# morse_player

<file path="config.mk">
export PLATFORM = sky130hd
export DESIGN_NAME = morse_player
export DESIGN_NICKNAME = d
export VERILOG_FILES = /design/src/rtl/morse_pkg.sv /design/src/rtl/unit_timer.sv /design/src/rtl/morse_player.sv
export SDC_FILE = /design/constraint.sdc
export NUM_CORES = 1
export LEC_CHECK = 0
export ABC_AREA = 1
export CAP_MARGIN = 20
export CELL_PAD_IN_SITES_DETAIL_PLACEMENT = 1
export CELL_PAD_IN_SITES_GLOBAL_PLACEMENT = 2
export CORE_MARGIN = 3
export CORE_UTILIZATION = 33
export DETAILED_ROUTE_END_ITERATION = 7
export DONT_BUFFER_PORTS = 1
export PLACE_DENSITY_LB_ADDON = 0.12
export RECOVER_POWER = 50
export SLEW_MARGIN = 20
export SYNTH_ARGS = -nofsm -noshare
export SYNTH_HDL_FRONTEND = slang
export SYNTH_SLANG_ARGS = --single-unit
</file>
<file path="constraint.sdc">
create_clock -name clk -period 2.4 [get_ports clk]
set_input_delay 0.36 -clock clk [delete_from_list [all_inputs] [get_ports clk]]
set_output_delay 0.36 -clock clk [all_outputs]
set_load 0.05 [all_outputs]
</file>
<file path="src/rtl/morse_pkg.sv">
// rtl/morse_pkg.sv - Morse symbol encoding, player states and unit lengths
package morse_pkg;

    typedef enum logic [1:0] {
        SYM_DOT        = 2'b00,
        SYM_DASH       = 2'b01,
        SYM_LETTER_GAP = 2'b10,
        SYM_WORD_GAP   = 2'b11
    } symbol_e;

    typedef enum logic [2:0] {
        ST_IDLE  = 3'd0,
        ST_FETCH = 3'd1,
        ST_LOAD  = 3'd2,
        ST_MARK  = 3'd3,
        ST_SPACE = 3'd4
    } state_e;

    localparam logic [2:0] DOT_UNITS        = 3'd1;
    localparam logic [2:0] DASH_UNITS       = 3'd3;
    localparam logic [2:0] LETTER_GAP_UNITS = 3'd2;
    localparam logic [2:0] WORD_GAP_UNITS   = 3'd6;
    localparam logic [2:0] ELEMENT_GAP_UNITS = 3'd1;

    function automatic logic [2:0] sym_units(symbol_e s);
        case (s)
            SYM_DOT:        return DOT_UNITS;
            SYM_DASH:       return DASH_UNITS;
            SYM_LETTER_GAP: return LETTER_GAP_UNITS;
            default:        return WORD_GAP_UNITS;
        endcase
    endfunction

    function automatic logic sym_is_mark(symbol_e s);
        return (s == SYM_DOT) || (s == SYM_DASH);
    endfunction

endpackage

</file>
<file path="src/rtl/unit_timer.sv">
// rtl/unit_timer.sv - cycle prescaler plus unit down-counter, expires on last unit tick
module unit_timer #(
    parameter int UNIT_CYCLES = 12_500_000
) (
    input  logic       clk,
    input  logic       rst,
    input  logic       load,
    input  logic [2:0] units,
    output logic       expired
);

    localparam int CW = (UNIT_CYCLES > 1) ? $clog2(UNIT_CYCLES) : 1;
    localparam logic [CW-1:0] LAST = CW'(UNIT_CYCLES - 1);

    logic [CW-1:0] cyc_q, cyc_d;
    logic [2:0]    units_q, units_d;
    logic          tick;

    assign tick    = (cyc_q == LAST);
    assign expired = tick && (units_q == 3'd1);

    // Prescaler idles once the unit count is exhausted.
    always_comb begin
        cyc_d   = cyc_q;
        units_d = units_q;
        if (load) begin
            cyc_d   = '0;
            units_d = units;
        end else if (units_q != 3'd0) begin
            if (tick) begin
                cyc_d   = '0;
                units_d = units_q - 3'd1;
            end else begin
                cyc_d = cyc_q + 1'b1;
            end
        end
    end

    always_ff @(posedge clk) begin
        if (rst) begin
            cyc_q   <= '0;
            units_q <= 3'd0;
        end else begin
            cyc_q   <= cyc_d;
            units_q <= units_d;
        end
    end

endmodule

</file>
<file path="src/rtl/morse_player.sv">
// rtl/morse_player.sv - drains the Morse symbol FIFO and keys the tone output
module morse_player
    import morse_pkg::*;
#(
    parameter int UNIT_CYCLES = 12_500_000
) (
    input  logic       clk,
    input  logic       rst,
    input  logic       start,
    input  logic       abort,
    input  logic       fifo_empty,
    input  logic [1:0] fifo_data,
    output logic       fifo_re,
    output logic       tone_on,
    output logic       busy,
    output logic       done
);

    state_e     state_q, state_d;
    logic       done_q, done_d;
    logic       tmr_load;
    logic [2:0] tmr_units;
    logic       tmr_expired;
    symbol_e    sym;

    assign sym = symbol_e'(fifo_data);

    unit_timer #(
        .UNIT_CYCLES(UNIT_CYCLES)
    ) u_timer (
        .clk    (clk),
        .rst    (rst),
        .load   (tmr_load),
        .units  (tmr_units),
        .expired(tmr_expired)
    );

    always_comb begin
        state_d   = state_q;
        done_d    = 1'b0;
        tmr_load  = 1'b0;
        tmr_units = 3'd0;
        case (state_q)
            ST_IDLE: begin
                if (start) state_d = ST_FETCH;
            end
            ST_FETCH: begin
                if (fifo_empty) begin
                    state_d = ST_IDLE;
                    done_d  = 1'b1;
                end else begin
                    state_d = ST_LOAD;
                end
            end
            ST_LOAD: begin
                tmr_load  = 1'b1;
                tmr_units = sym_units(sym);
                state_d   = sym_is_mark(sym) ? ST_MARK : ST_SPACE;
            end
            ST_MARK: begin
                if (tmr_expired) begin
                    tmr_load  = 1'b1;
                    tmr_units = ELEMENT_GAP_UNITS;
                    state_d   = ST_SPACE;
                end
            end
            ST_SPACE: begin
                if (tmr_expired) state_d = ST_FETCH;
            end
            default: state_d = ST_IDLE;
        endcase
        // Abort wins over everything, including start in IDLE.
        if (abort) begin
            state_d  = ST_IDLE;
            done_d   = 1'b0;
            tmr_load = 1'b0;
        end
    end

    always_ff @(posedge clk) begin
        if (rst) begin
            state_q <= ST_IDLE;
            done_q  <= 1'b0;
        end else begin
            state_q <= state_d;
            done_q  <= done_d;
        end
    end

    assign fifo_re = (state_q == ST_FETCH) && !fifo_empty;
    assign tone_on = (state_q == ST_MARK);
    assign busy    = (state_q != ST_IDLE);
    assign done    = done_q;

endmodule
</file>
# banked_dot_sequencer

===== config.mk =====
export PLATFORM = sky130hd
export DESIGN_NAME = banked_dot_sequencer
export DESIGN_NICKNAME = d
export VERILOG_FILES = /design/src/rtl/banked_dot_sequencer.sv
export SDC_FILE = /design/constraint.sdc
export NUM_CORES = 2
export LEC_CHECK = 0
export CELL_PAD_IN_SITES_DETAIL_PLACEMENT = 0
export CELL_PAD_IN_SITES_GLOBAL_PLACEMENT = 2
export CORE_UTILIZATION = 43
export DETAILED_ROUTE_END_ITERATION = 10
export PLACE_DENSITY = 0.76
export SLEW_MARGIN = 20
export SYNTH_ARGS = -nofsm -noshare
export SYNTH_HDL_FRONTEND = slang
export SYNTH_SLANG_ARGS = --single-unit

===== constraint.sdc =====
create_clock -name clock -period 2.5 [get_ports clock]
set_input_delay 0.25 -clock clock [delete_from_list [all_inputs] [get_ports clock]]
set_output_delay 0.25 -clock clock [all_outputs]
set_load 0.005 [all_outputs]

===== src/rtl/banked_dot_sequencer.sv =====
`default_nettype none
// ============================================================================
// Module  : banked_dot_sequencer
// Brief   : Ping-pong banked per-channel dot pattern player with step timer and
//           loop control. Define SEQ_INVERT_EN to add the inv_mask port.
// Rev     : 1.0  initial release
// ============================================================================
module banked_dot_sequencer #(
    parameter int NUM_CHANNELS = 16,
    parameter int CH_SEL_W     = 4,
    parameter int MEM_DEPTH    = 48,
    parameter int ADDR_W       = 6,
    parameter int PRESCALE_W   = 16
) (
    input  logic                    clock,
    input  logic                    reset_n,
    input  logic                    wr_en,
    input  logic [CH_SEL_W-1:0]     wr_channel,
    input  logic [ADDR_W-1:0]       wr_addr,
    input  logic [1:0]              wr_data,
    input  logic                    cfg_wr,
    input  logic [PRESCALE_W-1:0]   cfg_period,
    input  logic [ADDR_W-1:0]       cfg_length,
    input  logic [7:0]              cfg_loops,
    input  logic                    start,
    input  logic                    stop,
    input  logic                    swap_req,
`ifdef SEQ_INVERT_EN
    input  logic [NUM_CHANNELS-1:0] inv_mask,
`endif
    output logic [NUM_CHANNELS-1:0] dot_enable,
    output logic [NUM_CHANNELS-1:0] dot_state,
    output logic                    busy,
    output logic [ADDR_W-1:0]       step_index,
    output logic                    active_bank,
    output logic                    swap_pending,
    output logic                    cycle_done
);

    localparam logic [0:0]          c_ST_IDLE = 1'b0;
    localparam logic [0:0]          c_ST_RUN  = 1'b1;
    localparam logic [ADDR_W:0]     c_DEPTH_X = (ADDR_W+1)'(MEM_DEPTH);
    localparam logic [CH_SEL_W:0]   c_NCH_X   = (CH_SEL_W+1)'(NUM_CHANNELS);

    logic [0:0]              r_state;
    logic [0:0]              w_next_state;
    logic [PRESCALE_W-1:0]   r_period;
    logic [ADDR_W-1:0]       r_length;
    logic [7:0]              r_loops;
    logic [7:0]              r_loop_cnt;
    logic [PRESCALE_W-1:0]   r_presc;
    logic [ADDR_W-1:0]       r_step;
    logic                    r_active_bank;
    logic                    r_swap_pending;
    logic                    r_cycle_done;
    logic [NUM_CHANNELS-1:0] r_dot_enable;
    logic [NUM_CHANNELS-1:0] r_dot_state;
    logic [NUM_CHANNELS-1:0] w_rd_en;
    logic [NUM_CHANNELS-1:0] w_rd_st;
    logic [NUM_CHANNELS-1:0] w_st_out;
    logic [ADDR_W-1:0]       w_cfg_length;
    logic                    w_wr_ok;
    logic                    w_tick;
    logic                    w_last;
    logic                    w_cycle_end;
    logic                    w_start_ok;
    logic                    w_final;
`ifdef SEQ_INVERT_EN
    logic [NUM_CHANNELS-1:0] r_inv_mask;
`endif

    assign w_wr_ok      = ({1'b0, wr_addr} < c_DEPTH_X) && ({1'b0, wr_channel} < c_NCH_X);
    assign w_cfg_length = ({1'b0, cfg_length} > c_DEPTH_X) ? ADDR_W'(MEM_DEPTH) : cfg_length;

    // Per-channel storage; host writes always go to the bank not being played.
    for (genvar g = 0; g < NUM_CHANNELS; g++) begin : g_ch
        logic [1:0] r_mem [2][MEM_DEPTH];
        logic       w_we;
        assign w_we = wr_en && w_wr_ok && (wr_channel == CH_SEL_W'(g));
        always_ff @(posedge clock) begin
            if (w_we) begin
                r_mem[~r_active_bank][wr_addr] <= wr_data;
            end
        end
        assign w_rd_en[g] = r_mem[r_active_bank][r_step][1];
        assign w_rd_st[g] = r_mem[r_active_bank][r_step][0];
    end

`ifdef SEQ_INVERT_EN
    assign w_st_out = w_rd_en & (w_rd_st ^ r_inv_mask);
`else
    assign w_st_out = w_rd_st;
`endif

    // FSM: state register
    always_ff @(posedge clock) begin
        if (!reset_n) begin
            r_state <= c_ST_IDLE;
        end else begin
            r_state <= w_next_state;
        end
    end

    // FSM: next-state logic (stop dominates start and the step tick)
    always_comb begin
        w_next_state = r_state;
        case (r_state)
            c_ST_IDLE: if (w_start_ok)      w_next_state = c_ST_RUN;
            c_ST_RUN:  if (stop || w_final) w_next_state = c_ST_IDLE;
            default:                        w_next_state = c_ST_IDLE;
        endcase
    end

    // FSM: output / event decode
    always_comb begin
        w_tick      = (r_presc == r_period);
        w_last      = (r_step == (r_length - ADDR_W'(1)));
        w_cycle_end = (r_state == c_ST_RUN) && !stop && w_tick && w_last;
        w_start_ok  = (r_state == c_ST_IDLE) && start && !stop && (r_length != '0);
        w_final     = w_cycle_end && (r_loops != 8'd0) && (r_loop_cnt == 8'd1);
    end

    always_ff @(posedge clock) begin
        if (!reset_n) begin
            r_period       <= '0;
            r_length       <= '0;
            r_loops        <= '0;
            r_loop_cnt     <= '0;
            r_presc        <= '0;
            r_step         <= '0;
            r_active_bank  <= 1'b0;
            r_swap_pending <= 1'b0;
            r_cycle_done   <= 1'b0;
`ifdef SEQ_INVERT_EN
            r_inv_mask     <= '0;
`endif
        end else begin
            r_cycle_done <= w_cycle_end;
            if (cfg_wr && (r_state == c_ST_IDLE)) begin
                r_period <= cfg_period;
                r_length <= w_cfg_length;
                r_loops  <= cfg_loops;
`ifdef SEQ_INVERT_EN
                r_inv_mask <= inv_mask;
`endif
            end
            if (w_start_ok) begin
                r_step     <= '0;
                r_presc    <= '0;
                r_loop_cnt <= r_loops;
            end else if ((r_state == c_ST_RUN) && !stop) begin
                if (!w_tick) begin
                    r_presc <= r_presc + PRESCALE_W'(1);
                end else begin
                    r_presc <= '0;
                    if (w_last) begin
                        r_step <= '0;
                        if (r_loops != 8'd0) r_loop_cnt <= r_loop_cnt - 8'd1;
                    end else begin
                        r_step <= r_step + ADDR_W'(1);
                    end
                end
            end
            // A request landing on the boundary itself swaps immediately.
            if (r_state == c_ST_IDLE) begin
                if (swap_req) r_active_bank <= ~r_active_bank;
            end else if (w_cycle_end && (r_swap_pending || swap_req)) begin
                r_active_bank  <= ~r_active_bank;
                r_swap_pending <= 1'b0;
            end else if (swap_req) begin
                r_swap_pending <= 1'b1;
            end
        end
    end

    // Registered read of the playing bank, one clock behind step/bank changes.
    always_ff @(posedge clock) begin
        if (!reset_n) begin
            r_dot_enable <= '0;
            r_dot_state  <= '0;
        end else if ((r_state == c_ST_RUN) && !stop) begin
            r_dot_enable <= w_rd_en;
            r_dot_state  <= w_st_out;
        end else begin
            r_dot_enable <= '0;
            r_dot_state  <= '0;
        end
    end

    assign dot_enable   = r_dot_enable;
    assign dot_state    = r_dot_state;
    assign busy         = (r_state == c_ST_RUN);
    assign step_index   = r_step;
    assign active_bank  = r_active_bank;
    assign swap_pending = r_swap_pending;
    assign cycle_done   = r_cycle_done;

endmodule
`default_nettype wire


# wb_initiator

--- config.mk ---
export PLATFORM = sky130hd
export DESIGN_NAME = wb_initiator
export DESIGN_NICKNAME = d
export VERILOG_FILES = /design/src/rtl/wb_initiator_pkg.sv /design/src/rtl/wb_timeout_ctr.sv /design/src/rtl/wb_initiator.sv
export SDC_FILE = /design/constraint.sdc
export NUM_CORES = 1
export LEC_CHECK = 0
export ABC_AREA = 1
export CORE_ASPECT_RATIO = 0.6
export CORE_MARGIN = 4
export CORE_UTILIZATION = 30
export CTS_CLUSTER_SIZE = 14
export DETAILED_ROUTE_END_ITERATION = 10
export DONT_BUFFER_PORTS = 1
export GPL_ROUTABILITY_DRIVEN = 0
export GPL_TIMING_DRIVEN = 1
export PLACE_DENSITY = 0.5
export SYNTH_ARGS = -nofsm -noshare
export SYNTH_HDL_FRONTEND = slang
export SYNTH_SLANG_ARGS = --single-unit
--- constraint.sdc ---
create_clock -name wb_clk_i -period 9.66 [get_ports wb_clk_i]
set_clock_uncertainty 0.15 [all_clocks]
set_input_delay 0.966 -clock wb_clk_i [delete_from_list [all_inputs] [get_ports wb_clk_i]]
set_output_delay 0.966 -clock wb_clk_i [all_outputs]
set_load 0.02 [all_outputs]
--- src/rtl/wb_initiator_pkg.sv ---
// Shared types and widths for the Wishbone classic single-transfer initiator.
package wb_initiator_pkg;

  localparam int unsigned WB_ADR_W  = 32;
  localparam int unsigned WB_DAT_W  = 32;
  localparam int unsigned WB_SEL_W  = 4;
  localparam int unsigned ERR_CNT_W = 8;

  typedef enum logic [1:0] {
    IDLE = 2'd0,
    BUS  = 2'd1,
    RESP = 2'd2
  } state_t;

  // Captured request as presented on the Wishbone side.
  typedef struct packed {
    logic                we;
    logic [WB_SEL_W-1:0] sel;
    logic [WB_ADR_W-1:0] adr;
    logic [WB_DAT_W-1:0] dat;
  } wb_req_t;

  // Increment that sticks at all-ones.
  function automatic logic [ERR_CNT_W-1:0] sat_inc(input logic [ERR_CNT_W-1:0] v);
    return (&v) ? v : v + ERR_CNT_W'(1);
  endfunction

endpackage

--- src/rtl/wb_timeout_ctr.sv ---
// Ack timeout counter for the Wishbone initiator.
// Ports:
//   clk, rst     - clock, asynchronous active-high reset
//   i_clear      - zero the counter
//   i_enable     - count this cycle (bus phase active)
//   o_expire_c   - combinational: this edge is the last allowed cycle without ack
module wb_timeout_ctr #(
  parameter int unsigned TIMEOUT_CYCLES = 255,
  parameter int unsigned TO_W           = 8
) (
  input  logic clk,
  input  logic rst,
  input  logic i_clear,
  input  logic i_enable,
  output logic o_expire_c
);

  // A limit of 0 means the timeout is disabled; LIMIT is unused in that case.
  localparam bit              ENABLED = (TIMEOUT_CYCLES != 0);
  localparam logic [TO_W-1:0] LIMIT   = TO_W'(TIMEOUT_CYCLES - 1);

  logic [TO_W-1:0] r_cnt;

  // Counts bus cycles spent waiting for ack.
  always_ff @(posedge clk or posedge rst) begin
    if (rst)           r_cnt <= '0;
    else if (i_clear)  r_cnt <= '0;
    else if (i_enable) r_cnt <= r_cnt + TO_W'(1);
  end

  assign o_expire_c = ENABLED && i_enable && (r_cnt == LIMIT);

endmodule

--- src/rtl/wb_initiator.sv ---
// Wishbone classic single-transfer initiator with valid/ready request and
// response channels, ack timeout and saturating timeout counter.
// Ports:
//   wb_clk_i, wb_rst_i              - clock, asynchronous active-high reset
//   req_valid/req_ready             - request handshake
//   req_we/adr/dat/sel              - request payload
//   rsp_valid/rsp_ready             - response handshake
//   rsp_dat, rsp_err                - read data (0 on write/timeout), timeout flag
//   err_count                       - saturating count of timeouts
//   wbm_*                           - Wishbone initiator interface
module wb_initiator
  import wb_initiator_pkg::*;
#(
  parameter int unsigned TIMEOUT_CYCLES = 255,
  parameter int unsigned TO_W           = 8
) (
  input  logic                 wb_clk_i,
  input  logic                 wb_rst_i,
  input  logic                 req_valid,
  output logic                 req_ready,
  input  logic                 req_we,
  input  logic [WB_ADR_W-1:0]  req_adr,
  input  logic [WB_DAT_W-1:0]  req_dat,
  input  logic [WB_SEL_W-1:0]  req_sel,
  output logic                 rsp_valid,
  input  logic                 rsp_ready,
  output logic [WB_DAT_W-1:0]  rsp_dat,
  output logic                 rsp_err,
  output logic [ERR_CNT_W-1:0] err_count,
  output logic                 wbm_cyc_o,
  output logic                 wbm_stb_o,
  output logic                 wbm_we_o,
  output logic [WB_SEL_W-1:0]  wbm_sel_o,
  output logic [WB_ADR_W-1:0]  wbm_adr_o,
  output logic [WB_DAT_W-1:0]  wbm_dat_o,
  input  logic [WB_DAT_W-1:0]  wbm_dat_i,
  input  logic                 wbm_ack_i
);

  state_t                r_state, w_state_nxt;
  wb_req_t               r_req, w_req_nxt;
  logic                  r_cyc, w_cyc_nxt;
  logic                  r_rsp_valid, w_rsp_valid_nxt;
  logic [WB_DAT_W-1:0]   r_rsp_dat, w_rsp_dat_nxt;
  logic                  r_rsp_err, w_rsp_err_nxt;
  logic [ERR_CNT_W-1:0]  r_err_cnt, w_err_cnt_nxt;
  logic                  w_expire;
  logic                  w_accept;

  assign w_accept = (r_state == IDLE) && req_valid;

  wb_timeout_ctr #(
    .TIMEOUT_CYCLES (TIMEOUT_CYCLES),
    .TO_W           (TO_W)
  ) u_timeout (
    .clk        (wb_clk_i),
    .rst        (wb_rst_i),
    .i_clear    (w_accept),
    .i_enable   (r_state == BUS),
    .o_expire_c (w_expire)
  );

  // State and registered outputs.
  always_ff @(posedge wb_clk_i or posedge wb_rst_i) begin
    if (wb_rst_i) begin
      r_state     <= IDLE;
      r_req       <= '0;
      r_cyc       <= 1'b0;
      r_rsp_valid <= 1'b0;
      r_rsp_dat   <= '0;
      r_rsp_err   <= 1'b0;
      r_err_cnt   <= '0;
    end else begin
      r_state     <= w_state_nxt;
      r_req       <= w_req_nxt;
      r_cyc       <= w_cyc_nxt;
      r_rsp_valid <= w_rsp_valid_nxt;
      r_rsp_dat   <= w_rsp_dat_nxt;
      r_rsp_err   <= w_rsp_err_nxt;
      r_err_cnt   <= w_err_cnt_nxt;
    end
  end

  // Next state. Ack takes priority over an expiring timeout.
  always_comb begin
    w_state_nxt = r_state;
    unique case (r_state)
      IDLE:    if (req_valid) w_state_nxt = BUS;
      BUS:     if (wbm_ack_i || w_expire) w_state_nxt = RESP;
      RESP:    if (rsp_ready) w_state_nxt = IDLE;
      default: w_state_nxt = IDLE;
    endcase
  end

  // Next values of the output registers.
  always_comb begin
    w_req_nxt       = r_req;
    w_cyc_nxt       = r_cyc;
    w_rsp_valid_nxt = r_rsp_valid;
    w_rsp_dat_nxt   = r_rsp_dat;
    w_rsp_err_nxt   = r_rsp_err;
    w_err_cnt_nxt   = r_err_cnt;
    unique case (r_state)
      IDLE: begin
        if (req_valid) begin
          w_req_nxt = '{we: req_we, sel: req_sel, adr: req_adr, dat: req_dat};
          w_cyc_nxt = 1'b1;
        end
      end
      BUS: begin
        if (wbm_ack_i) begin
          w_cyc_nxt       = 1'b0;
          w_req_nxt.we    = 1'b0;
          w_rsp_dat_nxt   = r_req.we ? '0 : wbm_dat_i;
          w_rsp_err_nxt   = 1'b0;
          w_rsp_valid_nxt = 1'b1;
        end else if (w_expire) begin
          w_cyc_nxt       = 1'b0;
          w_req_nxt.we    = 1'b0;
          w_rsp_dat_nxt   = '0;
          w_rsp_err_nxt   = 1'b1;
          w_rsp_valid_nxt = 1'b1;
          w_err_cnt_nxt   = sat_inc(r_err_cnt);
        end
      end
      RESP: begin
        if (rsp_ready) w_rsp_valid_nxt = 1'b0;
      end
      default: ;
    endcase
  end

  assign req_ready = (r_state == IDLE);
  assign wbm_cyc_o = r_cyc;
  assign wbm_stb_o = r_cyc;
  assign wbm_we_o  = r_req.we;
  assign wbm_sel_o = r_req.sel;
  assign wbm_adr_o = r_req.adr;
  assign wbm_dat_o = r_req.dat;
  assign rsp_valid = r_rsp_valid;
  assign rsp_dat   = r_rsp_dat;
  assign rsp_err   = r_rsp_err;
  assign err_count = r_err_cnt;

endmodule

Fig. 1: banked_dot_sequencer, M3 wires
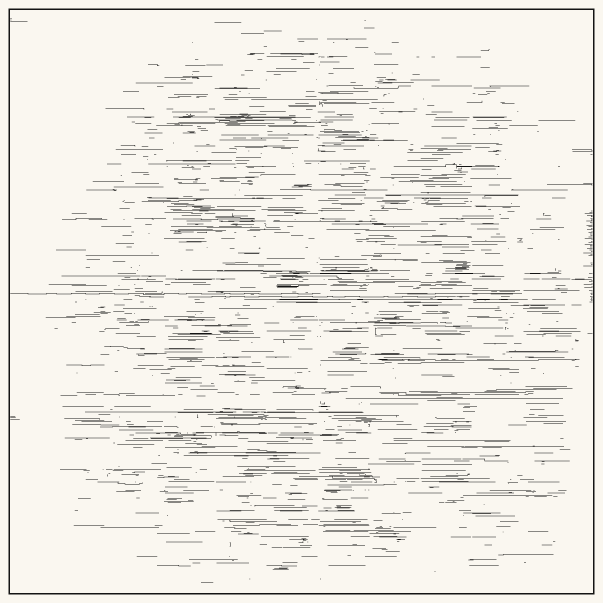
The layer carries 28.6 mm of wire. The wires run mostly horizontal.

==> run summary, banked_dot_sequencer <==
Synthesis and place-and-route results.

- The checks that failed: setup timing.
- The final timing report lists a max-slew violation count of 0.
- The detailed-route via count is ~74000.
- The most used flip-flop cell after synthesis is sky130_fd_sc_hd__edfxtp_1.
- The number of flip-flops in the largest register is about 3000.
- The finished cells cover 155200 um^2.
- The warning count from the yosys run is 0.
- STA on the placed design reports a worst setup slack of -0.6884 ns.
- The final antenna diode count is 4.
- Looking at the max-slew report, the worst-margin pin has a slew of just under 0.8 ns.
- The fraction of cell area in sequential cells is reported as 0.6070.
- In this design, the critical path's most frequently occurring cell is sky130_fd_sc_hd__buf_12.
- In this run, distinct cell masters in the synthesized netlist total ~70.
- The final count of hold timing violations is 0.
- Per the synth stats, the proportion of register bits with asynchronous set or reset is 0.
- In the final design database the tool counted between 8000 and 9000 nets.
- The height of the chip is about 550 um.
- The sum of routed wire segments on met1 is roughly 150000 um.
- The power attributed to the clock group is 49.5 mW.
- Once routing completed, OpenROAD measured the worst setup slack at -0.2312 ns.
- The flow ran to the end, but the final reports show violations.
- The clock tree root buffer cell is sky130_fd_sc_hd__clkbuf_16.
- After synthesis the cells add up to between 100000 and 150000 um^2.
- The register with the highest flop count is g_ch.r_mem.
- The worst setup path is captured at a flip-flop.
- The final tally of setup violations is 32.
- The filler-free cell count of the finished design is about 13000.
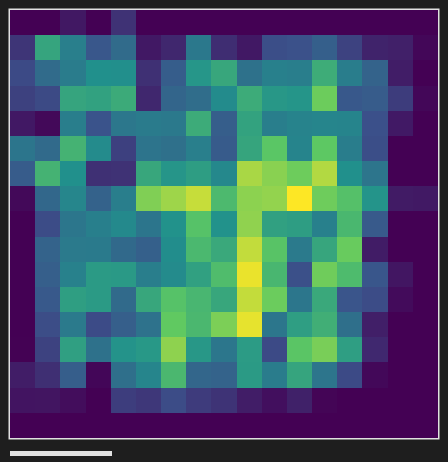
Fig. 2. Signal metal coverage by tile (morse_player).
Bar = 20 um. The die is cut into 17 by 17 equal tiles; dark purple is low, yellow is high, scaled to the fullest tile. Values are wire area over tile area, all layers added.
23% of the tiles are nearly empty. 29% of the tiles are over half the peak. The densest ninth of the die: center. The emptiest ninth of the die: south-east. The mean over all tiles is 0.13. The fullest tile reaches 0.39.

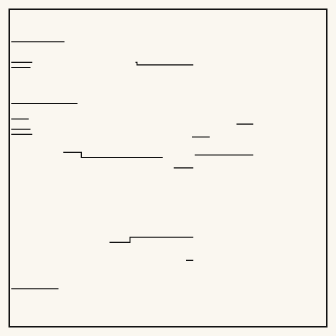
Fig. 3. M3 wires (morse_player).
The layer holds 2.8% of the routed length. The wires run mostly horizontal. 11 nets have wire on it. The longest straight run is 21.4 um.

==> run summary, morse_player <==
Synthesis and place-and-route results.

- The share of total power consumed by net switching is 0.2333.
- Per the run report, area growth between synthesis and finish was 9.962%.
- The proportion of register bits with asynchronous set or reset after synthesis is 0.
- Entering global routing, the biggest net connects 19 pins.
- The fraction of area in clock buffers and inverters is 0.04587.
- Counting the fill cells in the layout gives around 760.
- The violation count after the first detailed-route iteration is 66.
- met1 track demand over resource after global routing is 0.2253.
- The met2 routing resource usage after global routing is 0.3141.
- The number of well taps is roughly 70.
- The internal power component is slightly below 0.8 mW.
- The fraction of the yosys area taken by sequential cells is 0.3127.
- Based on the critical path, the design can be clocked at up to between 400 and 500 MHz.
- In this run the critical path is formed by ha_1 -> nand2_1 -> nor2_1 -> inv_1 -> nor2_1 -> nand4_1 -> o21ai_0 -> a31oi_1.
- Timing analysis after detailed placement gives a worst setup slack of roughly 0.43 ns.
- Per the OpenROAD floorplan log, the area of the die is 6980 um^2.
- The most common library cell in the layout ignoring fill and taps is sky130_fd_sc_hd__nand2_1.
- The number of cell rows is 27.
- The final antenna diode count is 0.
- The TritonCTS clock tree is done.
- The area reported by Yosys stat is ~2000 um^2.
- The filler-free cell count of the finished design is approximately 400.
- The fraction of synthesized cell area in xor and xnor cells is 0.04855.
- The final count of hold timing violations is 0.
- The proportion of power drawn by combinational gates is 0.031.
- The H-tree generated during clock tree synthesis spans 2 levels.
- The largest registers in the layout are u_timer.cyc_q (24), state_q (3), u_timer.units_q (3).
- The count of TritonRoute iterations in the first routing pass is 4.
- Looking at the area split, the leading class of cells is multi-input combinational cells.
- The endpoint kind of the worst setup timing path is a flip-flop.
- At the floorplan stage, the core utilization is reported as 0.3496.
- The total number of clock tree sinks is 31.
- Power comes to 1.024 mW.
- The number of nets in the layout is around 330.
- The layout stage reports a final design area of approximately 2200 um^2.
- STA reports a reg2reg setup slack of around 0.34 ns.
- In the post-synthesis netlist, the cell with the most instances is sky130_fd_sc_hd__nand2_1.
- The routed length on met2 is 2854 um.
- The max-slew check reports its worst relative slack as 0.5496.
- After detailed routing, the wire length on met1 is between 2000 and 3000 um.
- The synthesis run shows the most used standard cells to be 63 x sky130_fd_sc_hd__nand2_1, 45 x sky130_fd_sc_hd__nor2_1, 40 x sky130_fd_sc_hd__inv_1, 31 x sky130_fd_sc_hd__dfxtp_1, 22 x sky130_fd_sc_hd__nand3_1.
- The run finished with clean final reports.
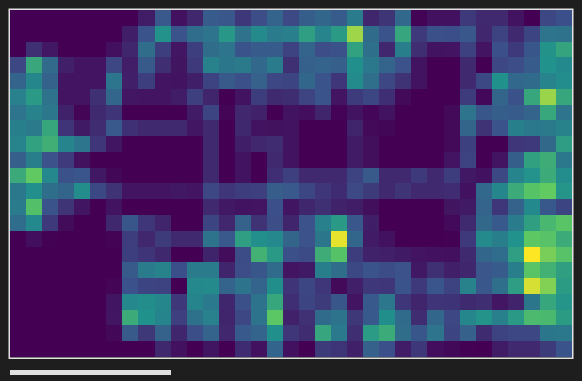
Fig. 4. Signal metal coverage by tile (wb_initiator).
Bar = 50 um. The die is cut into 35 by 22 equal tiles; dark purple is low, yellow is high, scaled to the fullest tile. Values are wire area over tile area, all layers added.
The densest ninth of the die: south-east. The emptiest ninth of the die: south-west. 9.1% of the tiles are over half the peak. The mean over all tiles is 0.10. The fullest tile reaches 0.49.

==> run summary, wb_initiator <==
Synthesis and place-and-route results.

- The flow ran to the end, and the final reports show no timing, DRC or antenna violations.
- The critical path's top delay family is simple AND/OR/NAND/NOR gates.
- The worst hold slack is ~0.37 ns.
- The mean instance size in the synthesized netlist is about 11 um^2.
- The die area is about 19000 um^2.
- By area, the combinational part of the netlist is dominated by multiplexers.
- The adder and majority cell fraction of the synthesized area is 0.007479.
- Routing resource usage on met1 recorded by global route was 0.1517.
- Power attributed to the clock group is 0.680 mW.
- The post-CTS clock slew at the launch and capture registers of the worst setup and hold paths is roughly 0.060 ns.
- The area reported by Yosys stat is 5019 um^2.
- For this run, design rule violations remaining after detail routing come to 0.
- Looking at the reg2reg group, the worst path starts from r_state[0].
- Per the final report, the share of cell area in non-clock buffers is 0.002570.
- The report lists the cells along the critical path as nor2_1 -> nand2_4 -> nand2_1 -> inv_1 -> a21oi_1 -> a21oi_1.
- The highest-delay cell along the critical path is sky130_fd_sc_hd__nand2_4.
- Of the available clock period, the critical path in the final layout requires 0.2555.
- CTS built an H-tree with a depth of 4.
- By instance count after routing, the leading logic cell types are 122 x sky130_fd_sc_hd__dfrtp_1, 85 x sky130_fd_sc_hd__nand2_1, 68 x sky130_fd_sc_hd__mux2_2.
- The share of total power consumed by net switching is 0.3965.
- The placed standard-cell area is 5205 um^2.
- For this block, the via count after detailed routing is between 3000 and 4000.
- The number of well taps is around 230.
- The TritonCTS clock tree is done.
- The count of non-CTS inverters in the layout is 26.
- The critical register-to-register path endpoint is u_timeout.r_cnt[5].
- The startpoint of the worst hold path is r_state[0].
- The maximum root-to-sink buffer count is 2.
- Across the whole layout, storage elements account for between 3000 and 4000 um^2.
- Prior to clock tree synthesis, the placed netlist has a worst setup slack of 7.104 ns.
- Of the cells placed in the final design, the portion with a size suffix greater than 1 is 0.2511.
- Sorting the synthesized cells by how often they occur yields 122 x sky130_fd_sc_hd__dfrtp_1, 86 x sky130_fd_sc_hd__nand2_1, 68 x sky130_fd_sc_hd__mux2_2, 45 x sky130_fd_sc_hd__nand3_1.
- The height of the chip is 108.2 um.
- The largest part of the power goes to sequential cells.
- The most critical min-delay path falls under flip-flop to flip-flop.
- Summing over the stages, the warning tally comes to 27.
- After detailed routing, the met2 layer carries ~5300 um of wire.
- In this run the cell area of the synthesized design comes to 5019 um^2.
- At the end of the flow the core is filled with cells to 0.3583.
- The yosys cell count is 444.
- Looking at the max-slew report, the worst-margin pin has a slew of around 0.95 ns.
- In the post-route analysis, the smallest setup slack over all paths is 7.192 ns.

==> screenshots <==
Met2 routing.
(a)
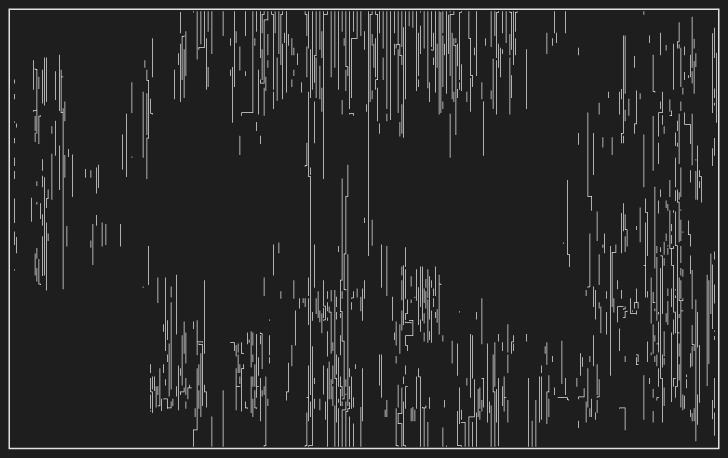
(b)
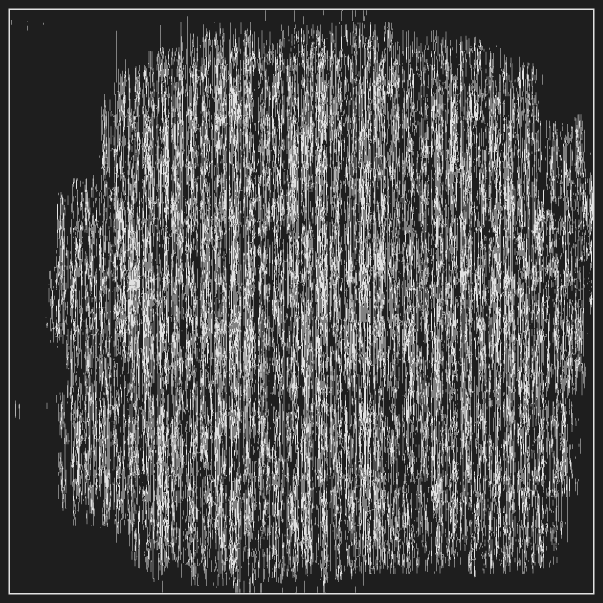
(c)
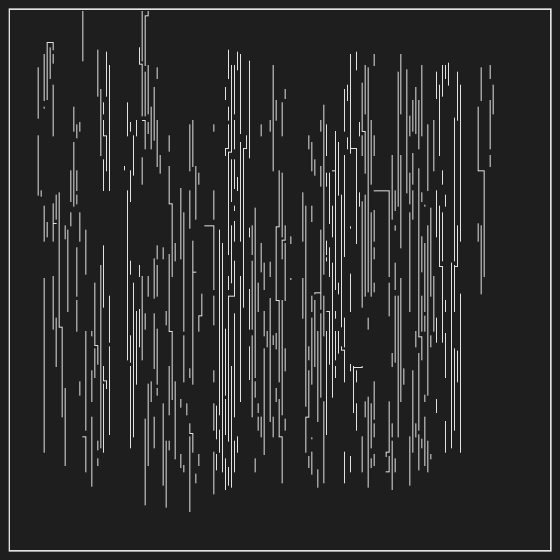
- morse_player = (c)
- wb_initiator = (a)
- banked_dot_sequencer = (b)

Key to (c):
The layer holds 48% of the routed length. 259 nets have wire on it. The wires run mostly vertical. The longest straight run is 35.4 um. The layer carries 2850 um of wire.


# exec_unit_flat

Fig. 5: exec_unit_flat, met2 routing
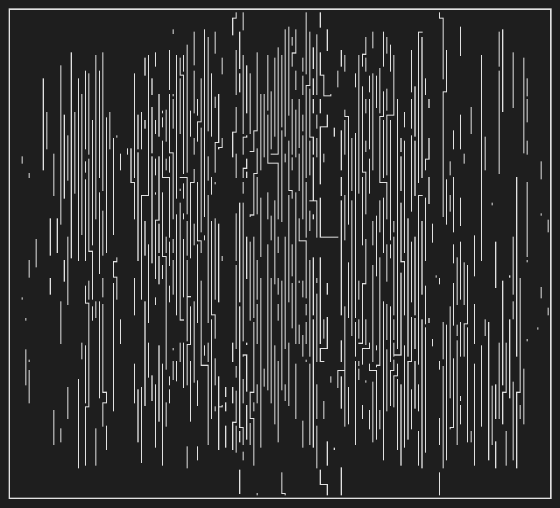

[src/rtl/exec_unit_if.sv]
// Command/result bundle between the issue logic, the execute stage and the register-file write port.
interface exec_unit_if #(
  parameter int unsigned DATA_W = 8,
  parameter int unsigned SEL_W  = 2
);
  logic              start;
  logic [2:0]        op;
  logic [SEL_W-1:0]  dest_sel;
  logic [DATA_W-1:0] operand_a;
  logic [DATA_W-1:0] operand_b;
  logic              busy;
  logic              done;
  logic              write_bit;
  logic [SEL_W-1:0]  selector_e;
  logic [DATA_W-1:0] data_out;
  logic              flag_z;
  logic              flag_c;

  modport master (
    output start, op, dest_sel, operand_a, operand_b,
    input  busy, done, write_bit, selector_e, data_out, flag_z, flag_c
  );

  modport slave (
    input  start, op, dest_sel, operand_a, operand_b,
    output busy, done, write_bit, selector_e, data_out, flag_z, flag_c
  );
endinterface

[src/rtl/exec_unit.sv]
// Multi-cycle execute stage: single-cycle ALU/shift ops plus an optional shift-add multiplier.
// EXEC_MUL_EN enables the DATA_W-cycle multiplier on op 111; otherwise op 111 completes with no write.
module exec_unit #(
  parameter int unsigned DATA_W = 8,
  parameter int unsigned SEL_W  = 2
) (
  input logic        CLK,
  input logic        areset,
  exec_unit_if.slave bus
);

  localparam logic [2:0] OP_ADD = 3'd0;
  localparam logic [2:0] OP_SUB = 3'd1;
  localparam logic [2:0] OP_AND = 3'd2;
  localparam logic [2:0] OP_OR  = 3'd3;
  localparam logic [2:0] OP_XOR = 3'd4;
  localparam logic [2:0] OP_SHL = 3'd5;
  localparam logic [2:0] OP_SHR = 3'd6;
  localparam logic [2:0] OP_MUL = 3'd7;

`ifdef EXEC_MUL_EN
  localparam int unsigned CNT_W = (DATA_W > 1) ? $clog2(DATA_W) : 1;
  localparam int unsigned PROD_W = 2 * DATA_W;
  typedef enum logic [1:0] {IDLE, CALC, WRITE} state_t;
`else
  typedef enum logic [1:0] {IDLE, WRITE} state_t;
`endif

  state_t            state_q, state_d;
  logic              busy_q, busy_d;
  logic              done_q, done_d;
  logic              write_q, write_d;
  logic [SEL_W-1:0]  sel_q, sel_d;
  logic [DATA_W-1:0] data_q, data_d;
  logic              z_q, z_d;
  logic              c_q, c_d;

  logic [DATA_W-1:0] alu_res;
  logic              alu_c;
  logic [DATA_W:0]   sum_ext;
  logic [DATA_W:0]   diff_ext;

`ifdef EXEC_MUL_EN
  logic [PROD_W-1:0] acc_q, acc_d;
  logic [PROD_W-1:0] mcand_q, mcand_d;
  logic [DATA_W-1:0] mplier_q, mplier_d;
  logic [CNT_W-1:0]  cnt_q, cnt_d;
  logic [SEL_W-1:0]  dest_q, dest_d;
  logic [PROD_W-1:0] acc_next;
`endif

  // Single-cycle datapath, evaluated straight from the live operands at the accepting edge.
  always_comb begin
    alu_res  = '0;
    alu_c    = 1'b0;
    sum_ext  = {1'b0, bus.operand_a} + {1'b0, bus.operand_b};
    diff_ext = {1'b0, bus.operand_a} - {1'b0, bus.operand_b};
    case (bus.op)
      OP_ADD: begin alu_res = sum_ext[DATA_W-1:0];  alu_c = sum_ext[DATA_W];  end
      OP_SUB: begin alu_res = diff_ext[DATA_W-1:0]; alu_c = diff_ext[DATA_W]; end
      OP_AND: alu_res = bus.operand_a & bus.operand_b;
      OP_OR:  alu_res = bus.operand_a | bus.operand_b;
      OP_XOR: alu_res = bus.operand_a ^ bus.operand_b;
      OP_SHL: begin
        alu_res = {bus.operand_a[DATA_W-2:0], 1'b0};
        alu_c   = bus.operand_a[DATA_W-1];
      end
      OP_SHR: begin
        alu_res = {1'b0, bus.operand_a[DATA_W-1:1]};
        alu_c   = bus.operand_a[0];
      end
      default: begin alu_res = '0; alu_c = 1'b0; end
    endcase
  end

  // Next-state and registered-output computation.
  always_comb begin
    state_d = state_q;
    busy_d  = busy_q;
    done_d  = 1'b0;
    write_d = 1'b0;
    sel_d   = '0;
    data_d  = '0;
    z_d     = z_q;
    c_d     = c_q;
`ifdef EXEC_MUL_EN
    acc_d    = acc_q;
    mcand_d  = mcand_q;
    mplier_d = mplier_q;
    cnt_d    = cnt_q;
    dest_d   = dest_q;
    acc_next = acc_q + (mplier_q[0] ? mcand_q : '0);
`endif
    case (state_q)
      IDLE: begin
        if (bus.start) begin
          busy_d = 1'b1;
          if (bus.op == OP_MUL) begin
`ifdef EXEC_MUL_EN
            state_d  = CALC;
            acc_d    = '0;
            mcand_d  = {{DATA_W{1'b0}}, bus.operand_a};
            mplier_d = bus.operand_b;
            cnt_d    = '0;
            dest_d   = bus.dest_sel;
`else
            // Unsupported multiply still completes so the issuer is not left waiting.
            state_d = WRITE;
            done_d  = 1'b1;
`endif
          end else begin
            state_d = WRITE;
            done_d  = 1'b1;
            write_d = 1'b1;
            sel_d   = bus.dest_sel;
            data_d  = alu_res;
            z_d     = (alu_res == '0);
            c_d     = alu_c;
          end
        end
      end
`ifdef EXEC_MUL_EN
      CALC: begin
        acc_d    = acc_next;
        mcand_d  = mcand_q << 1;
        mplier_d = mplier_q >> 1;
        cnt_d    = CNT_W'(cnt_q + 1'b1);
        // Last multiplier bit folds straight into the write-cycle registers.
        if (cnt_q == CNT_W'(DATA_W - 1)) begin
          state_d = WRITE;
          done_d  = 1'b1;
          write_d = 1'b1;
          sel_d   = dest_q;
          data_d  = acc_next[DATA_W-1:0];
          z_d     = (acc_next[DATA_W-1:0] == '0);
          c_d     = |acc_next[PROD_W-1:DATA_W];
        end
      end
`endif
      WRITE: begin
        state_d = IDLE;
        busy_d  = 1'b0;
      end
      default: begin
        state_d = IDLE;
        busy_d  = 1'b0;
      end
    endcase
  end

  always_ff @(posedge CLK or negedge areset) begin
    if (!areset) begin
      state_q  <= IDLE;
      busy_q   <= 1'b0;
      done_q   <= 1'b0;
      write_q  <= 1'b0;
      sel_q    <= '0;
      data_q   <= '0;
      z_q      <= 1'b0;
      c_q      <= 1'b0;
`ifdef EXEC_MUL_EN
      acc_q    <= '0;
      mcand_q  <= '0;
      mplier_q <= '0;
      cnt_q    <= '0;
      dest_q   <= '0;
`endif
    end else begin
      state_q  <= state_d;
      busy_q   <= busy_d;
      done_q   <= done_d;
      write_q  <= write_d;
      sel_q    <= sel_d;
      data_q   <= data_d;
      z_q      <= z_d;
      c_q      <= c_d;
`ifdef EXEC_MUL_EN
      acc_q    <= acc_d;
      mcand_q  <= mcand_d;
      mplier_q <= mplier_d;
      cnt_q    <= cnt_d;
      dest_q   <= dest_d;
`endif
    end
  end

  assign bus.busy       = busy_q;
  assign bus.done       = done_q;
  assign bus.write_bit  = write_q;
  assign bus.selector_e = sel_q;
  assign bus.data_out   = data_q;
  assign bus.flag_z     = z_q;
  assign bus.flag_c     = c_q;

endmodule
[src/flat_wrapper.sv]
// flat-port wrapper written by rule: the top's interface ports become plain ports
module exec_unit_flat 
#(
  parameter int unsigned DATA_W = 8,
  parameter int unsigned SEL_W  = 2
)
  (CLK, areset, bus_start, bus_op, bus_dest_sel, bus_operand_a, bus_operand_b, bus_busy, bus_done, bus_write_bit, bus_selector_e, bus_data_out, bus_flag_z, bus_flag_c);
  exec_unit_if #(.DATA_W(DATA_W), .SEL_W(SEL_W)) bus_i ();
  input logic CLK;
  input logic areset;
  input wire logic [$bits(bus_i.start)-1:0] bus_start;
  input wire logic [$bits(bus_i.op)-1:0] bus_op;
  input wire logic [$bits(bus_i.dest_sel)-1:0] bus_dest_sel;
  input wire logic [$bits(bus_i.operand_a)-1:0] bus_operand_a;
  input wire logic [$bits(bus_i.operand_b)-1:0] bus_operand_b;
  output wire logic [$bits(bus_i.busy)-1:0] bus_busy;
  output wire logic [$bits(bus_i.done)-1:0] bus_done;
  output wire logic [$bits(bus_i.write_bit)-1:0] bus_write_bit;
  output wire logic [$bits(bus_i.selector_e)-1:0] bus_selector_e;
  output wire logic [$bits(bus_i.data_out)-1:0] bus_data_out;
  output wire logic [$bits(bus_i.flag_z)-1:0] bus_flag_z;
  output wire logic [$bits(bus_i.flag_c)-1:0] bus_flag_c;
  assign bus_i.start = bus_start;
  assign bus_i.op = bus_op;
  assign bus_i.dest_sel = bus_dest_sel;
  assign bus_i.operand_a = bus_operand_a;
  assign bus_i.operand_b = bus_operand_b;
  assign bus_busy = bus_i.busy;
  assign bus_done = bus_i.done;
  assign bus_write_bit = bus_i.write_bit;
  assign bus_selector_e = bus_i.selector_e;
  assign bus_data_out = bus_i.data_out;
  assign bus_flag_z = bus_i.flag_z;
  assign bus_flag_c = bus_i.flag_c;
  exec_unit #(.DATA_W(DATA_W), .SEL_W(SEL_W)) u_core (.CLK(CLK), .areset(areset), .bus(bus_i));
endmodule
[config.mk]
export PLATFORM = sky130hd
export DESIGN_NAME = exec_unit_flat
export DESIGN_NICKNAME = d
export VERILOG_FILES = /design/src/rtl/exec_unit_if.sv /design/src/rtl/exec_unit.sv /design/src/flat_wrapper.sv
export SDC_FILE = /design/constraint.sdc
export NUM_CORES = 1
export LEC_CHECK = 0
export ABC_CLOCK_PERIOD_IN_PS = 1650
export CAP_MARGIN = 10
export CORE_ASPECT_RATIO = 0.9
export CORE_UTILIZATION = 45
export DETAILED_ROUTE_END_ITERATION = 8
export HOLD_SLACK_MARGIN = 0.15
export PLACE_DENSITY = 0.71
export SLEW_MARGIN = 10
export SYNTH_ARGS = -nofsm -noshare
export SYNTH_HDL_FRONTEND = slang
export SYNTH_SLANG_ARGS = --single-unit
[constraint.sdc]
create_clock -name CLK -period 1.65 [get_ports CLK]
set_input_delay 0.165 -clock CLK [delete_from_list [all_inputs] [get_ports CLK]]
set_output_delay 0.165 -clock CLK [all_outputs]
set_load 0.02 [all_outputs]
# vga_key_pattern_gen

<file path="config.mk">
export PLATFORM = sky130hd
export DESIGN_NAME = vga_key_pattern_gen
export DESIGN_NICKNAME = d
export VERILOG_FILES = /design/src/rtl/vga_pkg.sv /design/src/rtl/vga_timing.sv /design/src/rtl/vga_key_pattern_gen.sv
export SDC_FILE = /design/constraint.sdc
export NUM_CORES = 1
export LEC_CHECK = 0
export ABC_AREA = 1
export ABC_CLOCK_PERIOD_IN_PS = 2300
export CAP_MARGIN = 0
export CORE_MARGIN = 4
export CORE_UTILIZATION = 55
export CTS_BUF_LIST = sky130_fd_sc_hd__clkbuf_8 sky130_fd_sc_hd__clkbuf_16
export CTS_CLUSTER_DIAMETER = 50
export DETAILED_ROUTE_END_ITERATION = 16
export HOLD_SLACK_MARGIN = 0.12
export MAX_ROUTING_LAYER = met4
export PLACE_DENSITY = 0.79
export RECOVER_POWER = 25
export SLEW_MARGIN = 10
export SYNTH_ARGS = -nofsm -noshare
export SYNTH_HDL_FRONTEND = slang
export SYNTH_SLANG_ARGS = --single-unit
</file>
<file path="constraint.sdc">
create_clock -name clk -period 2.3 [get_ports clk]
set_input_delay 0.69 -clock clk [delete_from_list [all_inputs] [get_ports clk]]
set_output_delay 0.69 -clock clk [all_outputs]
set_load 0.05 [all_outputs]
</file>
<file path="src/rtl/vga_pkg.sv">
// Shared types for the VGA key-driven pattern generator: display modes,
// keyboard scancodes and the colour-bar table.
package vga_pkg;

  typedef enum logic [2:0] {
    SOLID_W,
    SOLID_R,
    SOLID_G,
    SOLID_B,
    BARS,
    CHECK
  } mode_t;

  localparam logic [7:0] KEY_RED   = 8'h80;
  localparam logic [7:0] KEY_GREEN = 8'h90;
  localparam logic [7:0] KEY_BLUE  = 8'h91;
  localparam logic [7:0] KEY_WHITE = 8'h92;
  localparam logic [7:0] KEY_BARS  = 8'h93;
  localparam logic [7:0] KEY_CHECK = 8'h94;

  typedef struct packed {
    logic  ok;
    mode_t mode;
  } key_dec_t;

  // Bar colours as {r,g,b} on/off flags, entry 0 is the leftmost bar:
  // white, yellow, cyan, green, magenta, red, blue, black.
  localparam logic [7:0][2:0] BAR_RGB = {
    3'b000, 3'b001, 3'b100, 3'b101, 3'b010, 3'b011, 3'b110, 3'b111
  };

  function automatic key_dec_t key_to_mode(input logic [7:0] code);
    key_dec_t r;
    r.ok   = 1'b1;
    r.mode = SOLID_W;
    case (code)
      KEY_WHITE: r.mode = SOLID_W;
      KEY_RED:   r.mode = SOLID_R;
      KEY_GREEN: r.mode = SOLID_G;
      KEY_BLUE:  r.mode = SOLID_B;
      KEY_BARS:  r.mode = BARS;
      KEY_CHECK: r.mode = CHECK;
      default:   r.ok   = 1'b0;
    endcase
    return r;
  endfunction

endpackage

</file>
<file path="src/rtl/vga_timing.sv">
// Pixel-rate divider, horizontal/vertical counters and raw sync/visible
// decode for the pattern generator.
module vga_timing
  import vga_pkg::*;
#(
  parameter int CLK_DIV = 2,
  parameter int H_VIS   = 640,
  parameter int H_FP    = 16,
  parameter int H_SYNC  = 96,
  parameter int H_BP    = 48,
  parameter int V_VIS   = 480,
  parameter int V_FP    = 11,
  parameter int V_SYNC  = 2,
  parameter int V_BP    = 31,
  localparam int H_TOT  = H_VIS + H_FP + H_SYNC + H_BP,
  localparam int V_TOT  = V_VIS + V_FP + V_SYNC + V_BP,
  localparam int HW     = $clog2(H_TOT),
  localparam int VW     = $clog2(V_TOT)
) (
  input  logic          clk,
  input  logic          rst,
  output logic [HW-1:0] h,
  output logic [VW-1:0] v,
  output logic          pen,
  output logic          visible,
  output logic          hs_raw,
  output logic          vs_raw,
  output logic          last_pixel
);

  localparam int DW = (CLK_DIV > 1) ? $clog2(CLK_DIV) : 1;

  localparam logic [HW-1:0] H_LAST = HW'(H_TOT - 1);
  localparam logic [VW-1:0] V_LAST = VW'(V_TOT - 1);
  localparam logic [HW-1:0] HS_LO  = HW'(H_VIS + H_FP);
  localparam logic [HW-1:0] HS_HI  = HW'(H_VIS + H_FP + H_SYNC - 1);
  localparam logic [VW-1:0] VS_LO  = VW'(V_VIS + V_FP);
  localparam logic [VW-1:0] VS_HI  = VW'(V_VIS + V_FP + V_SYNC - 1);

  generate
    if (CLK_DIV == 1) begin : g_no_div
      assign pen = 1'b1;
    end else begin : g_div
      logic [DW-1:0] div;

      always_ff @(posedge clk) begin
        if (rst) begin
          div <= '0;
        end else if (div == DW'(CLK_DIV - 1)) begin
          div <= '0;
        end else begin
          div <= div + 1'b1;
        end
      end

      assign pen = (div == DW'(CLK_DIV - 1));
    end
  endgenerate

  always_ff @(posedge clk) begin
    if (rst) begin
      h <= '0;
      v <= '0;
    end else if (pen) begin
      if (h == H_LAST) begin
        h <= '0;
        v <= (v == V_LAST) ? '0 : v + 1'b1;
      end else begin
        h <= h + 1'b1;
      end
    end
  end

  always_comb begin
    visible    = (h < HW'(H_VIS)) && (v < VW'(V_VIS));
    hs_raw     = (h >= HS_LO) && (h <= HS_HI);
    vs_raw     = (v >= VS_LO) && (v <= VS_HI);
    last_pixel = (h == H_LAST) && (v == V_LAST);
  end

endmodule

</file>
<file path="src/rtl/vga_key_pattern_gen.sv">
// VGA test-pattern generator; keyboard scancodes pick the pattern, and the
// choice is applied only at frame boundaries so a frame never tears.
module vga_key_pattern_gen
  import vga_pkg::*;
#(
  parameter int   CLK_DIV  = 2,
  parameter int   H_VIS    = 640,
  parameter int   H_FP     = 16,
  parameter int   H_SYNC   = 96,
  parameter int   H_BP     = 48,
  parameter int   V_VIS    = 480,
  parameter int   V_FP     = 11,
  parameter int   V_SYNC   = 2,
  parameter int   V_BP     = 31,
  parameter logic SYNC_ACT = 1'b0,
  parameter int   COLOR_W  = 4,
  parameter int   CHK_LOG2 = 5
) (
  input  logic               clk,
  input  logic               rst,
  input  logic [7:0]         scancode,
  input  logic               valid,
  output logic               hsync,
  output logic               vsync,
  output logic [COLOR_W-1:0] red,
  output logic [COLOR_W-1:0] green,
  output logic [COLOR_W-1:0] blue,
  output logic               de,
  output logic               frame_start
);

  localparam int H_TOT = H_VIS + H_FP + H_SYNC + H_BP;
  localparam int V_TOT = V_VIS + V_FP + V_SYNC + V_BP;
  localparam int HW    = $clog2(H_TOT);
  localparam int VW    = $clog2(V_TOT);
  localparam int BAR_W = (H_VIS >= 8) ? H_VIS / 8 : 1;

  logic [HW-1:0] h;
  logic [VW-1:0] v;
  logic          pen;
  logic          visible;
  logic          hs_raw;
  logic          vs_raw;
  logic          last_pixel;

  vga_timing #(
    .CLK_DIV (CLK_DIV),
    .H_VIS   (H_VIS),
    .H_FP    (H_FP),
    .H_SYNC  (H_SYNC),
    .H_BP    (H_BP),
    .V_VIS   (V_VIS),
    .V_FP    (V_FP),
    .V_SYNC  (V_SYNC),
    .V_BP    (V_BP)
  ) u_timing (
    .clk        (clk),
    .rst        (rst),
    .h          (h),
    .v          (v),
    .pen        (pen),
    .visible    (visible),
    .hs_raw     (hs_raw),
    .vs_raw     (vs_raw),
    .last_pixel (last_pixel)
  );

  mode_t    pending_mode;
  mode_t    active_mode;
  key_dec_t key_dec;

  always_comb key_dec = key_to_mode(scancode);

  // On a commit cycle that also carries a key, active takes the old pending
  // value; the new key waits for the next frame boundary.
  always_ff @(posedge clk) begin
    if (rst) begin
      pending_mode <= SOLID_W;
      active_mode  <= SOLID_W;
    end else begin
      if (valid && key_dec.ok) begin
        pending_mode <= key_dec.mode;
      end
      if (pen && last_pixel) begin
        active_mode <= pending_mode;
      end
    end
  end

  logic [HW-1:0] bar_q;
  logic [2:0]    bar_idx;
  logic [2:0]    pat_rgb;

  always_comb begin
    pat_rgb = 3'b000;
    bar_q   = h / HW'(BAR_W);
    bar_idx = (bar_q > HW'(7)) ? 3'd7 : bar_q[2:0];
    case (active_mode)
      SOLID_W: pat_rgb = 3'b111;
      SOLID_R: pat_rgb = 3'b100;
      SOLID_G: pat_rgb = 3'b010;
      SOLID_B: pat_rgb = 3'b001;
      BARS:    pat_rgb = BAR_RGB[bar_idx];
      CHECK:   pat_rgb = (h[CHK_LOG2] ^ v[CHK_LOG2]) ? 3'b000 : 3'b111;
      default: pat_rgb = 3'b000;
    endcase
  end

  always_ff @(posedge clk) begin
    if (rst) begin
      red         <= '0;
      green       <= '0;
      blue        <= '0;
      de          <= 1'b0;
      frame_start <= 1'b0;
      hsync       <= ~SYNC_ACT;
      vsync       <= ~SYNC_ACT;
    end else begin
      frame_start <= 1'b0;
      if (pen) begin
        red         <= {COLOR_W{pat_rgb[2] & visible}};
        green       <= {COLOR_W{pat_rgb[1] & visible}};
        blue        <= {COLOR_W{pat_rgb[0] & visible}};
        de          <= visible;
        frame_start <= (h == '0) && (v == '0);
        hsync       <= hs_raw ? SYNC_ACT : ~SYNC_ACT;
        vsync       <= vs_raw ? SYNC_ACT : ~SYNC_ACT;
      end
    end
  end

endmodule

</file>
# uart_byte_queue

### src/rtl/uart_pkg.sv
// Shared constants and FSM encoding for the UART byte queue.
package uart_pkg;

  localparam int DEPTH_DEF   = 16;
  localparam int GAP_DEF     = 4;
  localparam int TIMEOUT_DEF = 4096;

  localparam logic [2:0] S_IDLE  = 3'd0;
  localparam logic [2:0] S_LOAD  = 3'd1;
  localparam logic [2:0] S_START = 3'd2;
  localparam logic [2:0] S_WAIT  = 3'd3;
  localparam logic [2:0] S_GAP   = 3'd4;

endpackage

### src/rtl/byte_fifo.sv
// Circular byte store with wrapping pointers and an occupancy counter.
module byte_fifo #(
  parameter int DEPTH = 16,
  parameter int AW    = $clog2(DEPTH)
) (
  input  logic          clk,
  input  logic          rst,
  input  logic          wr_en,
  input  logic [7:0]    wr_data,
  input  logic          rd_en,
  output logic [7:0]    rd_data,
  output logic          full,
  output logic [AW:0]   count,
  output logic          drop
);

  localparam logic [AW:0] FULL_N = (AW+1)'(DEPTH);

  logic [7:0]    mem [DEPTH];
  logic [AW-1:0] wptr;
  logic [AW-1:0] rptr;
  logic          do_rd;
  logic          do_wr;

  // a pop in the same cycle frees the slot a full-queue write needs
  assign do_rd   = rd_en && (count != '0);
  assign do_wr   = wr_en && (!full || do_rd);
  assign drop    = wr_en && full && !do_rd;
  assign full    = (count == FULL_N);
  assign rd_data = mem[rptr];

  always_ff @(posedge clk) begin
    if (!rst && do_wr) mem[wptr] <= wr_data;
  end

  always_ff @(posedge clk) begin
    if (rst) begin
      wptr  <= '0;
      rptr  <= '0;
      count <= '0;
    end else begin
      if (do_wr) wptr <= wptr + 1'b1;
      if (do_rd) rptr <= rptr + 1'b1;
      if (do_wr && !do_rd) count <= count + 1'b1;
      else if (do_rd && !do_wr) count <= count - 1'b1;
    end
  end

endmodule

### src/rtl/uart_byte_queue.sv
// Byte queue feeding uart_tx: pops, strobes tx_start, waits for
// tx_done with a timeout, then idles for a gap before the next byte.
module uart_byte_queue
  import uart_pkg::*;
#(
  parameter int DEPTH          = DEPTH_DEF,
  parameter int GAP_CYCLES     = GAP_DEF,
  parameter int TIMEOUT_CYCLES = TIMEOUT_DEF
) (
  input  logic                     clk_3125KHz,
  input  logic                     rst,
  input  logic                     wr_en,
  input  logic [7:0]               wr_data,
  output logic                     full,
  output logic [$clog2(DEPTH):0]   count,
  output logic                     tx_start,
  output logic [7:0]               msg,
  input  logic                     tx_done,
  output logic                     overflow,
  output logic                     tx_timeout
);

  localparam int GW = $clog2(GAP_CYCLES + 2);
  localparam int TW = $clog2(TIMEOUT_CYCLES + 1);
  // a zero gap still spends one cycle in GAP
  localparam logic [GW-1:0] GAP_LAST =
    GW'((GAP_CYCLES == 0) ? 0 : GAP_CYCLES - 1);
  localparam logic [TW-1:0] TO_LAST = TW'(TIMEOUT_CYCLES - 1);

  logic [2:0]    state;
  logic [GW-1:0] gcnt;
  logic [TW-1:0] tcnt;
  logic          pop;
  logic          drop;
  logic [7:0]    head;

  assign pop = (state == S_IDLE) && (count != '0);

  byte_fifo #(.DEPTH(DEPTH)) u_fifo (
    .clk     (clk_3125KHz),
    .rst     (rst),
    .wr_en   (wr_en),
    .wr_data (wr_data),
    .rd_en   (pop),
    .rd_data (head),
    .full    (full),
    .count   (count),
    .drop    (drop)
  );

  always_ff @(posedge clk_3125KHz) begin
    if (rst) begin
      state      <= S_IDLE;
      tx_start   <= 1'b0;
      msg        <= 8'h00;
      overflow   <= 1'b0;
      tx_timeout <= 1'b0;
      gcnt       <= '0;
      tcnt       <= '0;
    end else begin
      tx_start <= 1'b0;
      if (drop) overflow <= 1'b1;
      case (state)
        S_IDLE: begin
          if (pop) begin
            msg   <= head;
            state <= S_LOAD;
          end
        end
        S_LOAD: state <= S_START;
        S_START: begin
          tx_start <= 1'b1;
          tcnt     <= '0;
          state    <= S_WAIT;
        end
        S_WAIT: begin
          if (tx_done) begin
            gcnt  <= '0;
            state <= S_GAP;
          end else if (tcnt == TO_LAST) begin
            tx_timeout <= 1'b1;
            gcnt       <= '0;
            state      <= S_GAP;
          end else begin
            tcnt <= tcnt + 1'b1;
          end
        end
        S_GAP: begin
          if (gcnt == GAP_LAST) state <= S_IDLE;
          else gcnt <= gcnt + 1'b1;
        end
        default: state <= S_IDLE;
      endcase
    end
  end

endmodule

### config.mk
export PLATFORM = sky130hd
export DESIGN_NAME = uart_byte_queue
export DESIGN_NICKNAME = d
export VERILOG_FILES = /design/src/rtl/uart_pkg.sv /design/src/rtl/byte_fifo.sv /design/src/rtl/uart_byte_queue.sv
export SDC_FILE = /design/constraint.sdc
export NUM_CORES = 1
export LEC_CHECK = 0
export ABC_AREA = 0
export CAP_MARGIN = 30
export CORE_AREA = 5 5 149 151
export CTS_CLUSTER_DIAMETER = 150
export DETAILED_ROUTE_END_ITERATION = 16
export DIE_AREA = 0 0 154 156
export GPL_TIMING_DRIVEN = 0
export PLACE_DENSITY = 0.57
export SLEW_MARGIN = 20
export SYNTH_ARGS = -nofsm -noshare
export SYNTH_HDL_FRONTEND = slang
export SYNTH_SLANG_ARGS = --single-unit
### constraint.sdc
create_clock -name clk_3125KHz -period 8.9 [get_ports clk_3125KHz]
set_clock_uncertainty 0.2 [all_clocks]
set_input_delay 1.335 -clock clk_3125KHz [delete_from_list [all_inputs] [get_ports clk_3125KHz]]
set_output_delay 1.335 -clock clk_3125KHz [all_outputs]
set_load 0.005 [all_outputs]
# membus_arbiter

<file path="src/rtl/membus_arbiter.sv">
// rtl/membus_arbiter.sv - two-master arbiter onto a single-strobe memory bus
`timescale 1ns/1ps

module membus_arbiter #(
  parameter int READ_LATENCY   = 2,
  parameter int FIXED_PRIORITY = 0
) (
  input  logic       clk_i,
  input  logic       rst_n_i,
  input  logic       m0_read_req_i,
  input  logic       m0_write_req_i,
  input  logic [6:0] m0_addr_i,
  input  logic [7:0] m0_data_i,
  output logic       m0_ack_o,
  output logic [7:0] m0_data_o,
  input  logic       m1_read_req_i,
  input  logic       m1_write_req_i,
  input  logic [6:0] m1_addr_i,
  input  logic [7:0] m1_data_i,
  output logic       m1_ack_o,
  output logic [7:0] m1_data_o,
  output logic       membus_read_req_o,
  output logic       membus_write_req_o,
  output logic [6:0] membus_addr_o,
  output logic [7:0] membus_data_o,
  input  logic [7:0] membus_data_i,
  output logic       proto_err_o
);

  typedef enum logic [1:0] {IDLE = 2'd0, ISSUE = 2'd1, WAIT = 2'd2, DONE = 2'd3} state_t;

  // WAIT spends READ_LATENCY-1 cycles; the counter's terminal value is one less than that.
  localparam logic [2:0] WAIT_LAST = (READ_LATENCY > 1) ? 3'(READ_LATENCY - 2) : 3'd0;

  state_t     state_q, state_d;
  logic       win_q;
  logic       is_write_q;
  logic [6:0] addr_q;
  logic [7:0] wdata_q;
  logic [2:0] cnt_q;
  logic       last_grant_q;
  logic [7:0] m0_rdata_q, m1_rdata_q;
  logic       proto_err_q;

  logic pend0, pend1, any_pend, grant1, capture_rd;

  assign pend0    = m0_read_req_i | m0_write_req_i;
  assign pend1    = m1_read_req_i | m1_write_req_i;
  assign any_pend = pend0 | pend1;

  // Round-robin: on a tie the master that did not win last time takes the bus.
  always_comb begin
    grant1 = 1'b0;
    if (FIXED_PRIORITY != 0) begin
      grant1 = pend1 & ~pend0;
    end else begin
      grant1 = pend1 & (~pend0 | ~last_grant_q);
    end
  end

  assign capture_rd = !is_write_q && (state_q != DONE) && (state_d == DONE);

  always_ff @(posedge clk_i or negedge rst_n_i) begin
    if (!rst_n_i) begin
      state_q <= IDLE;
    end else begin
      state_q <= state_d;
    end
  end

  always_comb begin
    state_d = state_q;
    case (state_q)
      IDLE:    if (any_pend) state_d = ISSUE;
      ISSUE:   state_d = (is_write_q || READ_LATENCY <= 1) ? DONE : WAIT;
      WAIT:    if (cnt_q == WAIT_LAST) state_d = DONE;
      DONE:    state_d = IDLE;
      default: state_d = IDLE;
    endcase
  end

  always_ff @(posedge clk_i or negedge rst_n_i) begin
    if (!rst_n_i) begin
      win_q        <= 1'b0;
      is_write_q   <= 1'b0;
      addr_q       <= 7'd0;
      wdata_q      <= 8'd0;
      cnt_q        <= 3'd0;
      last_grant_q <= 1'b1;
      m0_rdata_q   <= 8'd0;
      m1_rdata_q   <= 8'd0;
      proto_err_q  <= 1'b0;
    end else begin
      // Read+write together is serviced as a write.
      if (state_q == IDLE && any_pend) begin
        win_q        <= grant1;
        last_grant_q <= grant1;
        is_write_q   <= grant1 ? m1_write_req_i : m0_write_req_i;
        addr_q       <= grant1 ? m1_addr_i : m0_addr_i;
        wdata_q      <= grant1 ? m1_data_i : m0_data_i;
      end
      if (state_q == ISSUE) begin
        cnt_q <= 3'd0;
      end else if (state_q == WAIT) begin
        cnt_q <= cnt_q + 3'd1;
      end
      if (capture_rd) begin
        if (win_q) begin
          m1_rdata_q <= membus_data_i;
        end else begin
          m0_rdata_q <= membus_data_i;
        end
      end
      proto_err_q <= proto_err_q | (m0_read_req_i & m0_write_req_i)
                                 | (m1_read_req_i & m1_write_req_i);
    end
  end

  always_comb begin
    membus_read_req_o  = 1'b0;
    membus_write_req_o = 1'b0;
    membus_addr_o      = 7'd0;
    membus_data_o      = 8'd0;
    m0_ack_o           = 1'b0;
    m1_ack_o           = 1'b0;
    case (state_q)
      ISSUE: begin
        membus_read_req_o  = ~is_write_q;
        membus_write_req_o = is_write_q;
        membus_addr_o      = addr_q;
        membus_data_o      = wdata_q;
      end
      DONE: begin
        m0_ack_o = ~win_q;
        m1_ack_o = win_q;
      end
      default: ;
    endcase
  end

  assign m0_data_o   = m0_rdata_q;
  assign m1_data_o   = m1_rdata_q;
  assign proto_err_o = proto_err_q;

endmodule

</file>
<file path="config.mk">
export PLATFORM = sky130hd
export DESIGN_NAME = membus_arbiter
export DESIGN_NICKNAME = d
export VERILOG_FILES = /design/src/rtl/membus_arbiter.sv
export SDC_FILE = /design/constraint.sdc
export NUM_CORES = 1
export LEC_CHECK = 0
export CAP_MARGIN = 5
export CORE_AREA = 8 8 66 91
export DETAILED_ROUTE_END_ITERATION = 12
export DIE_AREA = 0 0 74 99
export PLACE_DENSITY_LB_ADDON = 0.05
export SLEW_MARGIN = 15
export SYNTH_ARGS = -nofsm -noshare
export SYNTH_HDL_FRONTEND = slang
export SYNTH_SLANG_ARGS = --single-unit
</file>
<file path="constraint.sdc">
create_clock -name clk_i -period 3 [get_ports clk_i]
set_input_delay 0.9 -clock clk_i [delete_from_list [all_inputs] [get_ports clk_i]]
set_output_delay 0.9 -clock clk_i [all_outputs]
set_load 0.1 [all_outputs]
</file>

==> layout pictures side by side <==
Met1 routing.
Supply wires on this layer in gray.
Plate I
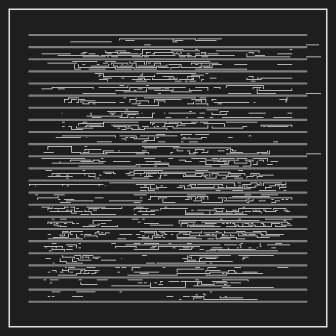
Plate II
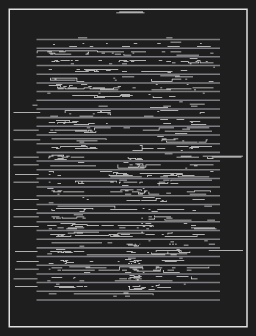
Plate III
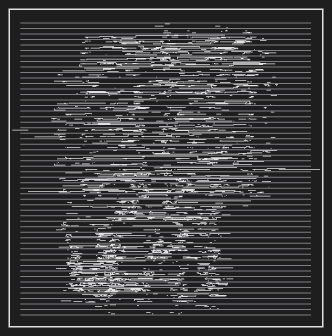
Plate IV
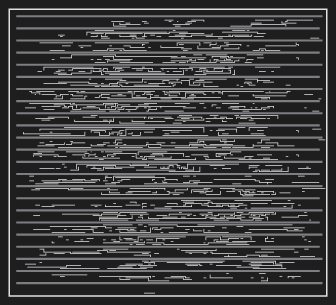
Plate IV comes from exec_unit_flat.
Plate II comes from membus_arbiter.
Plate I comes from vga_key_pattern_gen.
Plate III comes from uart_byte_queue.

Fig. 6: membus_arbiter, M3 wires
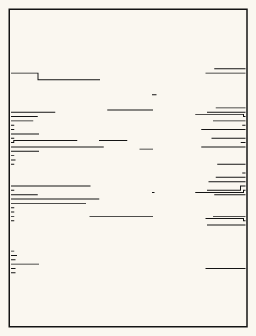
The layer holds 11% of the routed length. 52 nets have wire on it.

==> run summary, membus_arbiter <==
Synthesis and place-and-route results.

- The core area is 4692 um^2.
- The met2 routing resource usage after global routing is 0.2235.
- In the post-synthesis netlist, the biggest area contributors are sky130_fd_sc_hd__dfrtp_1 50%, sky130_fd_sc_hd__mux2_2 9.3%, sky130_fd_sc_hd__mux2i_1 7.8%.
- According to the timing report, the data required time at the worst endpoint equals ~2.1 ns.
- The worst-case reg-to-reg setup slack stands at around 0.48 ns.
- The post-synth count of flops with an enable pin is 0.
- The final design area excluding fillers is about 3000 um^2.
- The insertion delay at the late pin of the worst-skew pair is 0.29 ns.
- The layout report lists the non-clock buffer share of cell area as 0.3129.
- Measured in cells, the most critical reg-to-reg path has a length of 5.
- The clock tree root buffer cell is sky130_fd_sc_hd__clkbuf_8.
- The area taken by flip-flops and latches is between 1000 and 1500 um^2.
- According to the tapcell log, the count of inserted taps is ~64.
- Yosys shows that the main logic family after synthesis is multiplexers.
- The combinational gate area is between 800 and 900 um^2.
- The largest net degree at the start of global routing is ~41.
- The critical register-to-register path endpoint is m0_data_o[3].
- The cell-mix breakdown from Yosys lists the simple-gate area share as 0.1476.
- Per the timing report, the most critical flop-to-flop path originates at state_q[0].
- The via count of the first global-routing pass came to approximately 1600.
- The final cell utilization of the core is 0.6512.
- The die width is about 74 um.
- The worst hold slack is roughly 0.47 ns.
- OpenSTA lists the critical path endpoint as membus_data_o[1].
- The synthesized design spends more area on one cell type than any other, namely sky130_fd_sc_hd__dfrtp_1.
- The logic gate fraction of the total cell area is 0.2916.
- Looking at the post-CTS report, the setup buffer insertion count equals 0.
- The number of inserted filler cells in the final layout is ~390.
- The number of max-cap violations is 0.
- The mean instance size in the synthesized netlist is around 11 um^2.
- In this run the layout overhead on the synthesized area is reported as 58.06%.
- Per the cell usage report, the commonest logic cell in the layout is sky130_fd_sc_hd__clkdlybuf4s50_1.
- Per the OpenROAD floorplan log, the area of the die is 7326 um^2.
- Looking at hold timing, the worst path starts from wdata_q[6].
- The clock net in this run drives a total of roughly 40 sinks.
- The number of antenna-violating nets in the routed design is 0.
- The wire length of the first global-routing pass is roughly 7500 um.
- The uppermost layer routed is met4.
- The commonest cells after synthesis are 39 x sky130_fd_sc_hd__dfrtp_1, 24 x sky130_fd_sc_hd__o21ai_0, 22 x sky130_fd_sc_hd__nand2_1, 16 x sky130_fd_sc_hd__and2_1, 16 x sky130_fd_sc_hd__mux2_2.
- Looking at the critical path, the single cell with the biggest stage delay is sky130_fd_sc_hd__dfrtp_1.
- The flow ran to the end, and the final reports show no timing, DRC or antenna violations.
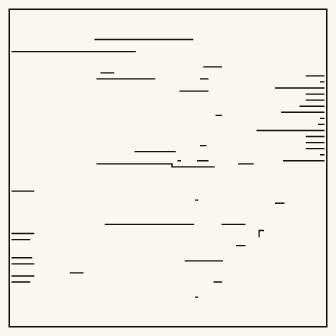
Fig. 7. M3 wires (vga_key_pattern_gen).
38 nets have wire on it. The longest straight run is 27.6 um. The layer holds 5.6% of the routed length. The layer carries 272 um of wire.

==> run summary, vga_key_pattern_gen <==
Synthesis and place-and-route results.

- The most common library cell in the layout ignoring fill and taps is sky130_fd_sc_hd__nand2_1.
- The routed layout has approximately 2200 vias.
- The final cell utilization of the core is 0.6648.
- Counting tap cells, the placed design contains a total of approximately 400 instances.
- The area growth from synthesis to final layout is 14.44%.
- By instance count after routing, the leading logic cell types are 76 x sky130_fd_sc_hd__nand2_1, 52 x sky130_fd_sc_hd__nor2_1, 34 x sky130_fd_sc_hd__dfxtp_1.
- The flow ran to the end, and the final reports show no timing, DRC or antenna violations.
- Ranked by total cell area, the synthesized netlist is headed by sky130_fd_sc_hd__dfxtp_1 31%, sky130_fd_sc_hd__nand2_1 13%, sky130_fd_sc_hd__nor2_1 9.0%.
- The startpoint of the worst hold path is de.
- The report puts the cell count of the worst reg-to-reg path at 7.
- The final-layout clock buffer total is 6.
- The clock tree root buffer cell is sky130_fd_sc_hd__clkbuf_8.
- For the pin with the worst max-slew slack, the measured transition is a little over 0.5 ns.
- The total CTS buffers is 5.
- The area reported by Yosys stat is about 2200 um^2.
- The compound-gate portion of the synthesized area is 0.09666.
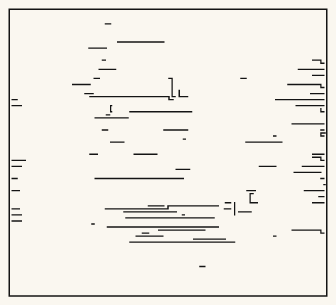
Fig. 8. M3 wires (exec_unit_flat).
The wires run mostly horizontal. The layer carries 383 um of wire. 60 nets have wire on it. The longest straight run is 24.8 um.
final WL: 6740 um
Global Route met3 Usage: 0.02997
vias after detailed routing: 2260

Notes on Fig. 5 above:
The layer holds 52% of the routed length. The layer carries 3490 um of wire. The wires run mostly vertical.

==> run summary, exec_unit_flat <==
Synthesis and place-and-route results.

- The number of antenna-violating nets in the routed design is 0.
- The commonest cells after synthesis are 25 x sky130_fd_sc_hd__inv_1, 24 x sky130_fd_sc_hd__ha_1, 21 x sky130_fd_sc_hd__nor2_1, 16 x sky130_fd_sc_hd__a21oi_1, 15 x sky130_fd_sc_hd__dfrtp_1.
- Synthesis produced ~240 cells.
- The total CTS buffers is 3.
- After the first detailed-routing iteration, the DRC count stood at between 150 and 200.
- Setup slack on the critical path of the routed design comes to -0.2955 ns.
- Routing resource usage on met1 recorded by global route was 0.3431.
- The most common library cell in the layout ignoring fill and taps is sky130_fd_sc_hd__buf_4.
- The global route stage reports its total congestion overflow as 0.
- The remaining routing DRC violations is 12.
- The checks that failed: DRC, setup timing.
- The largest contributor to cell area by class is multi-input combinational cells.
- The adder and majority cell fraction of the synthesized area is 0.1773.
- The uppermost layer routed is met4.
- The run finished, with violations left.
- The final tally of setup violations is 6.
- At the floorplan stage, the core utilization is reported as 0.4711.
- After detailed routing, the wire length on met1 is approximately 2600 um.
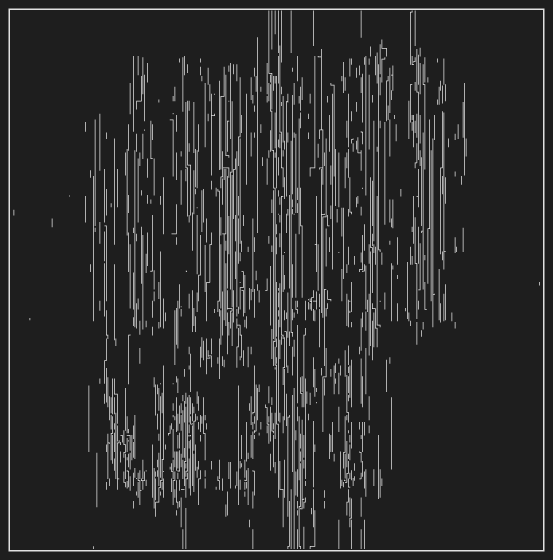
Fig. 9. Met2 routing (uart_byte_queue).
478 nets have wire on it. The longest straight run is 56.4 um. The wires run mostly vertical.
met2 Resource Use GR: 0.2128
final WL: 14320 um
vias after detailed routing: 4028

==> run summary, uart_byte_queue <==
Synthesis and place-and-route results.

- The flow ran to the end, and the final reports show no timing, DRC or antenna violations.
- The detailed router finished its first iteration with about 310 violations.
- about 260 cells are multi-input combinational gates.
- After its last routability iteration, the placer logged a weighted congestion of ~0.80.
- The number of antenna violations at the first check in global routing was 0.
- The number of I/O port buffers is 28.
- The total buffers and inverters traversed by the critical path is 3.
- Of the total standard cell area in the layout, the multi-input combinational portion is 0.2713.
- There are about 170 flip-flops and latches.
- In the synthesized netlist, the dominant kind of combinational cell is multiplexers.
- met1 track demand over resource after global routing is 0.1634.
- sky130_fd_sc_hd__edfxtp_1 is the most common cell in the netlist.
- The capture point of the critical path was reported as u_fifo.count[4].
- According to the floorplan report, the die height is 156 um.
- The final count of hold timing violations is 0.
- Per the detail_route log, the uppermost layer with routed signals is met4.
- The CTS H-tree depth is 4.
- The post-CTS clock slew at the launch and capture registers of the worst setup and hold paths is around 0.060 ns.
- During synthesis, Yosys emitted a total of 0 warnings.
- The area growth from synthesis to final layout is 17.41%.
- The aggregate negative setup slack is 0 ns.
- According to the Yosys statistics, the synthesized design has a chip area of about 7100 um^2.
- The basic-gate share of the synthesized area counting and, or, nand and nor cells is 0.09107.
- Looking at the max-slew report, the worst-margin pin has a slew of 0.9041 ns.
- At the worst endpoint, the arrival time is around 3.8 ns.
- After floorplanning, the core was divided into between 50 and 60 placement rows.
- The worst setup slack after layout is roughly 5.2 ns.
- The endpoint kind of the worst setup timing path is a flip-flop.
- By area, sequential cells come first.
- The number of different library cells used by synthesis comes to around 50.
- The startpoint of the worst hold path is overflow.
- Including well taps, the total number of placed cells is roughly 760.
- The final count of pins violating max slew is 0.


==> notes/layouts.md <==
Pictures saved along the way, in no particular order.

The metal 4 layer.
picture 1
Bar = 50 um. Supply wires on this layer in gray. Cells faint in the background.
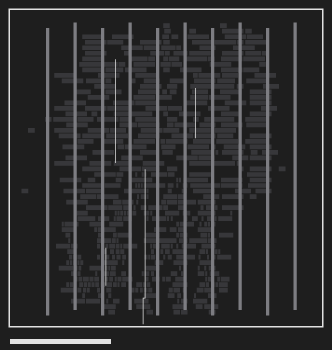
picture 2
Bar = 200 um. Supply wires on this layer in gray. Cells faint in the background.
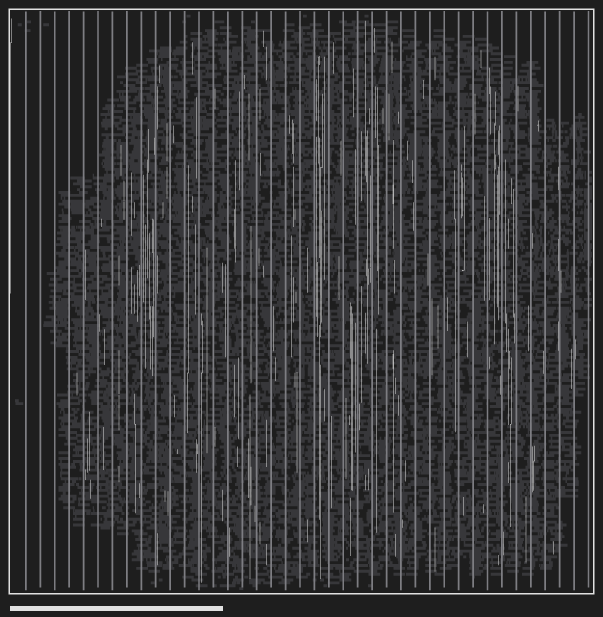
picture 3
Bar = 20 um. Supply wires on this layer in gray. Cells faint in the background.
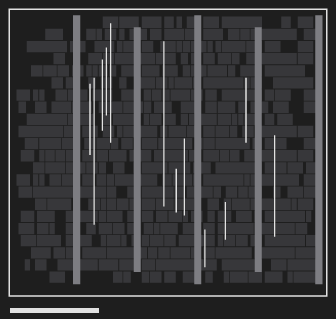
picture 4
Bar = 20 um. Supply wires on this layer in gray. Cells faint in the background.
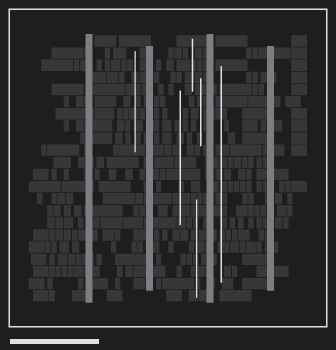
The one with the largest die is picture 2.
banked_dot_sequencer: picture 2
vga_key_pattern_gen: picture 4
exec_unit_flat: picture 3
uart_byte_queue: picture 1


==> layout pictures side by side <==
The clock network.
panel A
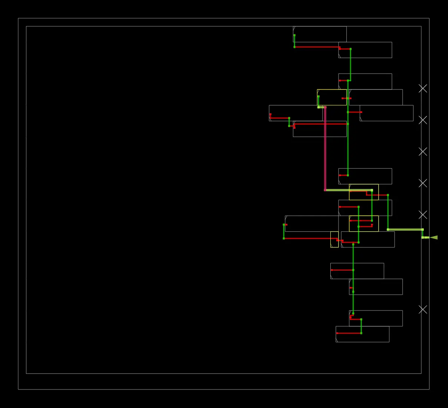
panel B
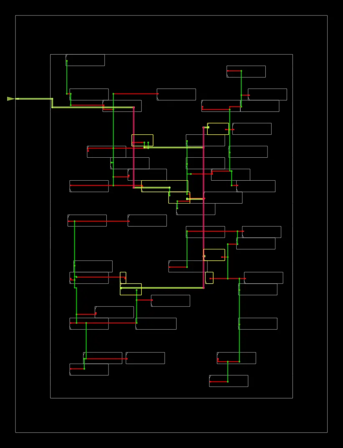
panel C
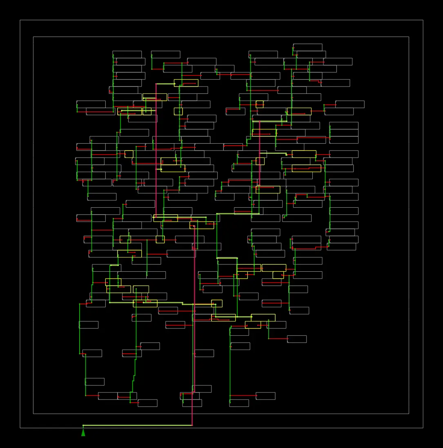
panel D
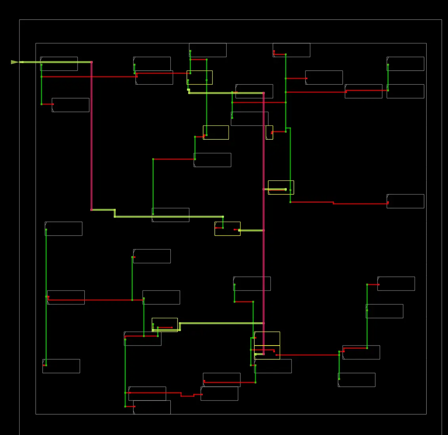
panel E
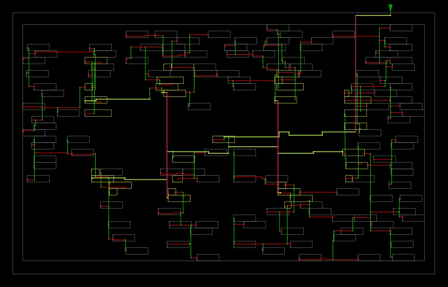
panel F
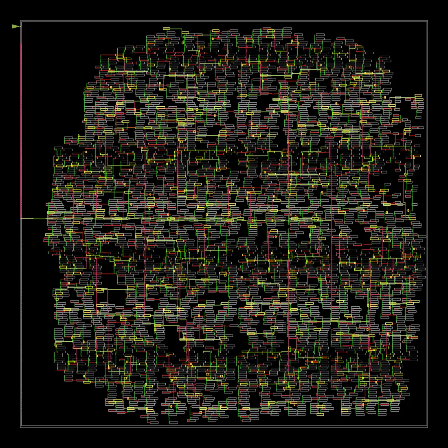
For exec_unit_flat, see panel A.
For banked_dot_sequencer, see panel F.
For membus_arbiter, see panel B.
For morse_player, see panel D.
For uart_byte_queue, see panel C.
For wb_initiator, see panel E.

Power and IR drop assume default switching activity.
